######## litedram_port_arbiter ########
Fig. 1: litedram_port_arbiter, wiring by layer
Only two layers are drawn.
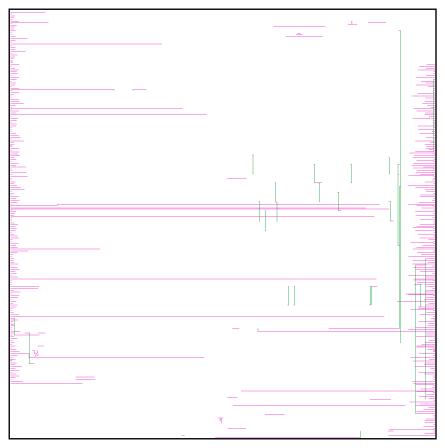

==> src/rtl/litedram_arb_pkg.sv <==
// litedram_arb_pkg: arbiter state encodings and default widths shared by the arbiter files.
package litedram_arb_pkg;
    typedef enum logic [1:0] {
        ARB_IDLE  = 2'd0,
        ARB_CMD   = 2'd1,
        ARB_WDATA = 2'd2,
        ARB_RDATA = 2'd3
    } arb_state_e;
    localparam int ARB_NUM_PORTS = 2;
    localparam int ARB_ADDR_W    = 24;
    localparam int ARB_DATA_W    = 128;
endpackage

==> src/rtl/litedram_port_arbiter_rr_arbiter.sv <==
// rr_arbiter: combinational request picker, round-robin from a pointer or fixed lowest-index priority.
//   req_i  : request vector, one bit per master
//   ptr_i  : round-robin start index (ignored in fixed-priority builds)
//   gnt_o  : index of the selected requester (0 when nothing requests)
//   any_o  : at least one request is present
//   Optional macro LITEDRAM_ARB_FIXED_PRIO_EN selects fixed priority.
module rr_arbiter
    import litedram_arb_pkg::*;
#(
    parameter int N  = ARB_NUM_PORTS,
    parameter int PW = $clog2(N)
) (
    input  logic [N-1:0]  req_i,
    input  logic [PW-1:0] ptr_i,
    output logic [PW-1:0] gnt_o,
    output logic          any_o
);
    assign any_o = |req_i;
`ifdef LITEDRAM_ARB_FIXED_PRIO_EN
    logic unused_ptr;
    assign unused_ptr = ^ptr_i;
    // Descending scan: the lowest requesting index is written last and wins.
    always_comb begin
        gnt_o = '0;
        for (int i = N - 1; i >= 0; i--) begin
            if (req_i[i]) gnt_o = PW'(i);
        end
    end
`else
    // Descending offset scan: the requester closest to the pointer is written last and wins.
    always_comb begin
        gnt_o = '0;
        for (int i = N - 1; i >= 0; i--) begin
            if (req_i[(int'(ptr_i) + i) % N]) gnt_o = PW'((int'(ptr_i) + i) % N);
        end
    end
`endif
endmodule

==> src/rtl/litedram_port_arbiter.sv <==
// litedram_port_arbiter: merges NUM_PORTS LiteDRAM native masters onto one user port, one transaction in flight.
//   clk_i, rst_ni              : clock, asynchronous active-low reset
//   m_cmd_*                    : per-master command channels (valid/ready/addr/we)
//   m_wdata_*                  : per-master write-data channels (valid/ready/data/byte enables)
//   m_rdata_*                  : per-master read-data valid/ready, read data broadcast to all masters
//   litedram_cmd/wdata/rdata_* : the single downstream LiteDRAM native port
//   Optional macro LITEDRAM_ARB_FIXED_PRIO_EN: fixed lowest-index priority, no pointer register.
module litedram_port_arbiter
    import litedram_arb_pkg::*;
#(
    parameter int NUM_PORTS = ARB_NUM_PORTS,
    parameter int ADDR_W    = ARB_ADDR_W,
    parameter int DATA_W    = ARB_DATA_W
) (
    input  logic                          clk_i,
    input  logic                          rst_ni,
    input  logic [NUM_PORTS-1:0]          m_cmd_valid_i,
    output logic [NUM_PORTS-1:0]          m_cmd_ready_o,
    input  logic [NUM_PORTS*ADDR_W-1:0]   m_cmd_addr_i,
    input  logic [NUM_PORTS-1:0]          m_cmd_we_i,
    input  logic [NUM_PORTS-1:0]          m_wdata_valid_i,
    output logic [NUM_PORTS-1:0]          m_wdata_ready_o,
    input  logic [NUM_PORTS*DATA_W-1:0]   m_wdata_data_i,
    input  logic [NUM_PORTS*DATA_W/8-1:0] m_wdata_we_i,
    output logic [NUM_PORTS-1:0]          m_rdata_valid_o,
    input  logic [NUM_PORTS-1:0]          m_rdata_ready_i,
    output logic [DATA_W-1:0]             m_rdata_data_o,
    output logic                          litedram_cmd_valid_o,
    input  logic                          litedram_cmd_ready_i,
    output logic [ADDR_W-1:0]             litedram_cmd_addr_o,
    output logic                          litedram_cmd_we_o,
    output logic                          litedram_wdata_valid_o,
    input  logic                          litedram_wdata_ready_i,
    output logic [DATA_W-1:0]             litedram_wdata_data_o,
    output logic [DATA_W/8-1:0]           litedram_wdata_we_o,
    input  logic                          litedram_rdata_valid_i,
    output logic                          litedram_rdata_ready_o,
    input  logic [DATA_W-1:0]             litedram_rdata_data_i
);
    localparam int PW = $clog2(NUM_PORTS);
    localparam int BW = DATA_W / 8;

    arb_state_e    state_q, state_d;
    logic [PW-1:0] grant_q, grant_d, ptr, arb_idx;
    logic          arb_any;

`ifdef LITEDRAM_ARB_FIXED_PRIO_EN
    assign ptr = '0;
`else
    logic [PW-1:0] ptr_q, ptr_d;
    assign ptr = ptr_q;
`endif

    rr_arbiter #(.N(NUM_PORTS), .PW(PW)) u_arb (
        .req_i (m_cmd_valid_i),
        .ptr_i (ptr),
        .gnt_o (arb_idx),
        .any_o (arb_any)
    );

    always_ff @(posedge clk_i or negedge rst_ni) begin
        if (!rst_ni) begin
            state_q <= ARB_IDLE;
            grant_q <= '0;
`ifndef LITEDRAM_ARB_FIXED_PRIO_EN
            ptr_q   <= '0;
`endif
        end else begin
            state_q <= state_d;
            grant_q <= grant_d;
`ifndef LITEDRAM_ARB_FIXED_PRIO_EN
            ptr_q   <= ptr_d;
`endif
        end
    end

    always_comb begin
        state_d = state_q;
        grant_d = grant_q;
`ifndef LITEDRAM_ARB_FIXED_PRIO_EN
        ptr_d   = ptr_q;
`endif
        case (state_q)
            ARB_IDLE: begin
                if (arb_any) begin
                    grant_d = arb_idx;
                    state_d = ARB_CMD;
                end
            end
            ARB_CMD: begin
                if (litedram_cmd_valid_o && litedram_cmd_ready_i) begin
`ifndef LITEDRAM_ARB_FIXED_PRIO_EN
                    ptr_d = (grant_q == PW'(NUM_PORTS - 1)) ? '0 : grant_q + 1'b1;
`endif
                    state_d = litedram_cmd_we_o ? ARB_WDATA : ARB_RDATA;
                end
            end
            ARB_WDATA: state_d = (litedram_wdata_valid_o && litedram_wdata_ready_i) ? ARB_IDLE : ARB_WDATA;
            default:   state_d = (litedram_rdata_valid_i && litedram_rdata_ready_o) ? ARB_IDLE : ARB_RDATA;
        endcase
    end

    // Every per-master and downstream strobe is gated by the phase so idle outputs read as zero.
    always_comb begin
        litedram_cmd_valid_o   = (state_q == ARB_CMD) & m_cmd_valid_i[grant_q];
        litedram_cmd_addr_o    = (state_q == ARB_CMD) ? m_cmd_addr_i[grant_q*ADDR_W +: ADDR_W] : '0;
        litedram_cmd_we_o      = (state_q == ARB_CMD) & m_cmd_we_i[grant_q];
        m_cmd_ready_o          = (state_q == ARB_CMD) ? NUM_PORTS'(litedram_cmd_ready_i) << grant_q : '0;
        litedram_wdata_valid_o = (state_q == ARB_WDATA) & m_wdata_valid_i[grant_q];
        litedram_wdata_data_o  = (state_q == ARB_WDATA) ? m_wdata_data_i[grant_q*DATA_W +: DATA_W] : '0;
        litedram_wdata_we_o    = (state_q == ARB_WDATA) ? m_wdata_we_i[grant_q*BW +: BW] : '0;
        m_wdata_ready_o        = (state_q == ARB_WDATA) ? NUM_PORTS'(litedram_wdata_ready_i) << grant_q : '0;
        m_rdata_valid_o        = (state_q == ARB_RDATA) ? NUM_PORTS'(litedram_rdata_valid_i) << grant_q : '0;
        litedram_rdata_ready_o = (state_q == ARB_RDATA) & m_rdata_ready_i[grant_q];
        m_rdata_data_o         = litedram_rdata_data_i;
    end
endmodule

==> config.mk <==
export PLATFORM = sky130hd
export DESIGN_NAME = litedram_port_arbiter
export DESIGN_NICKNAME = d
export VERILOG_FILES = /design/src/rtl/litedram_arb_pkg.sv /design/src/rtl/litedram_port_arbiter_rr_arbiter.sv /design/src/rtl/litedram_port_arbiter.sv
export SDC_FILE = /design/constraint.sdc
export NUM_CORES = 1
export LEC_CHECK = 0
export CORE_AREA = 2 2 308 310
export CTS_BUF_LIST = sky130_fd_sc_hd__clkbuf_8
export DETAILED_ROUTE_END_ITERATION = 10
export DIE_AREA = 0 0 310 312
export GPL_ROUTABILITY_DRIVEN = 0
export GPL_TIMING_DRIVEN = 0
export HOLD_SLACK_MARGIN = 0.06
export SLEW_MARGIN = 5
export SYNTH_ARGS = -nofsm -noshare
export SYNTH_HDL_FRONTEND = slang
export SYNTH_SLANG_ARGS = --single-unit
==> constraint.sdc <==
create_clock -name clk_i -period 1.5 [get_ports clk_i]
set_clock_uncertainty 0.2 [all_clocks]
set_input_delay 0.375 -clock clk_i [delete_from_list [all_inputs] [get_ports clk_i]]
set_output_delay 0.375 -clock clk_i [all_outputs]
set_load 0.005 [all_outputs]
######## output_reader ########
[src/rtl/output_reader.sv]
// Drains words from the result store and streams each one out as
// OUT_WIDTH-wide slices, least-significant slice first, over a
// valid/ready handshake.
//
// Ports:
//   clk, rst_n         clock, async active-low reset
//   start, count       begin a drain of count words (count sampled with start)
//   sram_re/raddr      read request to the result store
//   sram_rdata         store read data, valid the cycle after sram_re
//   out_data/valid     current slice toward downstream
//   out_ready          downstream accepts the slice this cycle
//   busy, done         activity flag, one-cycle completion pulse
module output_reader #(
  parameter int DATA_WIDTH = 16,
  parameter int DEPTH      = 16,
  parameter int ADDR_WIDTH = $clog2(DEPTH),
  parameter int OUT_WIDTH  = 8
) (
  input  logic                  clk,
  input  logic                  rst_n,
  input  logic                  start,
  input  logic [ADDR_WIDTH:0]   count,
  output logic                  sram_re,
  output logic [ADDR_WIDTH-1:0] sram_raddr,
  input  logic [DATA_WIDTH-1:0] sram_rdata,
  output logic [OUT_WIDTH-1:0]  out_data,
  output logic                  out_valid,
  input  logic                  out_ready,
  output logic                  busy,
  output logic                  done
);

  localparam int SLICES = DATA_WIDTH / OUT_WIDTH;
  localparam int IDX_W  = (SLICES > 1) ? $clog2(SLICES) : 1;

  localparam logic [2:0] S_IDLE    = 3'd0;
  localparam logic [2:0] S_READ    = 3'd1;
  localparam logic [2:0] S_CAPTURE = 3'd2;
  localparam logic [2:0] S_SEND    = 3'd3;
  localparam logic [2:0] S_FINISH  = 3'd4;

  localparam logic [ADDR_WIDTH:0] DEPTH_T =
    (ADDR_WIDTH+1)'(DEPTH);
  localparam logic [IDX_W-1:0] LAST_IDX =
    IDX_W'(SLICES - 1);

  logic [2:0]            state;
  logic [ADDR_WIDTH-1:0] addr;
  logic [ADDR_WIDTH:0]   target;
  logic [IDX_W-1:0]      idx;
  logic [DATA_WIDTH-1:0] buf_q;

  logic last_slice;
  logic more_words;
  logic xfer;

  assign last_slice = (idx == LAST_IDX);
  // Compare in ADDR_WIDTH+1 bits so a full store (target == DEPTH)
  // stops at DEPTH-1 instead of wrapping the address.
  assign more_words =
    (({1'b0, addr} + (ADDR_WIDTH+1)'(1)) < target);
  assign xfer = out_valid && out_ready;

  always_ff @(posedge clk or negedge rst_n) begin
    if (!rst_n) begin
      state  <= S_IDLE;
      addr   <= '0;
      target <= '0;
      idx    <= '0;
      buf_q  <= '0;
    end else begin
      unique case (state)
        S_IDLE: begin
          if (start) begin
            addr <= '0;
            idx  <= '0;
            if (count == '0) begin
              state <= S_FINISH;
            end else begin
              target <= (count > DEPTH_T) ? DEPTH_T : count;
              state  <= S_READ;
            end
          end
        end
        S_READ: begin
          state <= S_CAPTURE;
        end
        S_CAPTURE: begin
          buf_q <= sram_rdata;
          state <= S_SEND;
        end
        S_SEND: begin
          if (xfer) begin
            if (!last_slice) begin
              idx <= idx + IDX_W'(1);
            end else begin
              idx <= '0;
              if (more_words) begin
                addr  <= addr + ADDR_WIDTH'(1);
                state <= S_READ;
              end else begin
                state <= S_FINISH;
              end
            end
          end
        end
        S_FINISH: begin
          state <= S_IDLE;
        end
        default: begin
          state <= S_IDLE;
        end
      endcase
    end
  end

  // Outputs decode straight from state so reset clears them at once.
  assign sram_re    = (state == S_READ);
  assign sram_raddr = addr;
  assign out_valid  = (state == S_SEND);
  assign busy       = (state != S_IDLE);
  assign done       = (state == S_FINISH);
  assign out_data   = out_valid ?
    buf_q[idx*OUT_WIDTH +: OUT_WIDTH] : '0;

endmodule

[config.mk]
export PLATFORM = sky130hd
export DESIGN_NAME = output_reader
export DESIGN_NICKNAME = d
export VERILOG_FILES = /design/src/rtl/output_reader.sv
export SDC_FILE = /design/constraint.sdc
export NUM_CORES = 1
export LEC_CHECK = 0
export CORE_AREA = 2 2 61 63
export DETAILED_ROUTE_END_ITERATION = 16
export DIE_AREA = 0 0 63 65
export PLACE_DENSITY = 0.74
export SLEW_MARGIN = 20
export SYNTH_ARGS = -nofsm -noshare
export SYNTH_HDL_FRONTEND = slang
export SYNTH_SLANG_ARGS = --single-unit
[constraint.sdc]
create_clock -name clk -period 2.7 [get_ports clk]
set_clock_uncertainty 0.2 [all_clocks]
set_input_delay 0.54 -clock clk [delete_from_list [all_inputs] [get_ports clk]]
set_output_delay 0.54 -clock clk [all_outputs]
set_load 0.01 [all_outputs]
######## cim_bitserial_adder ########
[src/rtl/cim_bitserial_adder.sv]
// Bit-serial A+B->D adder that sequences a CIM column array's read/write wordlines.
// Define CIM_CARRY_OUT_EN to also store the final carry into row d_base+nbits.
module cim_bitserial_adder #(
  parameter int ROWS   = 16,
  parameter int COLS   = 8,
  parameter int ROW_AW = 4
) (
  input  logic              clk,
  input  logic              rst_n,
  input  logic              start,
  input  logic [ROW_AW-1:0] a_base,
  input  logic [ROW_AW-1:0] b_base,
  input  logic [ROW_AW-1:0] d_base,
  input  logic [ROW_AW:0]   nbits,
  output logic [ROWS-1:0]   rwl,
  output logic [ROWS-1:0]   wwl,
  input  logic [COLS-1:0]   to_adder,
  output logic [COLS-1:0]   from_adder,
  output logic [COLS-1:0]   carry_out,
  output logic              busy,
  output logic              done,
  output logic              err
);

`ifdef CIM_CARRY_OUT_EN
  typedef enum logic [2:0] {IDLE, RD_A, RD_B, WR, OVF, DONE} state_t;
`else
  typedef enum logic [2:0] {IDLE, RD_A, RD_B, WR, DONE} state_t;
`endif

  state_t            state_reg;
  logic [ROW_AW-1:0] a_base_reg, b_base_reg, d_base_reg;
  logic [ROW_AW:0]   nbits_reg, idx_reg, idx_next;
  logic [COLS-1:0]   opa_reg, carry_reg;
  logic [COLS-1:0]   sum_next, carry_next;
  logic              nbits_ok, last_bit;

  function automatic logic [ROWS-1:0] row_sel(input logic [ROW_AW-1:0] addr);
    row_sel = '0;
    row_sel[addr] = 1'b1;
  endfunction

  assign nbits_ok = (nbits != '0) && (nbits <= (ROW_AW+1)'(ROWS));
  assign idx_next = idx_reg + (ROW_AW+1)'(1);
  assign last_bit = (idx_next >= nbits_reg);

  // Full adder per lane: to_adder carries the B bit while in RD_B.
  genvar gi;
  generate
    for (gi = 0; gi < COLS; gi++) begin : g_lane
      assign sum_next[gi]   = opa_reg[gi] ^ to_adder[gi] ^ carry_reg[gi];
      assign carry_next[gi] = (opa_reg[gi] & to_adder[gi]) |
                              (opa_reg[gi] & carry_reg[gi]) |
                              (to_adder[gi] & carry_reg[gi]);
    end
  endgenerate

  // Wordlines are registered and default low, so each is active for exactly one state.
  always_ff @(posedge clk or negedge rst_n) begin
    if (!rst_n) begin
      state_reg  <= IDLE;
      a_base_reg <= '0;
      b_base_reg <= '0;
      d_base_reg <= '0;
      nbits_reg  <= '0;
      idx_reg    <= '0;
      opa_reg    <= '0;
      carry_reg  <= '0;
      rwl        <= '0;
      wwl        <= '0;
      from_adder <= '0;
      carry_out  <= '0;
      busy       <= 1'b0;
      done       <= 1'b0;
      err        <= 1'b0;
    end else begin
      done <= 1'b0;
      err  <= 1'b0;
      rwl  <= '0;
      wwl  <= '0;
      case (state_reg)
        IDLE: begin
          if (start) begin
            if (nbits_ok) begin
              a_base_reg <= a_base;
              b_base_reg <= b_base;
              d_base_reg <= d_base;
              nbits_reg  <= nbits;
              idx_reg    <= '0;
              carry_reg  <= '0;
              rwl        <= row_sel(a_base);
              busy       <= 1'b1;
              state_reg  <= RD_A;
            end else begin
              err <= 1'b1;
            end
          end
        end
        RD_A: begin
          opa_reg   <= to_adder;
          rwl       <= row_sel(b_base_reg + idx_reg[ROW_AW-1:0]);
          state_reg <= RD_B;
        end
        RD_B: begin
          from_adder <= sum_next;
          carry_reg  <= carry_next;
          wwl        <= row_sel(d_base_reg + idx_reg[ROW_AW-1:0]);
          state_reg  <= WR;
        end
        WR: begin
          if (!last_bit) begin
            idx_reg   <= idx_next;
            rwl       <= row_sel(a_base_reg + idx_next[ROW_AW-1:0]);
            state_reg <= RD_A;
          end else begin
`ifdef CIM_CARRY_OUT_EN
            from_adder <= carry_reg;
            wwl        <= row_sel(d_base_reg + nbits_reg[ROW_AW-1:0]);
            state_reg  <= OVF;
`else
            state_reg  <= DONE;
`endif
          end
        end
`ifdef CIM_CARRY_OUT_EN
        OVF: begin
          state_reg <= DONE;
        end
`endif
        DONE: begin
          done      <= 1'b1;
          carry_out <= carry_reg;
          busy      <= 1'b0;
          state_reg <= IDLE;
        end
        default: begin
          busy      <= 1'b0;
          state_reg <= IDLE;
        end
      endcase
    end
  end

endmodule

[config.mk]
export PLATFORM = sky130hd
export DESIGN_NAME = cim_bitserial_adder
export DESIGN_NICKNAME = d
export VERILOG_FILES = /design/src/rtl/cim_bitserial_adder.sv
export SDC_FILE = /design/constraint.sdc
export NUM_CORES = 1
export LEC_CHECK = 0
export ABC_AREA = 0
export CAP_MARGIN = 10
export CELL_PAD_IN_SITES_DETAIL_PLACEMENT = 1
export CELL_PAD_IN_SITES_GLOBAL_PLACEMENT = 1
export CORE_MARGIN = 2
export CORE_UTILIZATION = 41
export DETAILED_ROUTE_END_ITERATION = 16
export PLACE_DENSITY = 0.91
export SLEW_MARGIN = 25
export SYNTH_ARGS = -nofsm -noshare
export SYNTH_HDL_FRONTEND = slang
export SYNTH_SLANG_ARGS = --single-unit
[constraint.sdc]
create_clock -name clk -period 3.1 [get_ports clk]
set_input_delay 0.62 -clock clk [delete_from_list [all_inputs] [get_ports clk]]
set_output_delay 0.62 -clock clk [all_outputs]
set_load 0.01 [all_outputs]

==> layout pictures side by side <==
Met1 routing.
picture 1
The bar under the picture is 20 um long. Supply wires on this layer in gray. Cells faint in the background.
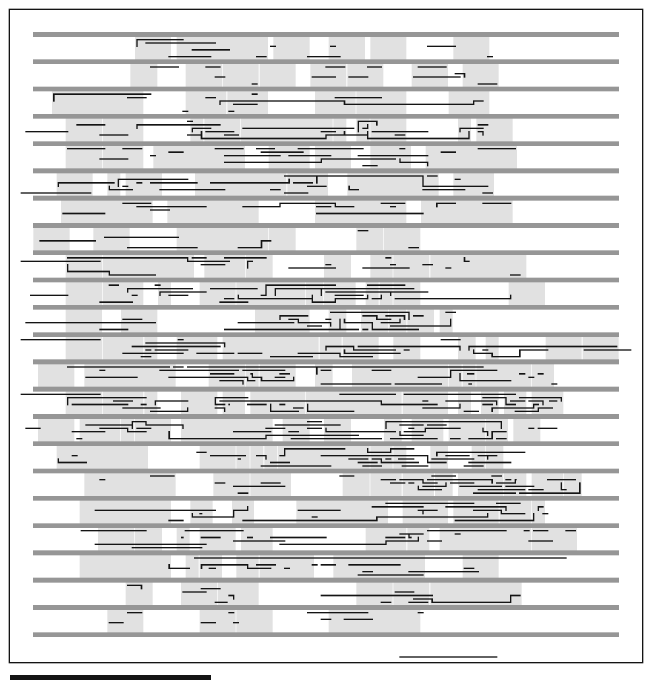
picture 2
The bar under the picture is 100 um long. Supply wires on this layer in gray. Cells faint in the background.
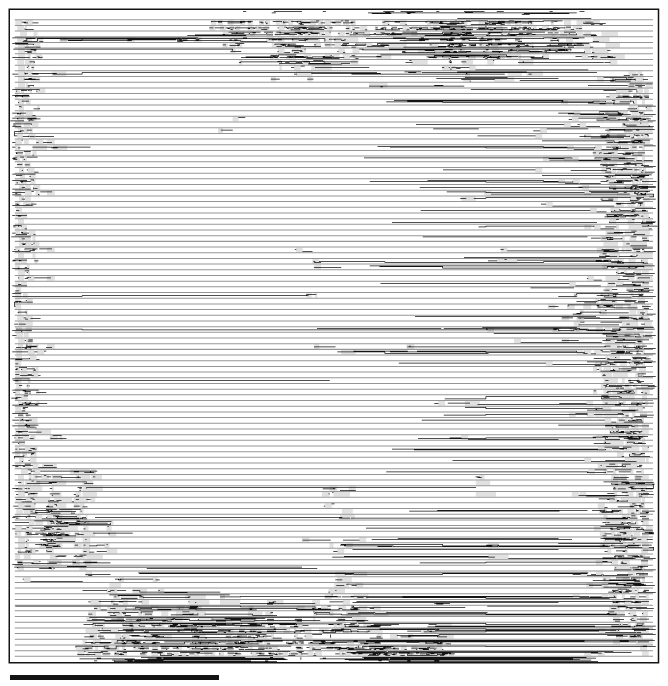
picture 3
The bar under the picture is 20 um long. Supply wires on this layer in gray. Cells faint in the background.
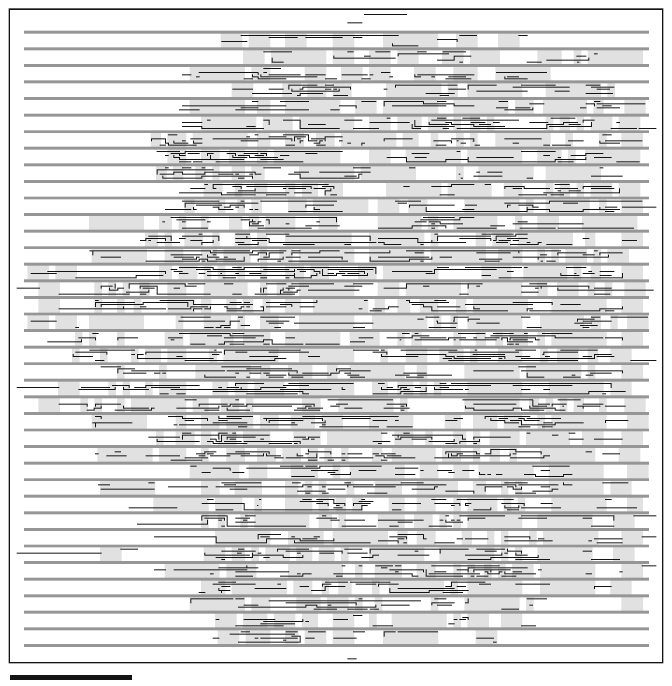
litedram_port_arbiter -> picture 2
output_reader -> picture 1
cim_bitserial_adder -> picture 3
- largest die: picture 2
- smallest die: picture 1

Key to picture 2:
- share of all routed wire: 41%
- longest straight run: 227 um
- main direction: horizontal
- wire length on this layer: 23.2 mm

Fig. 2: litedram_port_arbiter, nets reached from selected ports
The bar under the picture is 100 um long.
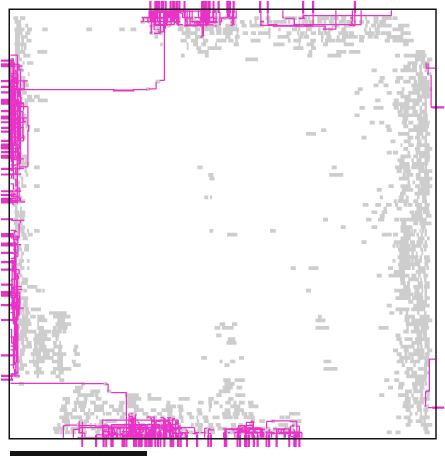
- `m_rdata_data_o`: magenta (bits 128; direction output; edge 49 bottom, 46 left, 31 top, 2 right; end cells 0; buffers 256; wire 5290 um)

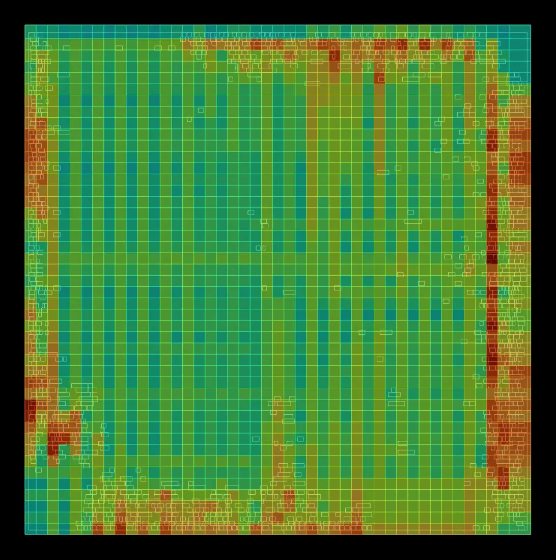
Fig. 3. Routing congestion map (litedram_port_arbiter).
Final Core Density: 15.7%
GRT Total Usage: 10.6%

## Picture notes: Fig. 1
- met4: green (wire length 912 um)
- met3: magenta (wire length 5640 um)
total number of vias: 7064
Wirelength per Cell: 21.8 um
routed wire length: 56300 um

==> results.yml, litedram_port_arbiter <==
# synthesis and place-and-route metrics
place:
  place_inst: 2453
yosys:
  synth_cell_types: 23
  edf_count: 0
  synthArstFlopShare_pct: 100
power_and_ir_drop:
  switching_share_pct: 41.5
  clockPowerShare_pct: 1.3
  comb_cell_power_uw: 17400
final_timing:
  tightest_slew_ns: 0.376
  tns_ns: -125.05
  setup_viol: 180
  finalWorstSetupSlack_ns: -0.855
final_layout:
  final_cell_area_mm2: 0.0146
outcome:
  status: "finished with violations"
  violations: "negative setup slack"
critical_path:
  cp_data_required_time_ns: 0.92
  arrival_ns: 1.78
  path_buffers: 5
  crit_top_cell: "buf_12"
  crit_chain: "buf_6 > buf_12 > buf_12 > buf_12 > mux2i_4 > nor2_2 > buf_2"
clocking:
  cts_tree: "built"
routing:
  wl_met3_um: 5640
  via_per_inst: 2.74
==> litedram_port_arbiter: cell families after synthesis <==
logic type      after synthesis  share of synthesized area (%)
simple gates                188                           18.0
buf+inv                     172                           35.5
flops                         4                           2.47
compound gates                9                           1.48
mux                         172                           42.5
==> litedram_port_arbiter: registers in the layout, summed over array words and instances, names as in the netlist <==
| name | count |
|---|---|
| state_q | 2 |
| grant_q | 1 |
| ptr | 1 |
==> litedram_port_arbiter: what timing repair did <==
item,in CTS,in global routing
pin swaps,45,50
setup buffers,83,33
setup endpoints to repair,308,182
resized,1086,205
gates cloned,20,2
hold buffers,0,0
==> litedram_port_arbiter: final cells by class <==
cell class / count / area, um2
antenna: 2 / 5.00
buffer: 157 / 1480
clock buffer: 3 / 41.3
clock inverter: 1 / 3.75
fill: 10700 / 78400
inverter: 5 / 22.5
multi-input combinational: 369 / 3710
sequential: 4 / 101
tap: 1254 / 1570
timing repair buffer: 784 / 7690
==> litedram_port_arbiter: layer usage <==
metal	global-route usage [%]	up-vias
li1	-	3246
met5	0	-
met3	3.33	55
met4	0.988	6
met1	13.2	3261
met2	18.5	496
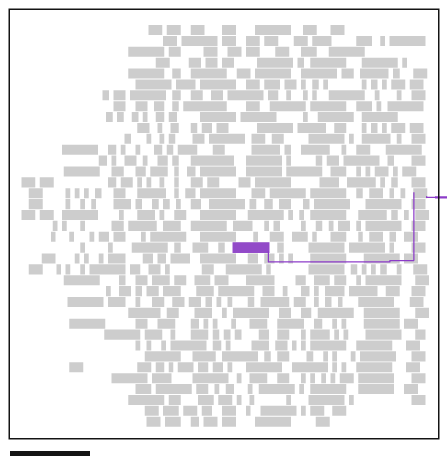
Fig. 4. Nets reached from selected ports (cim_bitserial_adder).
The bar under the picture is 20 um long.
- `err`: purple (bits 1; direction output; edge right; end cells 1; buffers 1; wire 58.6 um)
total I/O pin count: 79
port buffer count: 78

==> results.yml, cim_bitserial_adder <==
# synthesis and place-and-route metrics
critical_path:
  worstReg2RegStart: "idx_reg[1]"
  criticalPathCategory: "reg -> reg"
die:
  fp.dieW_um: 107
clocking:
  clockBufferDepth: 2
  cts_hold_buf: 0
  cts_tree: "built"
power_and_ir_drop:
  fin_total_pwr_uw: 5900
final_layout:
  drive_above_1_share_pct: 9.43
  seq_area_share_pct: 41.8
  multiInputCombCellCount: 263
  combGateArea_mm2: 0.00188
  nets: 537
routing:
  via_per_inst: 5.37
  wl_um: 11900
  dr.first_iter.drc_count: 192
yosys:
  synthMostInstantiatedCell: "dfrtp_1"
  synthArstFlopShare_pct: 100
final_timing:
  timing.final.crit_period_ns: 2.82
  hold_violations: 0
grt:
  grt_pass1_wl_um: 19600
place:
  finalWeightedCongestion: 0.896
outcome:
  status: "complete, no violations"
==> cim_bitserial_adder: per-layer routing <==
layer / GRT usage (%) / part of all wire, % / routed length [um]
met4: 10.1 / 3.0 / 352
met2: 40.6 / 53 / 6310
met5: 0 / 0 / 0
met3: 3.65 / 3.8 / 457
met1: 26.1 / 40 / 4790
==> cim_bitserial_adder: critical path, cell delays in order, from the launching register on <==
cell and delay, ns:
dfrtp_1 0.56, ha_1 0.31, nand3_1 0.12, xnor2_1 0.27, ha_1 0.32, a211oi_2 0.23, a21boi_2 0.42, nand3_1 0.24
o221ai_1 0.24
==> cim_bitserial_adder: cells by family after synthesis <==
group,Yosys count,share of synthesized area (%)
AOI/OAI and AO/OA,63,10.7
adders and majority gates,26,9.38
buffers and inverters,43,3.97
xor gates and xnor gates,20,4.34
DFF,92,52.9
and+or+nand+nor,140,15.1
muxes,14,3.60
==> cim_bitserial_adder: where the power goes <==
| group | leakage (uW) | internal (uW) | switching, uW |
|---|---|---|---|
| Combinational | 0.00121 | 1270 | 1750 |
| Clock | 0.000109 | 451 | 434 |
| Sequential | 0.00118 | 1650 | 349 |
| Total | 0.00250 | 3370 | 2530 |
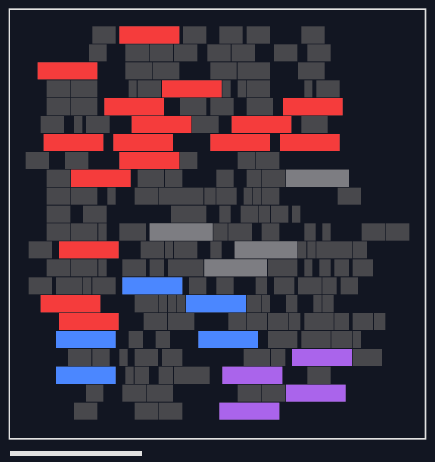
Fig. 5. Sequential cells grouped by signal name (output_reader).
The bar under the picture is 20 um long. Other sequential cells in the stronger gray, the rest of the logic in the fainter gray.
- `buf_q`: red (sequential cells 16)
- `target`: blue (sequential cells 5)
- `sram_raddr`: purple (sequential cells 4)

==> results.yml, output_reader <==
# synthesis and place-and-route metrics
critical_path:
  cp-end-kind: "output pin"
  start_kind: "register"
min_path:
  min_to: "buf_q[9]"
  worstHoldPathCells: 1
grt:
  use_met2_pct: 28.1
  grt_usage_pct: 18.6
  grt_antenna_before_repair: 0
  grt_overflow: 0
  met3_usage_pct: 5.56
  grt_pass1_wl_um: 5740
final_timing:
  finalWorstSetupSlack_ns: 0.110
  drv_slew: 0
  timing.final.crit_period_ns: 2.59
  post-route-period-util_pct: 95.9
  rsz0062_at_grt: "no"
  holdWs_ns: 0.291
  tns_ns: 0
die:
  fp.dieW_um: 63
  fp_util_pct: 45.1
  tap_cells: 48
final_layout:
  comb_share_pct: 37.4
  antenna_cells: 0
routing:
  wl_met3_um: 143
  drt-pass1-iter-count: 4
  wl_per_cell_um: 14.4
place:
  port_buffers: 40
outcome:
  status: "complete, no violations"
clocking:
  cts.sinks: 29
  numCtsBuffers: 5
yosys:
  synth_area_mm2: 0.00158
==> output_reader: power breakdown <==
group / internal [uW] / switching, uW / total [uW] / leakage, uW
sequential: 658 / 194 / 852 / 0.000343
clock: 123 / 140 / 263 / 0.0000314
combinational: 773 / 635 / 1410 / 0.000557
total: 1550 / 969 / 2520 / 0.000931
==> output_reader: cells in the mapped netlist, drive strengths merged, types with 2 or more instances <==
| cell type | number | area, um2 |
|---|---|---|
| ha | 5 | 62.6 |
| inv | 7 | 26.3 |
| a21oi | 6 | 33.8 |
| mux2 | 19 | 221 |
| dfrtp | 29 | 726 |
| a22o | 2 | 17.5 |
| nand4 | 2 | 12.5 |
| o21ai | 4 | 23.8 |
| and2 | 3 | 18.8 |
| buf | 6 | 38.8 |
| nor2 | 14 | 55.1 |
| nand2b | 3 | 18.8 |
| nor3 | 3 | 20.0 |
| nor3b | 3 | 33.8 |
| mux2i | 11 | 110 |
| nor2b | 2 | 15.0 |
| nand2 | 6 | 32.5 |
==> output_reader: registers in the layout, indices dropped and copies added (netlist names) <==
signal / count
idx: 1
state: 3
buf_q: 16
sram_raddr: 4
target: 5

######## mult_seq ########
Fig. 6: mult_seq, routing congestion map
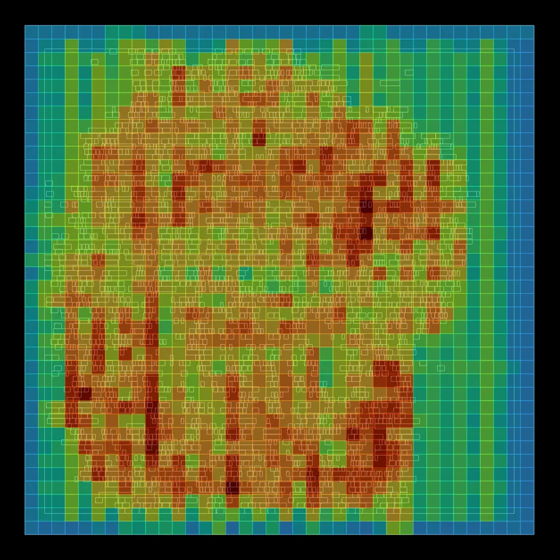

==> src/rtl/mult_pkg.sv <==
// Shared types and sizing helpers for the sequential multiplier.
//   state_e    : controller states
//   num_digits : digits per operand (WIDTH / CHUNK)
//   idx_width  : width of a digit index, at least one bit
package mult_pkg;

   typedef enum logic [1:0] {
      IDLE = 2'd0,
      CALC = 2'd1,
      FIX  = 2'd2
   } state_e;

   function automatic int unsigned num_digits(input int unsigned width,
                                              input int unsigned chunk);
      return width / chunk;
   endfunction

   function automatic int unsigned idx_width(input int unsigned n);
      return (n > 1) ? $clog2(n) : 1;
   endfunction

endpackage

==> src/rtl/mult_seq_fsm.sv <==
// Controller for mult_seq: state register, digit indices, busy/done flags.
// Ports:
//   clk, reset           : clock, async active-low reset
//   start                : request, honoured only in IDLE
//   busy, done           : registered status (done is a one-cycle pulse)
//   capture_c, clr_prod_c: load operands / clear accumulator (IDLE + start)
//   upd_prod_c           : accumulate one partial product (CALC)
//   negate_c             : conditional negation slot (FIX)
//   i, j                 : current multiplicand / multiplier digit indices
module mult_seq_fsm
   import mult_pkg::*;
#(
   parameter int unsigned N  = 2,
   parameter int unsigned IW = 1
) (
   input  logic          clk,
   input  logic          reset,
   input  logic          start,
   output logic          busy,
   output logic          done,
   output logic          capture_c,
   output logic          clr_prod_c,
   output logic          upd_prod_c,
   output logic          negate_c,
   output logic [IW-1:0] i,
   output logic [IW-1:0] j
);

   localparam logic [IW-1:0] LAST = IW'(N - 1);

   state_e        state, state_d;
   logic [IW-1:0] i_d, j_d;
   logic          busy_d, done_d;

   // State, index and status registers
   always_ff @(posedge clk or negedge reset) begin
      if (!reset) begin
         state <= IDLE;
         i     <= '0;
         j     <= '0;
         busy  <= 1'b0;
         done  <= 1'b0;
      end else begin
         state <= state_d;
         i     <= i_d;
         j     <= j_d;
         busy  <= busy_d;
         done  <= done_d;
      end
   end

   // Next state, next indices and datapath controls
   always_comb begin
      state_d    = state;
      i_d        = i;
      j_d        = j;
      busy_d     = 1'b0;
      done_d     = 1'b0;
      capture_c  = 1'b0;
      clr_prod_c = 1'b0;
      upd_prod_c = 1'b0;
      negate_c   = 1'b0;

      unique case (state)
         IDLE: begin
            if (start) begin
               capture_c  = 1'b1;
               clr_prod_c = 1'b1;
               i_d        = '0;
               j_d        = '0;
               busy_d     = 1'b1;
               state_d    = CALC;
            end
         end
         CALC: begin
            upd_prod_c = 1'b1;
            busy_d     = 1'b1;
            // j is the inner digit loop; i advances when j wraps
            if (j == LAST) begin
               j_d = '0;
               if (i == LAST) begin
                  i_d     = '0;
                  state_d = FIX;
               end else begin
                  i_d = i + IW'(1);
               end
            end else begin
               j_d = j + IW'(1);
            end
         end
         FIX: begin
            negate_c = 1'b1;
            done_d   = 1'b1;
            state_d  = IDLE;
         end
         default: begin
            state_d = IDLE;
         end
      endcase
   end

endmodule

==> src/rtl/mult_seq.sv <==
// Parametrised sequential multiplier (unsigned or two's-complement).
// Operand magnitudes are captured on start, CHUNK x CHUNK digit products are
// accumulated one per clock, and the sign is applied in a final FIX cycle.
// Ports:
//   clk, reset         : clock, async active-low reset
//   start              : request, sampled only when idle
//   signed_mode        : 1 = two's-complement operands (captured with start)
//   a, b               : WIDTH-bit operands (captured with start)
//   busy               : computation in progress
//   done               : one-cycle pulse when product is final
//   product            : 2*WIDTH-bit result register
module mult_seq
   import mult_pkg::*;
#(
   parameter int unsigned WIDTH = 32,
   parameter int unsigned CHUNK = 16
) (
   input  logic               clk,
   input  logic               reset,
   input  logic               start,
   input  logic               signed_mode,
   input  logic [WIDTH-1:0]   a,
   input  logic [WIDTH-1:0]   b,
   output logic               busy,
   output logic               done,
   output logic [2*WIDTH-1:0] product
);

   localparam int unsigned N  = num_digits(WIDTH, CHUNK);
   localparam int unsigned IW = idx_width(N);
   localparam int unsigned PW = 2 * WIDTH;
   localparam int unsigned DW = 2 * CHUNK;
   localparam int unsigned SW = $clog2(PW) + 1;

   generate
      if (WIDTH % CHUNK != 0) begin : g_bad_chunk
         $error("mult_seq: WIDTH must be a multiple of CHUNK");
      end
   endgenerate

   logic          capture_c, clr_prod_c, upd_prod_c, negate_c;
   logic [IW-1:0] i, j;

   mult_seq_fsm #(
      .N  (N),
      .IW (IW)
   ) u_fsm (
      .clk        (clk),
      .reset      (reset),
      .start      (start),
      .busy       (busy),
      .done       (done),
      .capture_c  (capture_c),
      .clr_prod_c (clr_prod_c),
      .upd_prod_c (upd_prod_c),
      .negate_c   (negate_c),
      .i          (i),
      .j          (j)
   );

   logic [WIDTH-1:0] amag, bmag;
   logic             neg;
   logic             a_neg_c, b_neg_c;

   assign a_neg_c = signed_mode & a[WIDTH-1];
   assign b_neg_c = signed_mode & b[WIDTH-1];

   // Operand magnitude capture; -2^(WIDTH-1) negates to itself, which is
   // exactly its unsigned magnitude
   always_ff @(posedge clk or negedge reset) begin
      if (!reset) begin
         amag <= '0;
         bmag <= '0;
         neg  <= 1'b0;
      end else if (capture_c) begin
         amag <= a_neg_c ? (~a + WIDTH'(1)) : a;
         bmag <= b_neg_c ? (~b + WIDTH'(1)) : b;
         neg  <= a_neg_c ^ b_neg_c;
      end
   end

   logic [CHUNK-1:0] a_dig_c, b_dig_c;
   logic [DW-1:0]    pp_c;
   logic [SW-1:0]    shamt_c;
   logic [PW-1:0]    pp_shift_c;

   // Digit selection by index compare keeps every slice in range
   always_comb begin
      a_dig_c = '0;
      b_dig_c = '0;
      for (int unsigned k = 0; k < N; k++) begin
         if (i == IW'(k)) a_dig_c = amag[k*CHUNK +: CHUNK];
         if (j == IW'(k)) b_dig_c = bmag[k*CHUNK +: CHUNK];
      end
   end

   // Partial product aligned to digit position i+j
   assign pp_c       = DW'(a_dig_c) * DW'(b_dig_c);
   assign shamt_c    = SW'(CHUNK) * (SW'(i) + SW'(j));
   assign pp_shift_c = PW'(pp_c) << shamt_c;

   // Accumulator
   always_ff @(posedge clk or negedge reset) begin
      if (!reset) begin
         product <= '0;
      end else if (clr_prod_c) begin
         product <= '0;
      end else if (upd_prod_c) begin
         product <= product + pp_shift_c;
      end else if (negate_c && neg) begin
         product <= ~product + PW'(1);
      end
   end

endmodule
==> config.mk <==
export PLATFORM = sky130hd
export DESIGN_NAME = mult_seq
export DESIGN_NICKNAME = d
export VERILOG_FILES = /design/src/rtl/mult_pkg.sv /design/src/rtl/mult_seq_fsm.sv /design/src/rtl/mult_seq.sv
export SDC_FILE = /design/constraint.sdc
export NUM_CORES = 1
export LEC_CHECK = 0
export CORE_MARGIN = 10
export CORE_UTILIZATION = 35
export CTS_CLUSTER_SIZE = 40
export DETAILED_ROUTE_END_ITERATION = 10
export GPL_TIMING_DRIVEN = 0
export PLACE_DENSITY = 0.6
export SYNTH_ARGS = -nofsm -noshare
export SYNTH_HDL_FRONTEND = slang
export SYNTH_SLANG_ARGS = --single-unit
==> constraint.sdc <==
create_clock -name clk -period 29.8 [get_ports clk]
set_input_delay 5.96 -clock clk [delete_from_list [all_inputs] [get_ports clk]]
set_output_delay 5.96 -clock clk [all_outputs]
set_load 0.005 [all_outputs]
######## adsr_env_poly ########
--- src/rtl/adsr_env_poly.sv ---
`default_nettype none
// +----------------------------------------------------------------------------+
// | adsr_env_poly : polyphonic ADSR envelope generator, one voice per clock    |
// | Rev 1.0                                                                    |
// +----------------------------------------------------------------------------+
module adsr_env_poly #(
  parameter  int VOICES = 4,
  parameter  int W      = 32,
  localparam int VW     = (VOICES > 1) ? $clog2(VOICES) : 1
) (
  input  logic              Sys_clk,
  input  logic              Syn_rst_n,
  input  logic              Syn_ce,
  input  logic              Smp_ce,
  input  logic [VOICES-1:0] Syn_key,
  input  logic [W-1:0]      A_lvl,
  input  logic [W-1:0]      S_lvl,
  input  logic [W-1:0]      A_rate,
  input  logic [W-1:0]      D_rate,
  input  logic [W-1:0]      R_rate,
  output logic              Env_valid,
  output logic [VW-1:0]     Env_voice,
  output logic [W-1:0]      Env,
  output logic [2:0]        Env_state,
  output logic [VOICES-1:0] Active,
  output logic              Busy
);

  typedef enum logic [2:0] {
    S_IDLE    = 3'd0,
    S_ATTACK  = 3'd1,
    S_DECAY   = 3'd2,
    S_SUSTAIN = 3'd3,
    S_RELEASE = 3'd4
  } state_t;

  localparam logic [VW-1:0] LAST = VW'(VOICES - 1);

  logic [VOICES-1:0]        key_q, key_d;
  logic [VOICES-1:0]        rise_pend_q, rise_pend_d;
  logic [VOICES-1:0]        active_q, active_d;
  logic [VOICES-1:0][W-1:0] lvl_q, lvl_d;
  logic [VOICES-1:0][2:0]   st_q, st_d;
  logic                     busy_q, busy_d;
  logic [VW-1:0]            pos_q, pos_d;
  logic                     env_valid_q, env_valid_d;
  logic [VW-1:0]            env_voice_q, env_voice_d;
  logic [W-1:0]             env_q, env_d;
  logic [2:0]               env_state_q, env_state_d;

  logic         start, svc, last;
  state_t       cur_st, nxt_st;
  logic [W-1:0] cur_lvl, nxt_lvl;
  logic [W:0]   add_n, dec_n, rel_n;

  always_comb begin
    start = Syn_ce & Smp_ce & ~busy_q;
    svc   = Syn_ce & busy_q;
    last  = (pos_q == LAST);

    // Retrigger keeps the current level so the attack ramps from there.
    cur_lvl = lvl_q[pos_q];
    cur_st  = state_t'(st_q[pos_q]);
    if (rise_pend_q[pos_q]) begin
      cur_st = S_ATTACK;
    end else if (!Syn_key[pos_q] && (cur_st inside {S_ATTACK, S_DECAY, S_SUSTAIN})) begin
      cur_st = S_RELEASE;
    end

    // One extra bit: carry for the attack sum, borrow (bit W) for the subtractions.
    add_n = {1'b0, cur_lvl} + {1'b0, A_rate};
    dec_n = {1'b0, cur_lvl} - {1'b0, D_rate};
    rel_n = {1'b0, cur_lvl} - {1'b0, R_rate};

    nxt_st  = cur_st;
    nxt_lvl = cur_lvl;
    case (cur_st)
      S_ATTACK: begin
        if (add_n >= {1'b0, A_lvl}) begin
          nxt_lvl = A_lvl;
          nxt_st  = S_DECAY;
        end else begin
          nxt_lvl = add_n[W-1:0];
        end
      end
      S_DECAY: begin
        if (dec_n[W] || (dec_n[W-1:0] <= S_lvl)) begin
          nxt_lvl = S_lvl;
          nxt_st  = S_SUSTAIN;
        end else begin
          nxt_lvl = dec_n[W-1:0];
        end
      end
      S_SUSTAIN: nxt_lvl = S_lvl;
      S_RELEASE: begin
        if (rel_n[W] || (rel_n[W-1:0] == '0)) begin
          nxt_lvl = '0;
          nxt_st  = S_IDLE;
        end else begin
          nxt_lvl = rel_n[W-1:0];
        end
      end
      default: begin
        nxt_lvl = '0;
        nxt_st  = S_IDLE;
      end
    endcase

    // Edge latch runs regardless of Syn_ce; a new rise beats the service clear.
    key_d       = Syn_key;
    rise_pend_d = rise_pend_q;
    if (svc) rise_pend_d[pos_q] = 1'b0;
    rise_pend_d = rise_pend_d | (Syn_key & ~key_q);

    lvl_d       = lvl_q;
    st_d        = st_q;
    active_d    = active_q;
    busy_d      = busy_q;
    pos_d       = pos_q;
    env_valid_d = 1'b0;
    env_voice_d = env_voice_q;
    env_d       = env_q;
    env_state_d = env_state_q;

    if (start) begin
      busy_d = 1'b1;
      pos_d  = '0;
    end else if (svc) begin
      lvl_d[pos_q]    = nxt_lvl;
      st_d[pos_q]     = nxt_st;
      active_d[pos_q] = (nxt_st != S_IDLE);
      env_valid_d     = 1'b1;
      env_voice_d     = pos_q;
      env_d           = nxt_lvl;
      env_state_d     = nxt_st;
      pos_d           = last ? '0 : pos_q + VW'(1);
      busy_d          = ~last;
    end
  end

  always_ff @(posedge Sys_clk or negedge Syn_rst_n) begin
    if (!Syn_rst_n) begin
      key_q       <= '0;
      rise_pend_q <= '0;
      active_q    <= '0;
      lvl_q       <= '0;
      st_q        <= '0;
      busy_q      <= 1'b0;
      pos_q       <= '0;
      env_valid_q <= 1'b0;
      env_voice_q <= '0;
      env_q       <= '0;
      env_state_q <= '0;
    end else begin
      key_q       <= key_d;
      rise_pend_q <= rise_pend_d;
      active_q    <= active_d;
      lvl_q       <= lvl_d;
      st_q        <= st_d;
      busy_q      <= busy_d;
      pos_q       <= pos_d;
      env_valid_q <= env_valid_d;
      env_voice_q <= env_voice_d;
      env_q       <= env_d;
      env_state_q <= env_state_d;
    end
  end

  assign Env_valid = env_valid_q;
  assign Env_voice = env_voice_q;
  assign Env       = env_q;
  assign Env_state = env_state_q;
  assign Active    = active_q;
  assign Busy      = busy_q;

endmodule
`default_nettype wire

--- config.mk ---
export PLATFORM = sky130hd
export DESIGN_NAME = adsr_env_poly
export DESIGN_NICKNAME = d
export VERILOG_FILES = /design/src/rtl/adsr_env_poly.sv
export SDC_FILE = /design/constraint.sdc
export NUM_CORES = 1
export LEC_CHECK = 0
export CAP_MARGIN = 20
export CORE_UTILIZATION = 35
export CTS_BUF_LIST = sky130_fd_sc_hd__clkbuf_8
export CTS_CLUSTER_SIZE = 20
export DETAILED_ROUTE_END_ITERATION = 6
export PLACE_DENSITY_LB_ADDON = 0.2
export SYNTH_ARGS = -nofsm -noshare
export SYNTH_HDL_FRONTEND = slang
export SYNTH_SLANG_ARGS = --single-unit
--- constraint.sdc ---
create_clock -name Sys_clk -period 8.82 [get_ports Sys_clk]
set_input_delay 1.323 -clock Sys_clk [delete_from_list [all_inputs] [get_ports Sys_clk]]
set_output_delay 1.323 -clock Sys_clk [all_outputs]
set_load 0.02 [all_outputs]
######## alu_mul_seq ########
### config.mk
export PLATFORM = sky130hd
export DESIGN_NAME = alu_mul_seq
export DESIGN_NICKNAME = d
export VERILOG_FILES = /design/src/rtl/alu_mul_seq.sv
export SDC_FILE = /design/constraint.sdc
export NUM_CORES = 1
export LEC_CHECK = 0
export ABC_AREA = 1
export CORE_UTILIZATION = 41
export DETAILED_ROUTE_END_ITERATION = 16
export PLACE_DENSITY = 0.91
export SYNTH_ARGS = -nofsm -noshare
export SYNTH_HDL_FRONTEND = slang
export SYNTH_SLANG_ARGS = --single-unit
### constraint.sdc
create_clock -name clk -period 2.35 [get_ports clk]
set_input_delay 0.5875 -clock clk [delete_from_list [all_inputs] [get_ports clk]]
set_output_delay 0.5875 -clock clk [all_outputs]
set_load 0.03 [all_outputs]
### src/rtl/alu_mul_seq.sv
// 16x16 unsigned shift-add multiplier that uses an external ALU as its adder; start to done pulse is 17 cycles.
// No backpressure: start is taken only in IDLE or DONE, is ignored during RUN, and the product holds until the next accepted start.
module alu_mul_seq (
    input  logic        clk,
    input  logic        reset,
    input  logic        start,
    input  logic [15:0] a,
    input  logic [15:0] b,
    output logic        busy,
    output logic        done,
    output logic [31:0] product,
    output logic [3:0]  alu_op,
    output logic        alu_mode,
    output logic [15:0] alu_x,
    output logic [15:0] alu_y,
    output logic        alu_cin,
    input  logic [15:0] alu_z,
    input  logic        alu_cout
);

    typedef enum logic [1:0] {IDLE, RUN, DONE} state_t;

    state_t      state;
    logic [15:0] acc;
    logic [15:0] mq;
    logic [15:0] mcand;
    logic [3:0]  cnt;

    // ALU is strapped to "A plus B" with its active-low carry-in inactive.
    assign alu_op   = 4'b1001;
    assign alu_mode = 1'b0;
    assign alu_cin  = 1'b1;
    assign alu_x    = acc;
    assign alu_y    = mq[0] ? mcand : 16'h0000;
    assign product  = {acc, mq};

    always_ff @(posedge clk or posedge reset) begin
        if (reset) begin
            state <= IDLE;
            acc   <= 16'h0000;
            mq    <= 16'h0000;
            mcand <= 16'h0000;
            cnt   <= 4'd0;
            busy  <= 1'b0;
            done  <= 1'b0;
        end else begin
            case (state)
                IDLE: begin
                    done <= 1'b0;
                    if (start) begin
                        mcand <= a;
                        mq    <= b;
                        acc   <= 16'h0000;
                        cnt   <= 4'd0;
                        busy  <= 1'b1;
                        state <= RUN;
                    end
                end
                RUN: begin
                    // Carry-out is active-low; it becomes the new top bit of the shifted pair.
                    {acc, mq} <= {~alu_cout, alu_z, mq[15:1]};
                    cnt       <= cnt + 4'd1;
                    if (cnt == 4'd15) begin
                        busy  <= 1'b0;
                        done  <= 1'b1;
                        state <= DONE;
                    end
                end
                DONE: begin
                    done <= 1'b0;
                    if (start) begin
                        mcand <= a;
                        mq    <= b;
                        acc   <= 16'h0000;
                        cnt   <= 4'd0;
                        busy  <= 1'b1;
                        state <= RUN;
                    end else begin
                        state <= IDLE;
                    end
                end
                default: begin
                    busy  <= 1'b0;
                    done  <= 1'b0;
                    state <= IDLE;
                end
            endcase
        end
    end

endmodule

Fig. 7: alu_mul_seq, nets reached from selected ports
The bar under the picture is 20 um long.
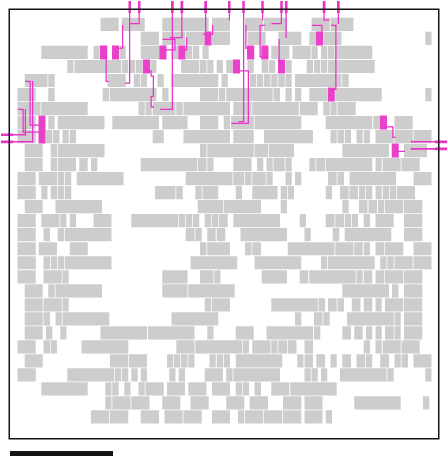
- `alu_y`: magenta (bits 16; direction output; edge 12 top, 2 left, 2 right; end cells 16; buffers 16; wire 235 um)
total I/O pin count: 124
port buffer count: 117

==> results.yml, alu_mul_seq <==
# synthesis and place-and-route metrics
final_layout:
  fill_cells: 519
  inverters: 36
  comb_share_pct: 22.8
  clkbuf_count: 7
clocking:
  cts.sinks: 56
  clockBufferDepth: 2
  path_clk_slew_ns: 0.09
final_timing:
  timing.final.crit_period_ns: 2.27
  finalWorstSetupSlack_ns: 0.0808
yosys:
  synth_cell_types: 21
  ys_ff: 56
die:
  fp_util_pct: 42.4
grt:
  met3_usage_pct: 3.98
  grt.busiest_layer: "met2"
outcome:
  status: "complete, no violations"
alu_mul_seq: worst max-delay path, stage by stage (launching register included):
cell and delay, ns:
dfrtp_2 0.58, nand2_1 0.09, inv_1 0.06, clkdlybuf4s50_1 0.66
alu_mul_seq: worst max-delay path by stage:
| stage | to | cells after the start | startpoint |
|---|---|---|---|
| after detailed placement | alu_y[14] | 3 | mq[0] |
| after floorplan | alu_x[0] | 1 | reset |
| after CTS | alu_y[14] | 3 | mq[0] |
| final | alu_y[12] | 3 | mq[0] |
| after global routing | alu_y[12] | 3 | mq[0] |
| after global placement | alu_y[11] | 3 | mq[0] |
alu_mul_seq: per-stage QoR:
step,cells,hold slack [ns]
2_1_floorplan,339,0.449
3_3_place_gp,500,0.463
5_1_grt,508,0.503
4_1_cts,508,0.493
6_report,508,0.491
3_5_place_dp,500,0.470
alu_mul_seq: sequential cells by signal, summed over array words and instances, names as in the netlist:
name / count
alu_x: 16
busy: 1
cnt: 4
done: 1
mcand: 16
mq: 16
state: 2
alu_mul_seq: what timing repair did:
action                                  in CTS  in global routing
endpoints found under the hold margin        0                  0
gates cloned                                 0                  0
resized                                      1                 10
endpoints found under the setup margin      17                 10
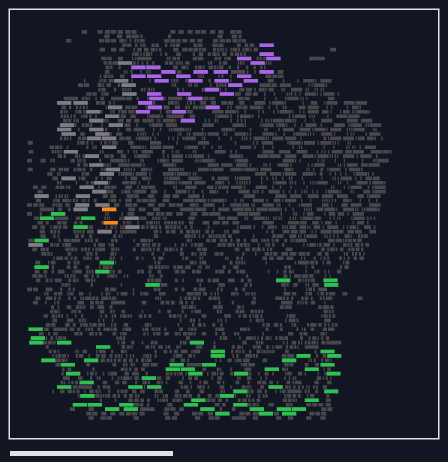
Fig. 8. Sequential cells grouped by signal name (mult_seq).
The bar under the picture is 100 um long. Other sequential cells in the stronger gray, the rest of the logic in the fainter gray.
- `amag`: purple (sequential cells 32; where top middle)
- `u_fsm.state`: orange (sequential cells 2)
- `product`: green (sequential cells 64)

## Picture notes: Fig. 6
Wirelength per Cell: 21.3 um
Final Core Density: 40.4%
met3 Resource Use GR: 4.19%
gr busiest metal: met2
met2 Track Usage GR: 34.1%

==> results.yml, mult_seq <==
# synthesis and place-and-route metrics
outcome:
  status: "complete, no violations"
final_timing:
  holdWs_ns: 0.474
  finalWorstSetupSlack_ns: 17.23
  tightest_slew_ns: 1.28
die:
  io-pin-count: 134
final_layout:
  buf_share_pct: 7.50
  clock_area_share_pct: 2.38
  design.seq.count: 135
  stdcell_count: 3488
  drive_above_1_share_pct: 3.16
critical_path:
  arrival_ns: 12.96
  worstReg2RegStart: "u_fsm.i"
  crit_end: "product[63]"
  crit_cells: 39
yosys:
  yosys.area.top_type: "fa_1"
  ys_warn_count: 0
  synthMostInstantiatedCell: "nand2_1"
  edf_count: 0
grt:
  grt_pass1_vias: 19300
  grtUsageMet1_pct: 28.1
clocking:
  cts_root_buffer: "clkbuf_16"
  cts_hold_buf: 0
  clockBufferDepth: 2
  cts_tree: "built"
routing:
  ant_nets: 0
[mult_seq: state kept, by name (all words and copies together) (netlist names)]
name	cells
product	64
neg	1
u_fsm.busy	1
u_fsm.j	1
amag	32
bmag	32
u_fsm.state	2
u_fsm.i	1
u_fsm.done	1
[mult_seq: cell usage in the layout (no fill, tap or decap), types with 6 or more instances in the layout]
cell / n
a21boi_0: 13
a211oi_1: 35
mux2_2: 31
nand4_1: 23
xnor2_1: 115
o31ai_1: 30
or3_1: 16
a21oi_1: 161
inv_1: 273
xor2_1: 78
o22ai_1: 22
o21a_1: 12
dfrtp_1: 135
a21o_1: 43
o21ai_0: 162
buf_1: 6
nand3_1: 33
nand3b_1: 6
clkdlybuf4s50_1: 131
o21bai_1: 17
fa_1: 195
clkbuf_16: 17
nor3_1: 48
nand2_1: 341
and2_1: 30
nor4_1: 14
or4_1: 12
o211ai_1: 7
ha_1: 171
mux2i_1: 39
nand2b_1: 15
o41ai_1: 7
or2_2: 7
nor2b_1: 32
a31oi_1: 15
nor2_1: 248
and3_1: 9
clkbuf_1: 102
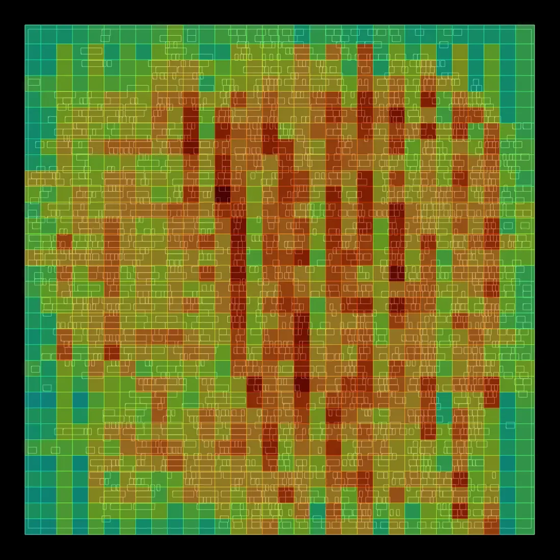
Fig. 9. Routing congestion map (adsr_env_poly).
met1 Use GR: 38.1%
met3 Resource Use GR: 2.78%
gr busiest metal: met2
Wirelength per Cell: 23.2 um
GRT Total Usage: 26.4%

==> results.yml, adsr_env_poly <==
# synthesis and place-and-route metrics
clocking:
  cts_hold_buf: 0
  cts_setup_buffers: 0
  clk-insertion-delay-late_ns: 0.50
grt:
  grt_antenna_before_repair: 0
routing:
  routed-wl-met2_um: 29100
critical_path:
  r2r-end: "lvl_q[117]"
  critPathMaxFanout: 24
  crit_end: "lvl_q[117]"
  cp-end-kind: "register"
  r2r_slack_ns: 0.83
final_layout:
  drive_above_1_share_pct: 7.99
  largest_register_ffs: 128
yosys:
  synth_area_mm2: 0.0170
  ys_warn_count: 0
  edf_count: 0
  flop_cell: "dfrtp_1"
  synthArstFlopShare_pct: 100
  aoi_share_pct: 25.3
outcome:
  status: "complete, no violations"
min_path:
  min_to: "rise_pend_q[2]"
adsr_env_poly: kinds of logic after synthesis:
kind of cell	Yosys count
DFF	193
AOI/OAI and AO/OA	670
and+or+nand+nor	588
buffers and inverters	256
xor gates and xnor gates	63
muxes	89
adders and majority gates	167
adsr_env_poly: worst max-delay path: stages, from the launching register on:
cell and delay, ns:
dfrtp_2 0.89, buf_12 0.28, mux4_2 0.66, ha_1 0.40, a211oi_1 0.34, nor3b_1 0.13, o211ai_1 0.19, o311a_1 0.29
a31oi_1 0.17, a221oi_1 0.65, xnor2_1 0.15, ha_1 0.33, nand4_1 0.24, nor4_1 0.64, a221oi_1 0.20, o2111ai_1 0.18
nand3_2 0.17, nor2_4 0.50, mux2_2 0.40, a222oi_1 0.79, o21ai_0 0.19
adsr_env_poly: final cells by class:
cell class	count	area (um2)	area share, %
multi-input combinational	1577	11100	55.3
sequential	193	4830	24.0
timing repair buffer	232	2300	11.4
tap	615	769	3.82
inverter	170	638	3.16
clock inverter	15	239	1.18
clock buffer	17	234	1.16
antenna	1	2.50	0.0124

######## recurrence_gen ########
Fig. 10: recurrence_gen, routing congestion map
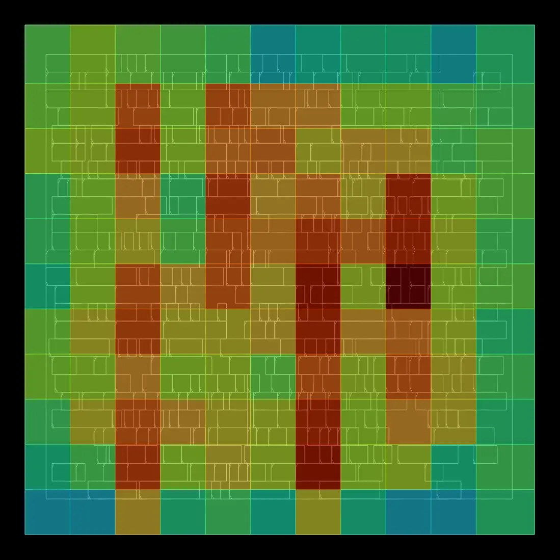

`src/rtl/recurrence_gen.sv`:
```
// Two-phase handshake generator for an ORDER-term additive recurrence
// (Fibonacci-style). Each o_req toggle presents h[0] until the synchronized ack matches.
module recurrence_gen #(
  parameter int unsigned DATA_WIDTH  = 16,
  parameter int unsigned ORDER       = 2,
  parameter int unsigned INIT_A      = 0,
  parameter int unsigned INIT_B      = 1,
  parameter int unsigned SAT_MODE    = 0,
  parameter int unsigned MAX_TERMS   = 0,
  parameter int unsigned COUNT_WIDTH = 16,
  parameter int unsigned SYNC_STAGES = 2
) (
  input  logic                   i_clk,
  input  logic                   i_rst,
  input  logic                   i_go,
  input  logic                   i_restart,
  input  logic                   i_ack,
  output logic                   o_req,
  output logic [DATA_WIDTH-1:0]  o_data,
  output logic [COUNT_WIDTH-1:0] o_count,
  output logic                   o_done,
  output logic                   o_ovf
);

  typedef enum logic [1:0] {IDLE, WAIT_ACK, DONE} state_e;

  state_e                   state_q, state_d;
  logic [DATA_WIDTH-1:0]    hist_q [ORDER];
  logic [DATA_WIDTH-1:0]    hist_d [ORDER];
  logic                     req_q, req_d;
  logic [COUNT_WIDTH-1:0]   count_q, count_d;
  logic                     ovf_q, ovf_d;
  logic                     pend_q, pend_d;
  logic                     armed_q, armed_d;
  logic [SYNC_STAGES-1:0]   sync_q, sync_d;

  logic                     ack_sync;
  logic [DATA_WIDTH+1:0]    sum_full;
  logic                     sum_ovf;
  logic [DATA_WIDTH-1:0]    sum_res;
  logic [COUNT_WIDTH-1:0]   count_inc;
  logic                     done_hit;
  logic                     do_reload;

  function automatic logic [DATA_WIDTH-1:0] seed(input int unsigned idx);
    if (idx == ORDER - 1)      return DATA_WIDTH'(INIT_B);
    else if (idx == ORDER - 2) return DATA_WIDTH'(INIT_A);
    else                       return '0;
  endfunction

  assign ack_sync = sync_q[SYNC_STAGES-1];

  always_comb begin
    sync_d = {sync_q[SYNC_STAGES-2:0], i_ack};
  end

  // Sum carries two guard bits so up to four full-scale terms never alias.
  always_comb begin
    sum_full = '0;
    for (int unsigned i = 0; i < ORDER; i++) begin
      sum_full = sum_full + (DATA_WIDTH+2)'(hist_q[i]);
    end
    sum_ovf = (sum_full > {2'b00, {DATA_WIDTH{1'b1}}});
    if (sum_ovf && (SAT_MODE != 0)) sum_res = '1;
    else                            sum_res = sum_full[DATA_WIDTH-1:0];
  end

  assign count_inc = count_q + COUNT_WIDTH'(1);
  assign done_hit  = (MAX_TERMS != 0) && (count_inc == COUNT_WIDTH'(MAX_TERMS));

  always_comb begin
    state_d   = state_q;
    hist_d    = hist_q;
    req_d     = req_q;
    count_d   = count_q;
    ovf_d     = ovf_q;
    pend_d    = pend_q;
    armed_d   = 1'b1;
    do_reload = 1'b0;

    case (state_q)
      IDLE: begin
        if (i_restart) begin
          do_reload = 1'b1;
        end else if (i_go && armed_q) begin
          req_d   = ~req_q;
          state_d = WAIT_ACK;
        end
      end
      WAIT_ACK: begin
        if (i_restart) pend_d = 1'b1;
        if (ack_sync == req_q) begin
          if (pend_q || i_restart) begin
            do_reload = 1'b1;
          end else begin
            for (int unsigned i = 0; i < ORDER - 1; i++) begin
              hist_d[i] = hist_q[i+1];
            end
            hist_d[ORDER-1] = sum_res;
            ovf_d   = ovf_q | sum_ovf;
            count_d = count_inc;
            state_d = done_hit ? DONE : IDLE;
          end
        end
      end
      DONE: begin
        if (i_restart) do_reload = 1'b1;
      end
      default: state_d = IDLE;
    endcase

    // Restart leaves the request phase alone so the consumer stays in step.
    if (do_reload) begin
      for (int unsigned i = 0; i < ORDER; i++) begin
        hist_d[i] = seed(i);
      end
      count_d = '0;
      ovf_d   = 1'b0;
      pend_d  = 1'b0;
      state_d = IDLE;
    end
  end

  always_ff @(posedge i_clk or posedge i_rst) begin
    if (i_rst) begin
      state_q <= IDLE;
      for (int unsigned i = 0; i < ORDER; i++) begin
        hist_q[i] <= seed(i);
      end
      req_q   <= 1'b0;
      count_q <= '0;
      ovf_q   <= 1'b0;
      pend_q  <= 1'b0;
      armed_q <= 1'b0;
      sync_q  <= '0;
    end else begin
      state_q <= state_d;
      hist_q  <= hist_d;
      req_q   <= req_d;
      count_q <= count_d;
      ovf_q   <= ovf_d;
      pend_q  <= pend_d;
      armed_q <= armed_d;
      sync_q  <= sync_d;
    end
  end

  assign o_req   = req_q;
  assign o_data  = hist_q[0];
  assign o_count = count_q;
  assign o_done  = (state_q == DONE);
  assign o_ovf   = ovf_q;

endmodule

```
`config.mk`:
```
export PLATFORM = sky130hd
export DESIGN_NAME = recurrence_gen
export DESIGN_NICKNAME = d
export VERILOG_FILES = /design/src/rtl/recurrence_gen.sv
export SDC_FILE = /design/constraint.sdc
export NUM_CORES = 1
export LEC_CHECK = 0
export ABC_AREA = 0
export CAP_MARGIN = 40
export CORE_MARGIN = 3
export CORE_UTILIZATION = 60
export CTS_CLUSTER_SIZE = 24
export DETAILED_ROUTE_END_ITERATION = 8
export GPL_ROUTABILITY_DRIVEN = 0
export GPL_TIMING_DRIVEN = 0
export MAX_ROUTING_LAYER = met4
export PLACE_DENSITY_LB_ADDON = 0.12
export SLEW_MARGIN = 0
export SYNTH_ARGS = -nofsm -noshare
export SYNTH_HDL_FRONTEND = slang
export SYNTH_SLANG_ARGS = --single-unit
```
`constraint.sdc`:
```
create_clock -name i_clk -period 6 [get_ports i_clk]
set_input_delay 0.9 -clock i_clk [delete_from_list [all_inputs] [get_ports i_clk]]
set_output_delay 0.9 -clock i_clk [all_outputs]
set_load 0.005 [all_outputs]
```
######## vram_write_queue_m ########
$ cat src/rtl/gpu_pkg.sv
// Shared GPU types: VRAM write entry, default queue depth and write-queue FSM states.
// VRAM_ADDR_WIDTH may be supplied by the build; it falls back to a 1 KiB VRAM (10 bits).
`ifndef VRAM_ADDR_WIDTH
`define VRAM_ADDR_WIDTH 10
`endif

package gpu_pkg;

    localparam int VRAM_ADDR_W   = `VRAM_ADDR_WIDTH;
    localparam int DEPTH_DEFAULT = 16;

    typedef struct packed {
        logic [VRAM_ADDR_W-1:0] address;
        logic [7:0]             data;
    } vram_wr_entry_t;

    typedef enum logic [1:0] {
        WAIT,
        SETTLE,
        DRAIN
    } wq_state_e;

endpackage

$ cat src/rtl/vram_wq_fifo_m.sv
// Single-clock FIFO with same-cycle push/pop; the caller qualifies push/pop against full/empty.
// The head entry is presented combinationally so the caller's output register acts as the read register.
module vram_wq_fifo_m #(
    parameter int WIDTH     = 18,
    parameter int DEPTH     = 16,
    parameter int CNT_WIDTH = $clog2(DEPTH) + 1
) (
    input  logic                 clk,
    input  logic                 rst_ni,
    input  logic                 push_i,
    input  logic                 pop_i,
    input  logic [WIDTH-1:0]     wdata_i,
    output logic [WIDTH-1:0]     rdata_o,
    output logic [CNT_WIDTH-1:0] count_o,
    output logic                 full_o,
    output logic                 empty_o
);

    localparam int PTR_W = $clog2(DEPTH);
    localparam logic [CNT_WIDTH-1:0] DEPTH_C = CNT_WIDTH'(DEPTH);

    logic [WIDTH-1:0]     mem [DEPTH];
    logic [PTR_W-1:0]     wr_ptr_q, wr_ptr_d;
    logic [PTR_W-1:0]     rd_ptr_q, rd_ptr_d;
    logic [CNT_WIDTH-1:0] count_q, count_d;

    always_comb begin
        wr_ptr_d = wr_ptr_q;
        rd_ptr_d = rd_ptr_q;
        count_d  = count_q;
        // Power-of-two depth lets the pointers wrap by natural overflow.
        if (push_i) wr_ptr_d = wr_ptr_q + PTR_W'(1);
        if (pop_i)  rd_ptr_d = rd_ptr_q + PTR_W'(1);
        if (push_i && !pop_i)      count_d = count_q + CNT_WIDTH'(1);
        else if (pop_i && !push_i) count_d = count_q - CNT_WIDTH'(1);
    end

    always_ff @(posedge clk or negedge rst_ni) begin
        if (!rst_ni) begin
            wr_ptr_q <= '0;
            rd_ptr_q <= '0;
            count_q  <= '0;
        end else begin
            wr_ptr_q <= wr_ptr_d;
            rd_ptr_q <= rd_ptr_d;
            count_q  <= count_d;
        end
    end

    always_ff @(posedge clk) begin
        if (push_i) mem[wr_ptr_q] <= wdata_i;
    end

    assign rdata_o = mem[rd_ptr_q];
    assign count_o = count_q;
    assign full_o  = (count_q == DEPTH_C);
    assign empty_o = (count_q == '0);

endmodule

$ cat src/rtl/vram_write_queue_m.sv
// Defers CPU VRAM stores into a FIFO and replays them only inside the video writable window.
// Define VRAM_WRITE_QUEUE_BYPASS_EN to let a push into an empty queue during DRAIN skip the FIFO.
`ifndef VRAM_ADDR_WIDTH
`define VRAM_ADDR_WIDTH 10
`endif

module vram_write_queue_m
    import gpu_pkg::*;
#(
    parameter int DEPTH      = DEPTH_DEFAULT,
    parameter int ADDR_WIDTH = `VRAM_ADDR_WIDTH,
    parameter int CNT_WIDTH  = $clog2(DEPTH) + 1
) (
    input  logic                  clk,
    input  logic                  rst,
    input  logic [ADDR_WIDTH-1:0] cpu_address,
    input  logic [7:0]            cpu_data,
    input  logic                  cpu_write_enable,
    input  logic                  SELECT_vram,
    input  logic                  writable,
    input  logic                  clr_overflow,
    output logic [ADDR_WIDTH-1:0] vram_address,
    output logic [7:0]            vram_data,
    output logic                  vram_write_enable,
    output logic                  full,
    output logic                  empty,
    output logic [CNT_WIDTH-1:0]  count,
    output logic                  overflow,
    output logic                  drained
);

    localparam int ENTRY_W = ADDR_WIDTH + 8;

    wq_state_e             state_q, state_d;
    logic                  push_req, pop, bypass, fifo_push, drop;
    logic [ENTRY_W-1:0]    head;
    logic                  wen_q, wen_d;
    logic [ADDR_WIDTH-1:0] addr_q, addr_d;
    logic [7:0]            data_q, data_d;
    logic                  ovf_q, ovf_d;
    logic                  drained_q, drained_d;

    vram_wq_fifo_m #(
        .WIDTH     (ENTRY_W),
        .DEPTH     (DEPTH),
        .CNT_WIDTH (CNT_WIDTH)
    ) u_fifo (
        .clk     (clk),
        .rst_ni  (rst),
        .push_i  (fifo_push),
        .pop_i   (pop),
        .wdata_i ({cpu_address, cpu_data}),
        .rdata_o (head),
        .count_o (count),
        .full_o  (full),
        .empty_o (empty)
    );

    always_comb begin
        state_d = state_q;
        case (state_q)
            WAIT:    if (writable) state_d = SETTLE;
            // One idle cycle lets the GPU switch its internal buffers before the first write.
            SETTLE:  state_d = writable ? DRAIN : WAIT;
            DRAIN:   if (!writable) state_d = WAIT;
            default: state_d = WAIT;
        endcase
    end

    always_comb begin
        push_req = cpu_write_enable & SELECT_vram;
        pop      = (state_q == DRAIN) & writable & ~empty;
`ifdef VRAM_WRITE_QUEUE_BYPASS_EN
        // Only legal with an empty queue, so push order is never violated.
        bypass   = (state_q == DRAIN) & writable & empty & push_req;
`else
        bypass   = 1'b0;
`endif
        // A full queue still accepts a push when a pop frees a slot in the same cycle.
        fifo_push = push_req & ~bypass & (~full | pop);
        drop      = push_req & full & ~pop;
        drained_d = pop & ~push_req & (count == CNT_WIDTH'(1));

        wen_d  = pop | bypass;
        addr_d = addr_q;
        data_d = data_q;
        if (pop) begin
            addr_d = head[ENTRY_W-1:8];
            data_d = head[7:0];
        end else if (bypass) begin
            addr_d = cpu_address;
            data_d = cpu_data;
        end

        // A dropped push outranks a coincident clear so no loss goes unreported.
        ovf_d = ovf_q;
        if (drop)              ovf_d = 1'b1;
        else if (clr_overflow) ovf_d = 1'b0;
    end

    always_ff @(posedge clk or negedge rst) begin
        if (!rst) begin
            state_q   <= WAIT;
            wen_q     <= 1'b0;
            addr_q    <= '0;
            data_q    <= '0;
            ovf_q     <= 1'b0;
            drained_q <= 1'b0;
        end else begin
            state_q   <= state_d;
            wen_q     <= wen_d;
            addr_q    <= addr_d;
            data_q    <= data_d;
            ovf_q     <= ovf_d;
            drained_q <= drained_d;
        end
    end

    assign vram_write_enable = wen_q;
    assign vram_address      = addr_q;
    assign vram_data         = data_q;
    assign overflow          = ovf_q;
    assign drained           = drained_q;

endmodule

$ cat config.mk
export PLATFORM = sky130hd
export DESIGN_NAME = vram_write_queue_m
export DESIGN_NICKNAME = d
export VERILOG_FILES = /design/src/rtl/gpu_pkg.sv /design/src/rtl/vram_wq_fifo_m.sv /design/src/rtl/vram_write_queue_m.sv
export SDC_FILE = /design/constraint.sdc
export NUM_CORES = 1
export LEC_CHECK = 0
export ABC_AREA = 1
export CAP_MARGIN = 20
export CORE_AREA = 2 2 180 182
export CTS_CLUSTER_DIAMETER = 150
export DETAILED_ROUTE_END_ITERATION = 7
export DIE_AREA = 0 0 182 184
export DONT_BUFFER_PORTS = 1
export REMOVE_ABC_BUFFERS = 1
export SKIP_CTS_REPAIR_TIMING = 1
export SLEW_MARGIN = 5
export SYNTH_ARGS = -nofsm -noshare
export SYNTH_HDL_FRONTEND = slang
export SYNTH_SLANG_ARGS = --single-unit
$ cat constraint.sdc
create_clock -name clk -period 2.7 [get_ports clk]
set_clock_uncertainty 0.2 [all_clocks]
set_input_delay 0.54 -clock clk [delete_from_list [all_inputs] [get_ports clk]]
set_output_delay 0.54 -clock clk [all_outputs]
set_load 0.005 [all_outputs]
######## mem_bus_arbiter ########
--- config.mk ---
export PLATFORM = sky130hd
export DESIGN_NAME = mem_bus_arbiter
export DESIGN_NICKNAME = d
export VERILOG_FILES = /design/src/rtl/mem_bus_arbiter.sv
export SDC_FILE = /design/constraint.sdc
export NUM_CORES = 1
export LEC_CHECK = 0
export ABC_AREA = 1
export CORE_MARGIN = 2
export CORE_UTILIZATION = 35
export DETAILED_ROUTE_END_ITERATION = 16
export GPL_ROUTABILITY_DRIVEN = 1
export PLACE_DENSITY = 0.76
export SYNTH_ARGS = -nofsm -noshare
export SYNTH_HDL_FRONTEND = slang
export SYNTH_SLANG_ARGS = --single-unit
export TNS_END_PERCENT = 50
--- constraint.sdc ---
create_clock -name clk -period 1.4 [get_ports clk]
set_input_delay 0.28 -clock clk [delete_from_list [all_inputs] [get_ports clk]]
set_output_delay 0.28 -clock clk [all_outputs]
set_load 0.01 [all_outputs]
--- src/rtl/mem_bus_arbiter.sv ---
// Shares one waitrequest-style memory bus between the fetch and load/store paths.
// Define MEM_ARB_RR_EN for round-robin tie-breaking; otherwise data always beats fetch.
module mem_bus_arbiter #(
    parameter int AW = 32,
    parameter int DW = 32
) (
    input  logic            clk,
    input  logic            rst_n,
    input  logic            if_req,
    input  logic [AW-1:0]   if_addr,
    output logic            if_ack,
    output logic [DW-1:0]   if_rdata,
    input  logic            d_req,
    input  logic            d_we,
    input  logic [AW-1:0]   d_addr,
    input  logic [DW-1:0]   d_wdata,
    input  logic [DW/8-1:0] d_byteen,
    output logic            d_ack,
    output logic [DW-1:0]   d_rdata,
    output logic [AW-1:0]   bus_addr,
    output logic            bus_read,
    output logic            bus_write,
    output logic [DW-1:0]   bus_wdata,
    output logic [DW/8-1:0] bus_byteenable,
    input  logic            bus_waitrequest,
    input  logic [DW-1:0]   bus_readdata,
    output logic            busy,
    output logic            owner
);

    localparam int              BW        = DW / 8;
    localparam logic [AW-1:0]   ADDR_MASK = ~AW'(BW - 1);

    typedef enum logic [1:0] {
        S_IDLE = 2'd0,
        S_BUS  = 2'd1,
        S_RESP = 2'd2
    } state_t;

    state_t          r_state;
    state_t          w_state_nxt;
    logic            w_grant;
    logic            w_grant_data;
    logic            w_accept;

    logic [AW-1:0]   r_bus_addr;
    logic            r_bus_read;
    logic            r_bus_write;
    logic [DW-1:0]   r_bus_wdata;
    logic [BW-1:0]   r_bus_byteenable;
    logic [DW-1:0]   r_rdata;
    logic            r_if_ack;
    logic            r_d_ack;
    logic            r_owner;

`ifdef MEM_ARB_RR_EN
    logic            r_rr_last;

    // On a tie the requester that did not win last time goes next.
    always_comb w_grant_data = d_req && !(if_req && r_rr_last);

    always_ff @(posedge clk or negedge rst_n) begin
        if (!rst_n)
            r_rr_last <= 1'b0;
        else if (w_grant)
            r_rr_last <= w_grant_data;
    end
`else
    always_comb w_grant_data = d_req;
`endif

    always_comb begin
        // NOTE: every variable gets a default before the case so no path infers a latch.
        w_state_nxt = r_state;
        w_grant     = 1'b0;
        w_accept    = 1'b0;
        case (r_state)
            S_IDLE: begin
                if (if_req || d_req) begin
                    w_grant     = 1'b1;
                    w_state_nxt = S_BUS;
                end
            end
            S_BUS: begin
                if (!bus_waitrequest) begin
                    w_accept    = 1'b1;
                    w_state_nxt = S_RESP;
                end
            end
            S_RESP:  w_state_nxt = S_IDLE;
            default: w_state_nxt = S_IDLE;
        endcase
    end

    always_ff @(posedge clk or negedge rst_n) begin
        if (!rst_n)
            r_state <= S_IDLE;
        else
            r_state <= w_state_nxt;
    end

    // NOTE: sequential state uses non-blocking assignments so all registers see pre-edge values.
    always_ff @(posedge clk or negedge rst_n) begin
        if (!rst_n) begin
            r_bus_addr       <= '0;
            r_bus_read       <= 1'b0;
            r_bus_write      <= 1'b0;
            r_bus_wdata      <= '0;
            r_bus_byteenable <= '0;
            r_rdata          <= '0;
            r_if_ack         <= 1'b0;
            r_d_ack          <= 1'b0;
            r_owner          <= 1'b0;
        end else begin
            r_if_ack <= 1'b0;
            r_d_ack  <= 1'b0;
            if (w_grant) begin
                r_owner          <= w_grant_data;
                r_bus_addr       <= (w_grant_data ? d_addr : if_addr) & ADDR_MASK;
                r_bus_byteenable <= w_grant_data ? d_byteen : '1;
                r_bus_read       <= !(w_grant_data && d_we);
                r_bus_write      <= w_grant_data && d_we;
                if (w_grant_data)
                    r_bus_wdata <= d_wdata;
            end
            if (w_accept) begin
                r_bus_read  <= 1'b0;
                r_bus_write <= 1'b0;
                if (r_bus_read)
                    r_rdata <= bus_readdata;
                r_if_ack <= !r_owner;
                r_d_ack  <= r_owner;
            end
        end
    end

    assign bus_addr       = r_bus_addr;
    assign bus_read       = r_bus_read;
    assign bus_write      = r_bus_write;
    assign bus_wdata      = r_bus_wdata;
    assign bus_byteenable = r_bus_byteenable;
    assign if_ack         = r_if_ack;
    assign d_ack          = r_d_ack;
    assign if_rdata       = r_rdata;
    assign d_rdata        = r_rdata;
    assign owner          = r_owner;
    assign busy           = (r_state != S_IDLE);

endmodule
######## fifo_wr_arbiter_flat ########
## src/rtl/fifo_wr_arbiter_pkg.sv

```systemverilog
// Shared types and helpers for the round-robin FIFO write arbiter.
// Optional build macro used by the arbiter: FIFO_ARB_STATS_EN.
package fifo_arb_pkg;

    typedef enum logic {
        IDLE  = 1'b0,
        GRANT = 1'b1
    } arb_state_t;

    // Widest request vector the rotating search supports.
    localparam int unsigned RR_MAX = 32;

    // Index of the first set bit of req at or after ptr, wrapping at n.
    // Returns 0 when no bit is set.
    function automatic int unsigned rr_first(
        input logic [RR_MAX-1:0] req,
        input int unsigned       ptr,
        input int unsigned       n
    );
        int unsigned idx;
        logic        found;
        rr_first = 0;
        found    = 1'b0;
        for (int unsigned k = 0; k < RR_MAX; k++) begin
            idx = ptr + k;
            if (idx >= n) begin
                idx = idx - n;
            end
            if ((k < n) && !found && req[idx]) begin
                rr_first = idx;
                found    = 1'b1;
            end
        end
    endfunction

endpackage

```

## src/rtl/fifo_wr_arbiter_if.sv

```systemverilog
// Producer/FIFO-side bundle of the write arbiter: request words, grants, and the FIFO write port.
interface fifo_wr_arbiter_if #(
    parameter int unsigned NUM_REQ = 4,
    parameter int unsigned WIDTH   = 16
);

    logic [NUM_REQ-1:0]       req;
    logic [NUM_REQ*WIDTH-1:0] req_data;
    logic [NUM_REQ-1:0]       gnt;
    logic [NUM_REQ-1:0]       ack;
    logic                     fifo_wr_en;
    logic [WIDTH-1:0]         fifo_data_in;
    logic                     fifo_full;

    // Environment side: producers and the FIFO full flag.
    modport master (
        output req,
        output req_data,
        output fifo_full,
        input  gnt,
        input  ack,
        input  fifo_wr_en,
        input  fifo_data_in
    );

    // Arbiter side.
    modport slave (
        input  req,
        input  req_data,
        input  fifo_full,
        output gnt,
        output ack,
        output fifo_wr_en,
        output fifo_data_in
    );

endinterface

```

## src/rtl/fifo_wr_arbiter_rr_pick.sv

```systemverilog
// Combinational rotating-priority encoder: first active requester at or after rr_ptr.
module fifo_arb_rr_pick
    import fifo_arb_pkg::*;
#(
    parameter  int unsigned NUM_REQ = 4,
    localparam int unsigned PW      = $clog2(NUM_REQ)
) (
    input  logic [NUM_REQ-1:0] req,
    input  logic [PW-1:0]      rr_ptr,
    output logic [PW-1:0]      idx,
    output logic               any
);

    always_comb begin
        idx = PW'(rr_first(RR_MAX'(req), 32'(rr_ptr), NUM_REQ));
        any = |req;
    end

endmodule

```

## src/rtl/fifo_wr_arbiter.sv

```systemverilog
// Round-robin arbiter sharing one FIFO write port among NUM_REQ producers in bursts of up to MAX_BURST.
// Define FIFO_ARB_STATS_EN to add the saturating stall_cnt output.
module fifo_wr_arbiter
    import fifo_arb_pkg::*;
#(
    parameter int unsigned NUM_REQ   = 4,
    parameter int unsigned WIDTH     = 16,
    parameter int unsigned MAX_BURST = 4
) (
    input  logic              clk,
    input  logic              rst_n,
    fifo_wr_arbiter_if.slave  bus
`ifdef FIFO_ARB_STATS_EN
    ,
    output logic [15:0]       stall_cnt
`endif
);

    localparam int unsigned PW = $clog2(NUM_REQ);
    localparam int unsigned BW = $clog2(MAX_BURST + 1);

    arb_state_t         st, st_nxt;
    logic [PW-1:0]      sel, sel_nxt;
    logic [PW-1:0]      rr_ptr, rr_ptr_nxt;
    logic [BW-1:0]      burst_cnt, burst_nxt;
    logic [NUM_REQ-1:0] gnt_q, gnt_nxt;

    logic [PW-1:0]      pick_idx;
    logic               pick_any;
    logic               req_sel;
    logic               wr_en;
    logic               last_beat;

    fifo_arb_rr_pick #(
        .NUM_REQ (NUM_REQ)
    ) u_pick (
        .req    (bus.req),
        .rr_ptr (rr_ptr),
        .idx    (pick_idx),
        .any    (pick_any)
    );

    // Back-pressure freezes the grant: no write, no burst progress, no release.
    always_comb begin
        req_sel   = bus.req[sel];
        wr_en     = (st == GRANT) && req_sel && !bus.fifo_full;
        last_beat = wr_en && (burst_cnt == BW'(MAX_BURST - 1));
    end

    always_comb begin
        st_nxt     = st;
        sel_nxt    = sel;
        rr_ptr_nxt = rr_ptr;
        burst_nxt  = burst_cnt;
        gnt_nxt    = gnt_q;
        case (st)
            IDLE: begin
                if (pick_any) begin
                    sel_nxt   = pick_idx;
                    gnt_nxt   = NUM_REQ'(1) << pick_idx;
                    burst_nxt = '0;
                    st_nxt    = GRANT;
                end
            end
            GRANT: begin
                if (wr_en) begin
                    burst_nxt = burst_cnt + 1'b1;
                end
                if (last_beat || !req_sel) begin
                    gnt_nxt    = '0;
                    rr_ptr_nxt = (sel == PW'(NUM_REQ - 1)) ? '0 : sel + 1'b1;
                    st_nxt     = IDLE;
                end
            end
            default: begin
                st_nxt  = IDLE;
                gnt_nxt = '0;
            end
        endcase
    end

    always_ff @(posedge clk or negedge rst_n) begin
        if (!rst_n) begin
            st        <= IDLE;
            sel       <= '0;
            rr_ptr    <= '0;
            burst_cnt <= '0;
            gnt_q     <= '0;
        end else begin
            st        <= st_nxt;
            sel       <= sel_nxt;
            rr_ptr    <= rr_ptr_nxt;
            burst_cnt <= burst_nxt;
            gnt_q     <= gnt_nxt;
        end
    end

    // Data is forced to zero outside GRANT so reset drives every output low.
    assign bus.gnt          = gnt_q;
    assign bus.ack          = gnt_q & {NUM_REQ{wr_en}};
    assign bus.fifo_wr_en   = wr_en;
    assign bus.fifo_data_in = (st == GRANT) ? bus.req_data[sel*WIDTH +: WIDTH] : '0;

`ifdef FIFO_ARB_STATS_EN
    always_ff @(posedge clk or negedge rst_n) begin
        if (!rst_n) begin
            stall_cnt <= '0;
        end else if ((st == GRANT) && req_sel && bus.fifo_full && (stall_cnt != '1)) begin
            stall_cnt <= stall_cnt + 1'b1;
        end
    end
`endif

endmodule
```

## src/flat_wrapper.sv

```systemverilog
// flat-port wrapper written by rule: the top's interface ports become plain ports
module fifo_wr_arbiter_flat import fifo_arb_pkg::*;
#(
    parameter int unsigned NUM_REQ   = 4,
    parameter int unsigned WIDTH     = 16,
    parameter int unsigned MAX_BURST = 4
)
  (clk, rst_n, bus_req, bus_req_data, bus_fifo_full, bus_gnt, bus_ack, bus_fifo_wr_en, bus_fifo_data_in);
  fifo_wr_arbiter_if #(.NUM_REQ(NUM_REQ), .WIDTH(WIDTH)) bus_i ();
  input  logic clk;
  input  logic rst_n;
  input wire logic [$bits(bus_i.req)-1:0] bus_req;
  input wire logic [$bits(bus_i.req_data)-1:0] bus_req_data;
  input wire logic [$bits(bus_i.fifo_full)-1:0] bus_fifo_full;
  output wire logic [$bits(bus_i.gnt)-1:0] bus_gnt;
  output wire logic [$bits(bus_i.ack)-1:0] bus_ack;
  output wire logic [$bits(bus_i.fifo_wr_en)-1:0] bus_fifo_wr_en;
  output wire logic [$bits(bus_i.fifo_data_in)-1:0] bus_fifo_data_in;
  assign bus_i.req = bus_req;
  assign bus_i.req_data = bus_req_data;
  assign bus_i.fifo_full = bus_fifo_full;
  assign bus_gnt = bus_i.gnt;
  assign bus_ack = bus_i.ack;
  assign bus_fifo_wr_en = bus_i.fifo_wr_en;
  assign bus_fifo_data_in = bus_i.fifo_data_in;
  fifo_wr_arbiter #(.NUM_REQ(NUM_REQ), .WIDTH(WIDTH), .MAX_BURST(MAX_BURST)) u_core (.clk(clk), .rst_n(rst_n), .bus(bus_i));
endmodule
```

## config.mk

```make
export PLATFORM = sky130hd
export DESIGN_NAME = fifo_wr_arbiter_flat
export DESIGN_NICKNAME = d
export VERILOG_FILES = /design/src/rtl/fifo_wr_arbiter_pkg.sv /design/src/rtl/fifo_wr_arbiter_if.sv /design/src/rtl/fifo_wr_arbiter_rr_pick.sv /design/src/rtl/fifo_wr_arbiter.sv /design/src/flat_wrapper.sv
export SDC_FILE = /design/constraint.sdc
export NUM_CORES = 1
export LEC_CHECK = 0
export ABC_AREA = 1
export CORE_MARGIN = 3
export CORE_UTILIZATION = 36
export CTS_CLUSTER_DIAMETER = 50
export DETAILED_ROUTE_END_ITERATION = 6
export PLACE_DENSITY = 0.93
export SYNTH_ARGS = -nofsm -noshare
export SYNTH_HDL_FRONTEND = slang
export SYNTH_SLANG_ARGS = --single-unit
```

## constraint.sdc

```tcl
create_clock -name clk -period 2.3 [get_ports clk]
set_input_delay 0.345 -clock clk [delete_from_list [all_inputs] [get_ports clk]]
set_output_delay 0.345 -clock clk [all_outputs]
set_load 0.03 [all_outputs]
```


==> layout pictures side by side <==
Wiring by layer.
Only two layers are drawn.
shot_01.png
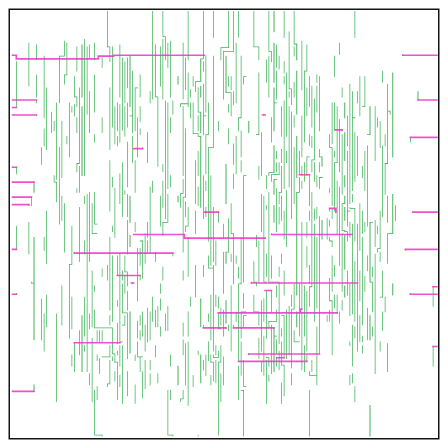
shot_02.png
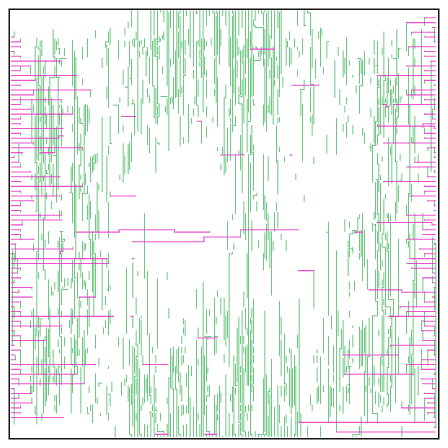
shot_03.png
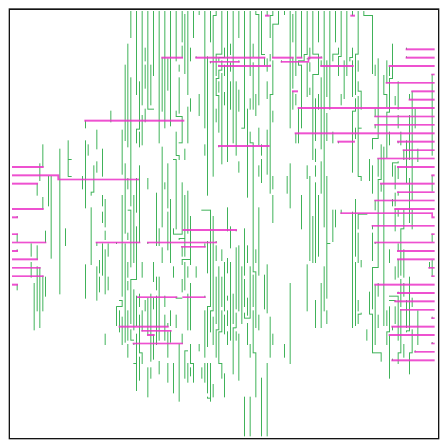
shot_04.png
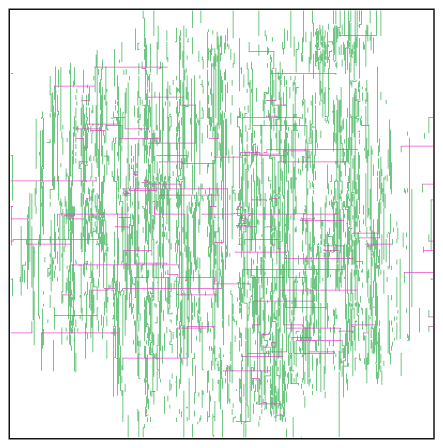
Of these, most wire: shot_04.png
Of these, least wire: shot_03.png
fifo_wr_arbiter_flat -> shot_03.png
recurrence_gen -> shot_01.png
vram_write_queue_m -> shot_04.png
mem_bus_arbiter -> shot_02.png

Key to shot_04.png:
- met2: green (wire length 17500 um)
- met3: magenta (wire length 1690 um)

Fig. 11: fifo_wr_arbiter_flat, nets reached from selected ports
The bar under the picture is 20 um long.
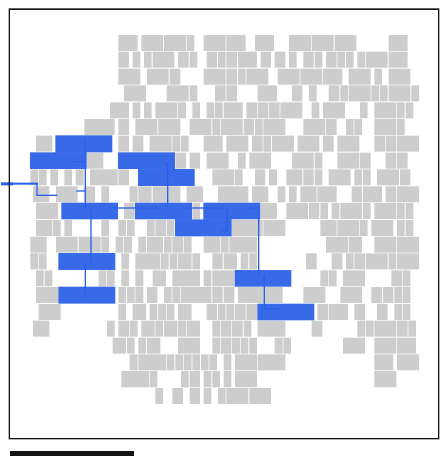
- `rst_n`: blue (bits 1; direction input; edge left; end cells 12; buffers 1; wire 86.1 um)
total I/O pin count: 96
port buffer count: 95

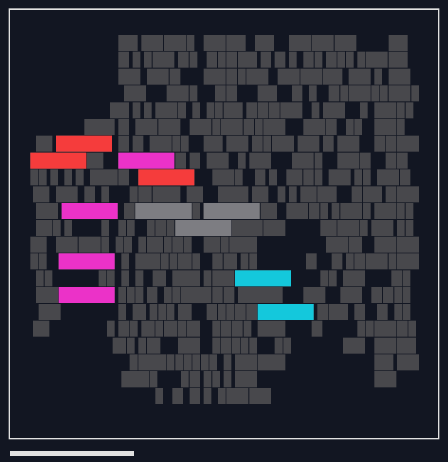
Fig. 12. Sequential cells grouped by signal name (fifo_wr_arbiter_flat).
The bar under the picture is 20 um long. Other sequential cells in the stronger gray, the rest of the logic in the fainter gray.
- `u_core.burst_cnt`: red (sequential cells 3)
- `u_core.rr_ptr`: cyan (sequential cells 2)
- `u_core.bus.gnt`: magenta (sequential cells 4; where left middle)
- not colored: 3

==> results.yml, fifo_wr_arbiter_flat <==
# synthesis and place-and-route metrics
outcome:
  status: "complete, no violations"
critical_path:
  criticalPathCategory: "reg -> out"
final_layout:
  clock_area_share_pct: 2.20
  inverters: 23
  stdcell_count: 402
yosys:
  synth_cell_types: 20
  floorplan.nets: 335
  yosysTopAreaCellShare_pct: 20.9
final_timing:
  rsz0062_at_grt: "no"
routing:
  routed-wl-met2_um: 2470
  dr.first_iter.drc_count: 71
  ant_nets: 0
die:
  tap_cells: 48
  chipHeight_um: 69.3
grt:
  grt_overflow: 0
fifo_wr_arbiter_flat: worst register-to-register path, cell delays in order (launching register included):
cell and delay [ns]:
dfrtp_1 0.54, inv_2 0.15, ha_1 0.33, inv_1 0.09, nand3_1 0.13, nand3_2 0.15, nor2_2 0.13, nand2_1 0.06
nand2_1 0.08, nand3_1 0.12, nand2_1 0.08, o21ai_0 0.07
fifo_wr_arbiter_flat: cell usage after synthesis:
library cell,instances
nor2_1,78
nand2_1,43
o21ai_0,38
a21oi_1,20
inv_1,20
dfrtp_1,12
clkbuf_1,9
nand3_1,9
ha_1,7
nand4_1,5
nand2_2,3
buf_6,2
inv_2,2
nand3_2,2
nor2_2,2
a31oi_2,1
clkinv_1,1
nor2_4,1
o21a_1,1
o22ai_1,1
fifo_wr_arbiter_flat: worst max-delay path by stage:
stage                                 to  slack, ns
global placement    bus_fifo_data_in[11]       0.05
detailed placement  bus_fifo_data_in[11]     -0.004
CTS                           bus_ack[1]       0.05
global route               u_core.sel[1]       0.02
finish                        bus_ack[1]       0.15
floorplan           bus_fifo_data_in[11]       0.46
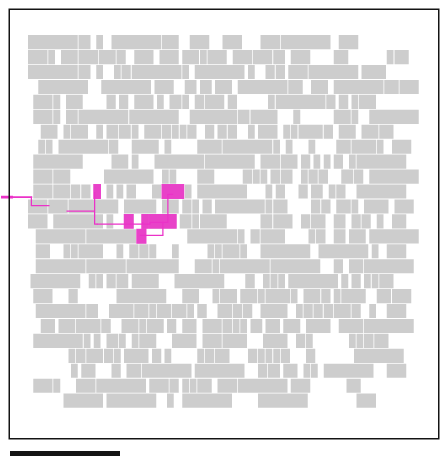
Fig. 13. Nets reached from selected ports (recurrence_gen).
The bar under the picture is 20 um long.
- `i_restart`: magenta (bits 1; direction input; edge left; end cells 6; buffers 1; wire 45.6 um)

Notes on Fig. 10 above:
met3 Resource Use GR: 3.13%
gr busiest metal: met2
met2 Track Usage GR: 42.1%

==> results.yml, recurrence_gen <==
# synthesis and place-and-route metrics
power_and_ir_drop:
  p_leak_uw: 0.00169
  peakVddDrop_uv: 189
  powerDensity_mw_per_mm2: 206
clocking:
  cts_tree: "built"
  cts_setup_buffers: 0
  clockBufferDepth: 2
  numCtsBuffers: 5
yosys:
  ys_sh_adder_pct: 7.50
  edf_count: 0
  synth.area.mux_share_pct: 1.45
  syn_avg_cell_area_um2: 9.16
  syn_inst: 339
  aoi_share_pct: 13.1
  flop_cell: "dfrtp_1"
die:
  fp.dieW_um: 77.9
routing:
  highest_layer: "met4"
  num_vias: 2584
  met1_length_um: 3010
final_timing:
  finClkSkew_ns: 0.00713
  holdWs_ns: 0.358
  drv_slew: 0
final_layout:
  mostFrequentLayoutCells: "nand2_1 (58), dfrtp_1 (54), clkdlybuf4s50_1 (38), o21ai_0 (27), nor2_1 (24)"
  lay_top_count: "nand2_1"
  drive_above_1_share_pct: 7.77
grt:
  grt_usage_pct: 25.0
outcome:
  status: "complete, no violations"
recurrence_gen: area by class of cell:
type / instances / area (um2) / area share (%)
multi-input combinational: 248 / 1530 / 41.6
clock buffer: 8 / 80.1 / 2.18
buffer: 29 / 174 / 4.74
timing repair buffer: 39 / 400 / 10.9
inverter: 7 / 26.3 / 0.716
tap: 67 / 83.8 / 2.29
sequential: 55 / 1380 / 37.6
recurrence_gen: synthesized netlist by cell type, types with 3 or more instances:
master / number / area, um2
a21oi_1: 17 / 85.1
a22o_1: 6 / 52.6
a22oi_1: 3 / 22.5
and2_1: 3 / 18.8
buf_4: 17 / 128
clkbuf_1: 10 / 37.5
dfrtp_1: 54 / 1350
ha_1: 17 / 213
inv_1: 7 / 26.3
nand2_1: 58 / 218
nand3_1: 21 / 105
nand4_1: 4 / 25.0
nor2_1: 24 / 90.1
nor2b_1: 4 / 25.0
nor3_1: 6 / 30.0
o21a_1: 3 / 22.5
o21ai_0: 27 / 135
or3_1: 5 / 31.3
xnor2_1: 10 / 87.6
xor2_1: 14 / 123
recurrence_gen: where the power goes:
group / internal, uW / switching, uW
registers: 388 / 17.1
clock network: 83.3 / 116
logic: 53.8 / 97.2
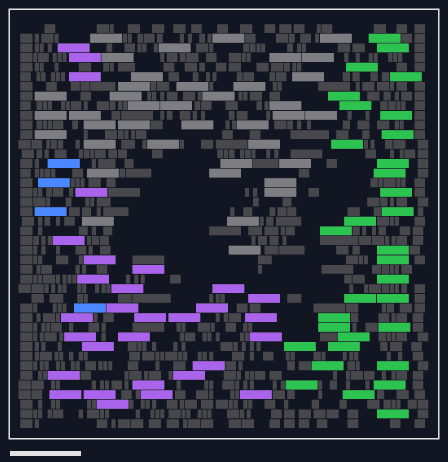
Fig. 14. Sequential cells grouped by signal name (mem_bus_arbiter).
The bar under the picture is 20 um long. Other sequential cells in the stronger gray, the rest of the logic in the fainter gray.
- `d_rdata`: green (sequential cells 32; where a column on the right)
- `bus_addr`: purple (sequential cells 30)
- `bus_byteenable`: blue (sequential cells 4; where left middle)
Reg area: 0.00263 mm2
Final Core Density: 58.6%
Flop+latch power: 5260 uW
sequential share of cell area: 33.8%

==> results.yml, mem_bus_arbiter <==
# synthesis and place-and-route metrics
place:
  place_inst: 987
yosys:
  synth_area_mm2: 0.00478
  syn_avg_cell_area_um2: 8.11
  top_logic_kind: "simple AND/OR/NAND/NOR gates"
  synth.area.mux_share_pct: 0
  synth_cell_types: 16
power_and_ir_drop:
  netSwitchingPower_uw: 5860
  p_leak_uw: 0.00422
  pwr-share-comb_pct: 46.7
final_layout:
  fill_cells: 1262
  syn2layout_area_growth_pct: 62.9
  antenna_cells: 0
  final_cell_area_mm2: 0.00778
final_timing:
  max_freq_mhz: 743
  setup_viol: 0
  finClkSkew_ns: 0.00729
  tns_ns: 0
  maxSlewHeadroom_pct: 66.2
  drv_slew: 0
clocking:
  cts_root_buffer: "clkbuf_16"
critical_path:
  critPathMaxFanout: 3
  critPathLaunch: "r_state[1]"
  criticalPathCategory: "reg -> out"
outcome:
  status: "complete, no violations"
die:
  die_area_mm2: 0.0146
  fp_util_pct: 35.9
min_path:
  hp-start: "d_req"
run:
  warnings: 32
## mem_bus_arbiter: per-stage QoR
step           utilization [%]  worst slack (ns)
2_1_floorplan                -             0.277
3_3_place_gp              56.2            -0.367
3_5_place_dp              56.2            -0.395
4_1_cts                   57.9           -0.0882
5_1_grt                   58.6           -0.0277
6_report                  58.6            0.0533
## mem_bus_arbiter: final cells by class
| type | count | share of cell area (%) |
|---|---|---|
| clock buffers | 12 | 3.42 |
| clock inverters | 4 | 1.25 |
| inverters | 7 | 0.338 |
| multi-input cells | 409 | 22.1 |
| flip-flops and latches | 105 | 33.8 |
| well taps | 176 | 2.83 |
| repair buffers | 298 | 36.4 |
## mem_bus_arbiter: synthesized netlist by cell type, types with 3 or more instances
cell type  count  area share (%)
inv_1          5            0.39
buf_6          3            0.71
nand2_1      322              25
nand4_1       33             4.3
buf_2         20             2.1
dfrtp_1      105              55
nor2_4         3            0.71
nor2_1         7            0.55
buf_4         35             5.5
nand3_1       36             3.8
clkbuf_1      12            0.94
o21ai_1        4            0.42
## mem_bus_arbiter: per-layer routing
metal,track usage [%],part of all wire [%]
met2,34.2,49
met3,5.83,8.3
met4,6.03,1.6
met5,0,0
met1,25.6,42
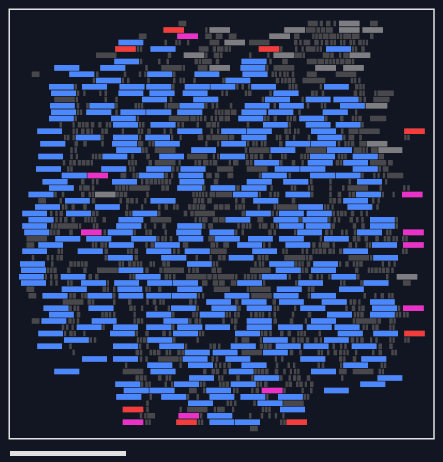
Fig. 15. Sequential cells grouped by signal name (vram_write_queue_m).
The bar under the picture is 50 um long. Other sequential cells in the stronger gray, the rest of the logic in the fainter gray.
- `vram_address`: magenta (sequential cells 10)
- `u_fifo.mem`: blue (sequential cells 288; where all over the die)
- `vram_data`: red (sequential cells 8; where all over the die)
- not colored: 18

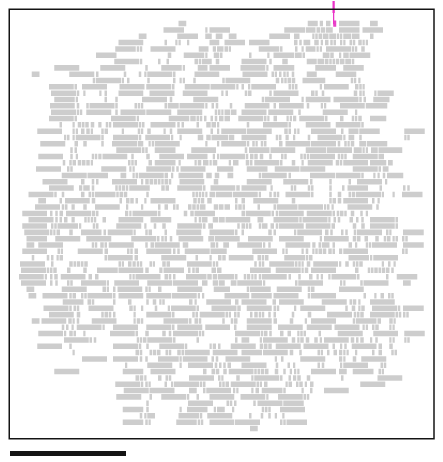
Fig. 16. Nets reached from selected ports (vram_write_queue_m).
The bar under the picture is 50 um long.
- `cpu_write_enable`: magenta (bits 1; direction input; edge top; end cells 1; buffers 0; wire 5.80 um)
total I/O pin count: 52
port buffer count: 0

==> results.yml, vram_write_queue_m <==
# synthesis and place-and-route metrics
outcome:
  status: "complete, no violations"
final_timing:
  max_freq_mhz: 404
final_layout:
  post-route-util_pct: 50.9
  buffers: 68
  lay_top_count: "nand2_1"
  syn2layout_area_growth_pct: 14.4
yosys:
  flop_cell: "edfxtp_1"
  yosys.area.top_type: "edfxtp_1"
  synthMostInstantiatedCell: "nand2_1"
  synth_cell_types: 24
routing:
  drc_errors: 0
  num_vias: 9294
grt:
  grt_antenna_before_repair: 0
  grt_usage_pct: 21.5
  grt_start_max_net_pins: 93
critical_path:
  crit_end: "u_fifo.count_o[3]"
  crit_family: "buffers and inverters"
  r2r_cells: 14
clocking:
  numCtsBuffers: 35
  clk-insertion-delay-late_ns: 0.51
place:
  dpl_cell_area_mm2: 0.0147
die:
  fp.dieW_um: 182
power_and_ir_drop:
  p_leak_uw: 0.00693
min_path:
  min_to: "overflow"
vram_write_queue_m: flip-flops by register name (all words and copies together), names as in the netlist:
register / cells
u_fifo.mem: 288
vram_address: 10
vram_data: 8
u_fifo.count_o: 5
u_fifo.rd_ptr_q: 4
u_fifo.wr_ptr_q: 4
state_q: 2
drained: 1
overflow: 1
vram_write_enable: 1
vram_write_queue_m: kinds of logic after synthesis:
group / Yosys count / share of synthesized area [%]
AOI/OAI and AO/OA: 10 / 0.413
xor gates and xnor gates: 11 / 0.691
adders and majority gates: 10 / 0.897
buffers and inverters: 301 / 8.58
DFF: 324 / 68.4
and+or+nand+nor: 702 / 21.0
vram_write_queue_m: metal layers:
| metal | vias up | routed length [um] | global-route usage (%) |
|---|---|---|---|
| met5 | - | 0 | 0 |
| met4 | 0 | 1170 | 7.58 |
| met3 | 79 | 1690 | 2.91 |
| met2 | 294 | 17500 | 36.5 |
| met1 | 4475 | 15200 | 28.6 |
| li1 | 4446 | - | - |
vram_write_queue_m: power breakdown:
group	switching (uW)	internal [uW]	total [uW]
Combinational	3450	1460	4910
Sequential	255	5890	6150
Clock	1900	2510	4410
Total	5600	9870	15500

######## vga_scanout_flat ########
Fig. 17: vga_scanout_flat, wiring by layer
Only two layers are drawn.
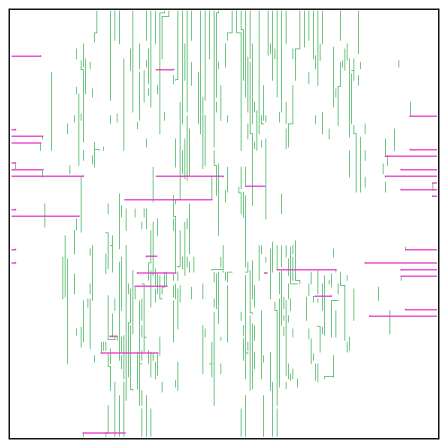
Fig. 18: vga_scanout_flat, sequential cells grouped by signal name
The bar under the picture is 20 um long. Other sequential cells in the stronger gray, the rest of the logic in the fainter gray.
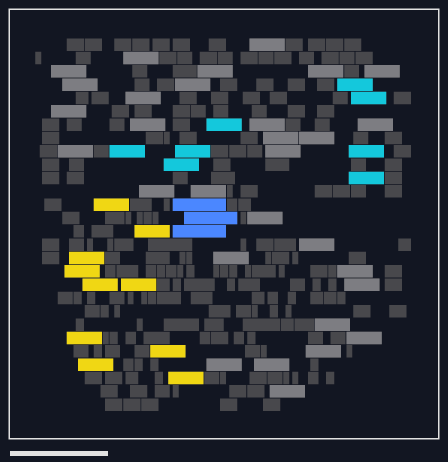
Fig. 19: vga_scanout_flat, nets reached from selected ports
The bar under the picture is 20 um long.
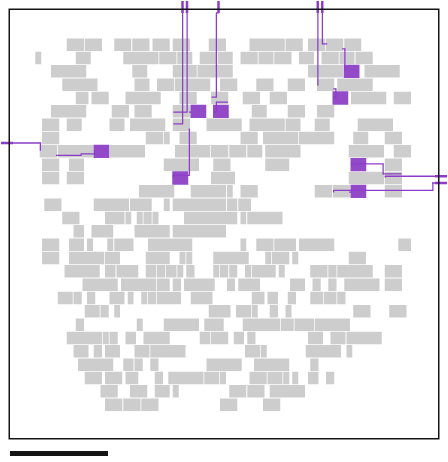
$ cat src/rtl/vga_timing_pkg.sv
// Shared timing constants and pixel types for the VGA scanout path.
// Defaults give 640x480@60 Hz from a 25 MHz pixel tick.
package vga_timing_pkg;

  localparam int unsigned H_ACTIVE_DEF = 640;
  localparam int unsigned H_FP_DEF     = 16;
  localparam int unsigned H_SYNC_DEF   = 96;
  localparam int unsigned H_BP_DEF     = 48;
  localparam int unsigned V_ACTIVE_DEF = 480;
  localparam int unsigned V_FP_DEF     = 10;
  localparam int unsigned V_SYNC_DEF   = 2;
  localparam int unsigned V_BP_DEF     = 33;
  localparam int unsigned CM_LAT_DEF   = 1;

  function automatic int unsigned line_total(int unsigned act, int unsigned fp,
                                             int unsigned sync, int unsigned bp);
    return act + fp + sync + bp;
  endfunction

  localparam int unsigned H_TOT_DEF    = line_total(H_ACTIVE_DEF, H_FP_DEF, H_SYNC_DEF, H_BP_DEF);
  localparam int unsigned V_TOT_DEF    = line_total(V_ACTIVE_DEF, V_FP_DEF, V_SYNC_DEF, V_BP_DEF);
  localparam int unsigned HS_START_DEF = H_ACTIVE_DEF + H_FP_DEF;
  localparam int unsigned HS_END_DEF   = HS_START_DEF + H_SYNC_DEF;
  localparam int unsigned VS_START_DEF = V_ACTIVE_DEF + V_FP_DEF;
  localparam int unsigned VS_END_DEF   = VS_START_DEF + V_SYNC_DEF;

  typedef struct packed {
    logic [7:0] r;
    logic [7:0] g;
    logic [7:0] b;
  } rgb_t;

  typedef struct packed {
    logic act;
    logic hs;
    logic vs;
  } flags_t;

  localparam flags_t FLAGS_RST = '{act: 1'b0, hs: 1'b1, vs: 1'b1};

endpackage

$ cat src/rtl/vga_scanout_if.sv
// Mapper coordinate/colour exchange plus VGA DAC pins of the scanout block.
interface vga_scanout_if;

  logic [9:0] tt_cm_x;
  logic [9:0] tt_cm_y;
  logic [7:0] tt_cm_r;
  logic [7:0] tt_cm_g;
  logic [7:0] tt_cm_b;
  logic       vga_clk;
  logic       vga_hs;
  logic       vga_vs;
  logic       vga_blank_n;
  logic       vga_sync_n;
  logic [7:0] vga_r;
  logic [7:0] vga_g;
  logic [7:0] vga_b;
  logic       frame_start;

  modport master (
    output tt_cm_x, tt_cm_y,
    input  tt_cm_r, tt_cm_g, tt_cm_b,
    output vga_clk, vga_hs, vga_vs, vga_blank_n, vga_sync_n,
    output vga_r, vga_g, vga_b, frame_start
  );

  modport slave (
    input  tt_cm_x, tt_cm_y,
    output tt_cm_r, tt_cm_g, tt_cm_b,
    input  vga_clk, vga_hs, vga_vs, vga_blank_n, vga_sync_n,
    input  vga_r, vga_g, vga_b, frame_start
  );

endinterface

$ cat src/rtl/vga_delay_line.sv
// Enable-gated shift register with a per-stage reset value; DEPTH 0 is a wire.
module vga_delay_line #(
  parameter int unsigned WIDTH = 1,
  parameter int unsigned DEPTH = 1
) (
  input  logic             clk,
  input  logic             reset,
  input  logic             en,
  input  logic [WIDTH-1:0] rst_val,
  input  logic [WIDTH-1:0] d,
  output logic [WIDTH-1:0] q
);

  if (DEPTH == 0) begin : g_wire
    logic unused_ok;
    assign unused_ok = ^{clk, reset, en, rst_val};
    assign q = d;
  end else begin : g_shift
    logic [WIDTH-1:0] stage [DEPTH];

    always_ff @(posedge clk) begin
      if (reset) begin
        for (int unsigned i = 0; i < DEPTH; i++) stage[i] <= rst_val;
      end else if (en) begin
        stage[0] <= d;
        for (int unsigned i = 1; i < DEPTH; i++) stage[i] <= stage[i-1];
      end
    end

    assign q = stage[DEPTH-1];
  end

endmodule

$ cat src/rtl/vga_scanout.sv
// VGA raster generator: presents coordinates to the colour mapper and drives
// the DAC pins with sync/blank realigned to the mapper's returned colour.
module vga_scanout
  import vga_timing_pkg::*;
#(
  parameter int unsigned H_ACTIVE = H_ACTIVE_DEF,
  parameter int unsigned H_FP     = H_FP_DEF,
  parameter int unsigned H_SYNC   = H_SYNC_DEF,
  parameter int unsigned H_BP     = H_BP_DEF,
  parameter int unsigned V_ACTIVE = V_ACTIVE_DEF,
  parameter int unsigned V_FP     = V_FP_DEF,
  parameter int unsigned V_SYNC   = V_SYNC_DEF,
  parameter int unsigned V_BP     = V_BP_DEF,
  parameter int unsigned CM_LAT   = CM_LAT_DEF
) (
  input  logic          clk,
  input  logic          reset,
  vga_scanout_if.master bus
);

  localparam int unsigned H_TOT = line_total(H_ACTIVE, H_FP, H_SYNC, H_BP);
  localparam int unsigned V_TOT = line_total(V_ACTIVE, V_FP, V_SYNC, V_BP);

  localparam logic [9:0] H_LAST = 10'(H_TOT - 1);
  localparam logic [9:0] V_LAST = 10'(V_TOT - 1);
  localparam logic [9:0] H_ACT  = 10'(H_ACTIVE);
  localparam logic [9:0] V_ACT  = 10'(V_ACTIVE);
  localparam logic [9:0] HS_LO  = 10'(H_ACTIVE + H_FP);
  localparam logic [9:0] HS_HI  = 10'(H_ACTIVE + H_FP + H_SYNC);
  localparam logic [9:0] VS_LO  = 10'(V_ACTIVE + V_FP);
  localparam logic [9:0] VS_HI  = 10'(V_ACTIVE + V_FP + V_SYNC);

  logic       ph;
  logic       pix_en;
  logic [9:0] hc;
  logic [9:0] vc;
  flags_t     raw;
  flags_t     dly;
  rgb_t       pix_q;
  logic       hs_q;
  logic       vs_q;
  logic       blank_q;

  always_ff @(posedge clk) begin
    if (reset) ph <= 1'b0;
    else       ph <= ~ph;
  end

  assign pix_en = ph;

  always_ff @(posedge clk) begin
    if (reset) begin
      hc <= '0;
      vc <= '0;
    end else if (pix_en) begin
      if (hc == H_LAST) begin
        hc <= '0;
        vc <= (vc == V_LAST) ? '0 : vc + 10'd1;
      end else begin
        hc <= hc + 10'd1;
      end
    end
  end

  always_comb begin
    raw     = FLAGS_RST;
    raw.act = (hc < H_ACT) && (vc < V_ACT);
    raw.hs  = !((hc >= HS_LO) && (hc < HS_HI));
    raw.vs  = !((vc >= VS_LO) && (vc < VS_HI));
  end

  // Flags wait CM_LAT ticks so they line up with the mapper's colour return.
  vga_delay_line #(
    .WIDTH($bits(flags_t)),
    .DEPTH(CM_LAT)
  ) u_flag_dly (
    .clk    (clk),
    .reset  (reset),
    .en     (pix_en),
    .rst_val(FLAGS_RST),
    .d      (raw),
    .q      (dly)
  );

  always_ff @(posedge clk) begin
    if (reset) begin
      hs_q    <= 1'b1;
      vs_q    <= 1'b1;
      blank_q <= 1'b0;
      pix_q   <= '0;
    end else if (pix_en) begin
      hs_q    <= dly.hs;
      vs_q    <= dly.vs;
      blank_q <= dly.act;
      pix_q   <= dly.act ? rgb_t'({bus.tt_cm_r, bus.tt_cm_g, bus.tt_cm_b}) : '0;
    end
  end

  assign bus.tt_cm_x     = hc;
  assign bus.tt_cm_y     = vc;
  assign bus.vga_clk     = ph;
  assign bus.vga_hs      = hs_q;
  assign bus.vga_vs      = vs_q;
  assign bus.vga_blank_n = blank_q;
  assign bus.vga_sync_n  = 1'b0;
  assign bus.vga_r       = pix_q.r;
  assign bus.vga_g       = pix_q.g;
  assign bus.vga_b       = pix_q.b;
  // Combinational from registers: high only during the pix_en cycle that wraps to (0,0).
  assign bus.frame_start = pix_en && (hc == H_LAST) && (vc == V_LAST);

endmodule

$ cat src/flat_wrapper.sv
// flat-port wrapper written by rule: the top's interface ports become plain ports
module vga_scanout_flat import vga_timing_pkg::*;
#(
  parameter int unsigned H_ACTIVE = H_ACTIVE_DEF,
  parameter int unsigned H_FP     = H_FP_DEF,
  parameter int unsigned H_SYNC   = H_SYNC_DEF,
  parameter int unsigned H_BP     = H_BP_DEF,
  parameter int unsigned V_ACTIVE = V_ACTIVE_DEF,
  parameter int unsigned V_FP     = V_FP_DEF,
  parameter int unsigned V_SYNC   = V_SYNC_DEF,
  parameter int unsigned V_BP     = V_BP_DEF,
  parameter int unsigned CM_LAT   = CM_LAT_DEF
)
  (clk, reset, bus_tt_cm_x, bus_tt_cm_y, bus_tt_cm_r, bus_tt_cm_g, bus_tt_cm_b, bus_vga_clk, bus_vga_hs, bus_vga_vs, bus_vga_blank_n, bus_vga_sync_n, bus_vga_r, bus_vga_g, bus_vga_b, bus_frame_start);
  vga_scanout_if bus_i ();
  input  logic clk;
  input  logic reset;
  output wire logic [$bits(bus_i.tt_cm_x)-1:0] bus_tt_cm_x;
  output wire logic [$bits(bus_i.tt_cm_y)-1:0] bus_tt_cm_y;
  input wire logic [$bits(bus_i.tt_cm_r)-1:0] bus_tt_cm_r;
  input wire logic [$bits(bus_i.tt_cm_g)-1:0] bus_tt_cm_g;
  input wire logic [$bits(bus_i.tt_cm_b)-1:0] bus_tt_cm_b;
  output wire logic [$bits(bus_i.vga_clk)-1:0] bus_vga_clk;
  output wire logic [$bits(bus_i.vga_hs)-1:0] bus_vga_hs;
  output wire logic [$bits(bus_i.vga_vs)-1:0] bus_vga_vs;
  output wire logic [$bits(bus_i.vga_blank_n)-1:0] bus_vga_blank_n;
  output wire logic [$bits(bus_i.vga_sync_n)-1:0] bus_vga_sync_n;
  output wire logic [$bits(bus_i.vga_r)-1:0] bus_vga_r;
  output wire logic [$bits(bus_i.vga_g)-1:0] bus_vga_g;
  output wire logic [$bits(bus_i.vga_b)-1:0] bus_vga_b;
  output wire logic [$bits(bus_i.frame_start)-1:0] bus_frame_start;
  assign bus_tt_cm_x = bus_i.tt_cm_x;
  assign bus_tt_cm_y = bus_i.tt_cm_y;
  assign bus_i.tt_cm_r = bus_tt_cm_r;
  assign bus_i.tt_cm_g = bus_tt_cm_g;
  assign bus_i.tt_cm_b = bus_tt_cm_b;
  assign bus_vga_clk = bus_i.vga_clk;
  assign bus_vga_hs = bus_i.vga_hs;
  assign bus_vga_vs = bus_i.vga_vs;
  assign bus_vga_blank_n = bus_i.vga_blank_n;
  assign bus_vga_sync_n = bus_i.vga_sync_n;
  assign bus_vga_r = bus_i.vga_r;
  assign bus_vga_g = bus_i.vga_g;
  assign bus_vga_b = bus_i.vga_b;
  assign bus_frame_start = bus_i.frame_start;
  vga_scanout #(.H_ACTIVE(H_ACTIVE), .H_FP(H_FP), .H_SYNC(H_SYNC), .H_BP(H_BP), .V_ACTIVE(V_ACTIVE), .V_FP(V_FP), .V_SYNC(V_SYNC), .V_BP(V_BP), .CM_LAT(CM_LAT)) u_core (.clk(clk), .reset(reset), .bus(bus_i));
endmodule
$ cat config.mk
export PLATFORM = sky130hd
export DESIGN_NAME = vga_scanout_flat
export DESIGN_NICKNAME = d
export VERILOG_FILES = /design/src/rtl/vga_timing_pkg.sv /design/src/rtl/vga_scanout_if.sv /design/src/rtl/vga_delay_line.sv /design/src/rtl/vga_scanout.sv /design/src/flat_wrapper.sv
export SDC_FILE = /design/constraint.sdc
export NUM_CORES = 1
export LEC_CHECK = 0
export CAP_MARGIN = 20
export CORE_MARGIN = 5
export CORE_UTILIZATION = 35
export DETAILED_ROUTE_END_ITERATION = 8
export PLACE_DENSITY_LB_ADDON = 0.2
export REMOVE_ABC_BUFFERS = 1
export SKIP_LAST_GASP = 1
export SLEW_MARGIN = 20
export SYNTH_ARGS = -nofsm -noshare
export SYNTH_HDL_FRONTEND = slang
export SYNTH_SLANG_ARGS = --single-unit
$ cat constraint.sdc
create_clock -name clk -period 3 [get_ports clk]
set_input_delay 0.45 -clock clk [delete_from_list [all_inputs] [get_ports clk]]
set_output_delay 0.45 -clock clk [all_outputs]
set_load 0.05 [all_outputs]
==> results.yml <==
# synthesis and place-and-route metrics
power_and_ir_drop:
  netSwitchingPower_uw: 321
  fin_total_pwr_uw: 1300
  powerDensity_mw_per_mm2: 434
final_timing:
  rsz0062_at_grt: "no"
  max_freq_mhz: 411
  holdWs_ns: 0.456
  tns_ns: 0
final_layout:
  drive_above_1_share_pct: 8.52
  syn2layout_area_growth_pct: 42.8
yosys:
  xor_share_pct: 5.02
  yosys.area.top_type: "dfxtp_1"
  yosys-stat-cells: 197
  synth_seq_share_pct: 50.2
  yosysTopAreaCellShare_pct: 45.9
  ys_area_mm2: 0.00209
clocking:
  cts_setup_buffers: 0
  cts.sinks: 51
critical_path:
  crit_chain: "and4_1 > nand3_4 > nor2_1 > buf_4"
  cp_slowest_stage_delay_ns: 0.61
outcome:
  status: "complete, no violations"
min_path:
  worstHoldPathCells: 1
routing:
  wl_per_cell_um: 14.2
  drt-pass1-iter-count: 4
## Picture notes: Fig. 17
- met2: green (wire length 2320 um)
- met3: magenta (wire length 249 um)

## Picture notes: Fig. 18
- `u_core.bus.vga_r`: cyan (sequential cells 8)
- `u_core.u_flag_dly.g_shift.stage`: blue (sequential cells 3)
- `u_core.bus.tt_cm_x`: yellow (sequential cells 10)

## Picture notes: Fig. 19
- `bus_tt_cm_r`: purple (bits 8; direction input; edge 5 top, 2 right, 1 left; end cells 8; buffers 8; wire 178 um)
total I/O pin count: 76
port buffer count: 74

[synth_stat cells (4+ instances only)]
cell type,n
dfxtp_1,48
a22o_1,24
nor2_1,13
nand2_1,12
nor3_1,9
nand3_1,8
xnor2_1,7
clkbuf_1,6
inv_1,6
xor2_1,5
a21oi_1,4
ha_1,4
mux2i_1,4
o21ai_0,4
[area by class of cell]
class / count / area, um2 / share of cell area, %
clock buffers: 7 / 97.6 / 3.27
clock inverters: 1 / 7.51 / 0.251
inverters: 6 / 22.5 / 0.754
multi-input cells: 129 / 961 / 32.2
flip-flops and latches: 51 / 1050 / 35.2
well taps: 75 / 93.8 / 3.14
repair buffers: 76 / 753 / 25.2
[stage by stage]
step | area [um2] | instances
after detailed placement | 2880 | 337
after global routing | 2990 | 345
after global placement | 2880 | 337
after CTS | 2980 | 345
final | 2990 | 345
after floorplan | 2030 | 186
[per-layer routing]
layer / share of wire [%] / GRT usage [%] / wire [um] / up-vias
met1: 45 / 18.8 / 2220 / 788
met2: 47 / 18.8 / 2320 / 44
li1: - / - / - / 855
met4: 2.1 / 6.69 / 103 / 0
met5: 0 / 0 / 0 / -
met3: 5.1 / 2.27 / 248 / 7


==> gallery <==
Wiring by layer.
Only two layers are drawn.
Plate I
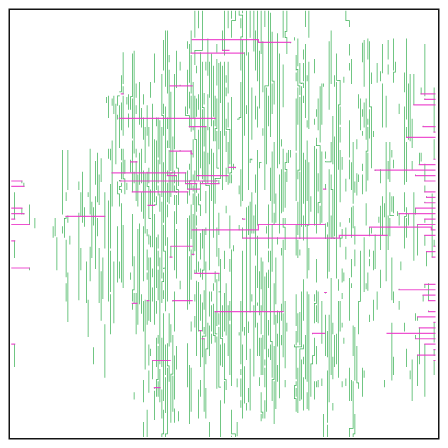
Plate II
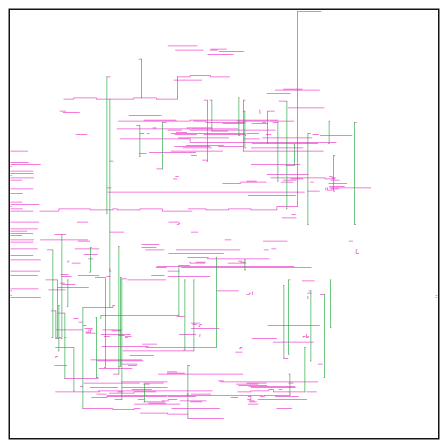
Plate III
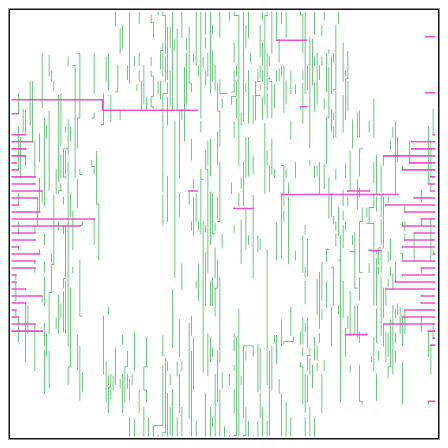
Plate IV
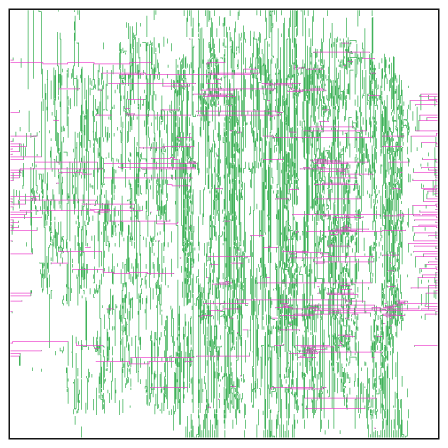
Plate V
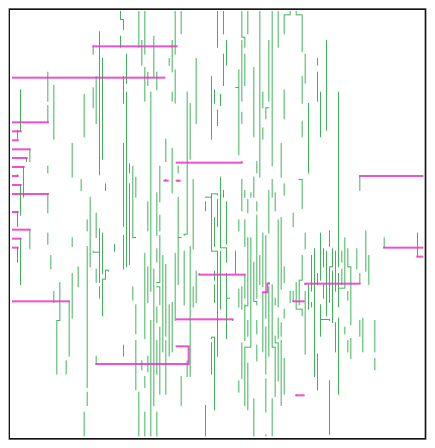
Plate IV -> adsr_env_poly
Plate V -> output_reader
Plate III -> alu_mul_seq
Plate II -> mult_seq
Plate I -> cim_bitserial_adder


==> screenshots <==
Sequential cells grouped by signal name.
panel A
The bar under the picture is 20 um long. Other sequential cells in the stronger gray, the rest of the logic in the fainter gray.
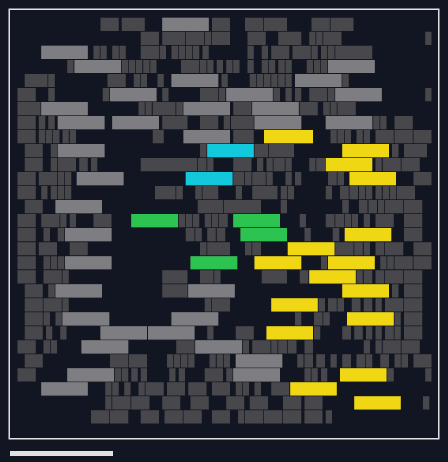
panel B
The bar under the picture is 50 um long. Other sequential cells in the stronger gray, the rest of the logic in the fainter gray.
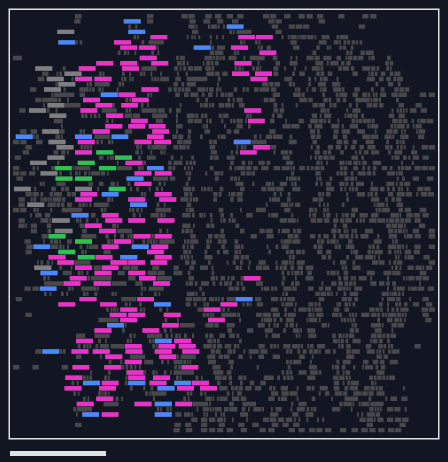
panel C
The bar under the picture is 20 um long. Other sequential cells in the stronger gray, the rest of the logic in the fainter gray.
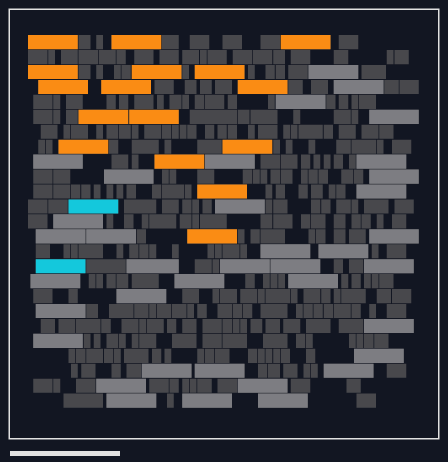
panel D
The bar under the picture is 20 um long. Other sequential cells in the stronger gray, the rest of the logic in the fainter gray.
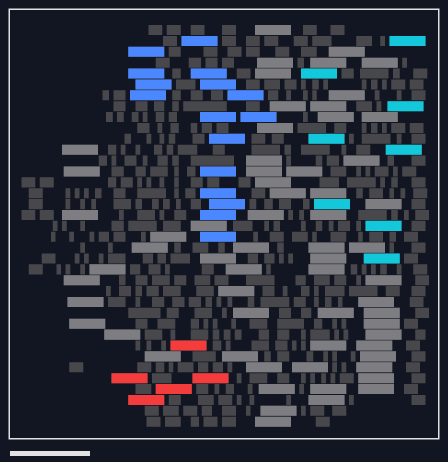
cim_bitserial_adder -> panel D
recurrence_gen -> panel C
alu_mul_seq -> panel A
adsr_env_poly -> panel B
Of these, most cells: panel B

Key to panel D:
- `rwl`: blue (sequential cells 16; where top middle)
- `from_adder`: cyan (sequential cells 8)
- `nbits_reg`: red (sequential cells 5)
- not colored: 63

Power figures rest on the tool's default switching activity, not on a simulated workload.
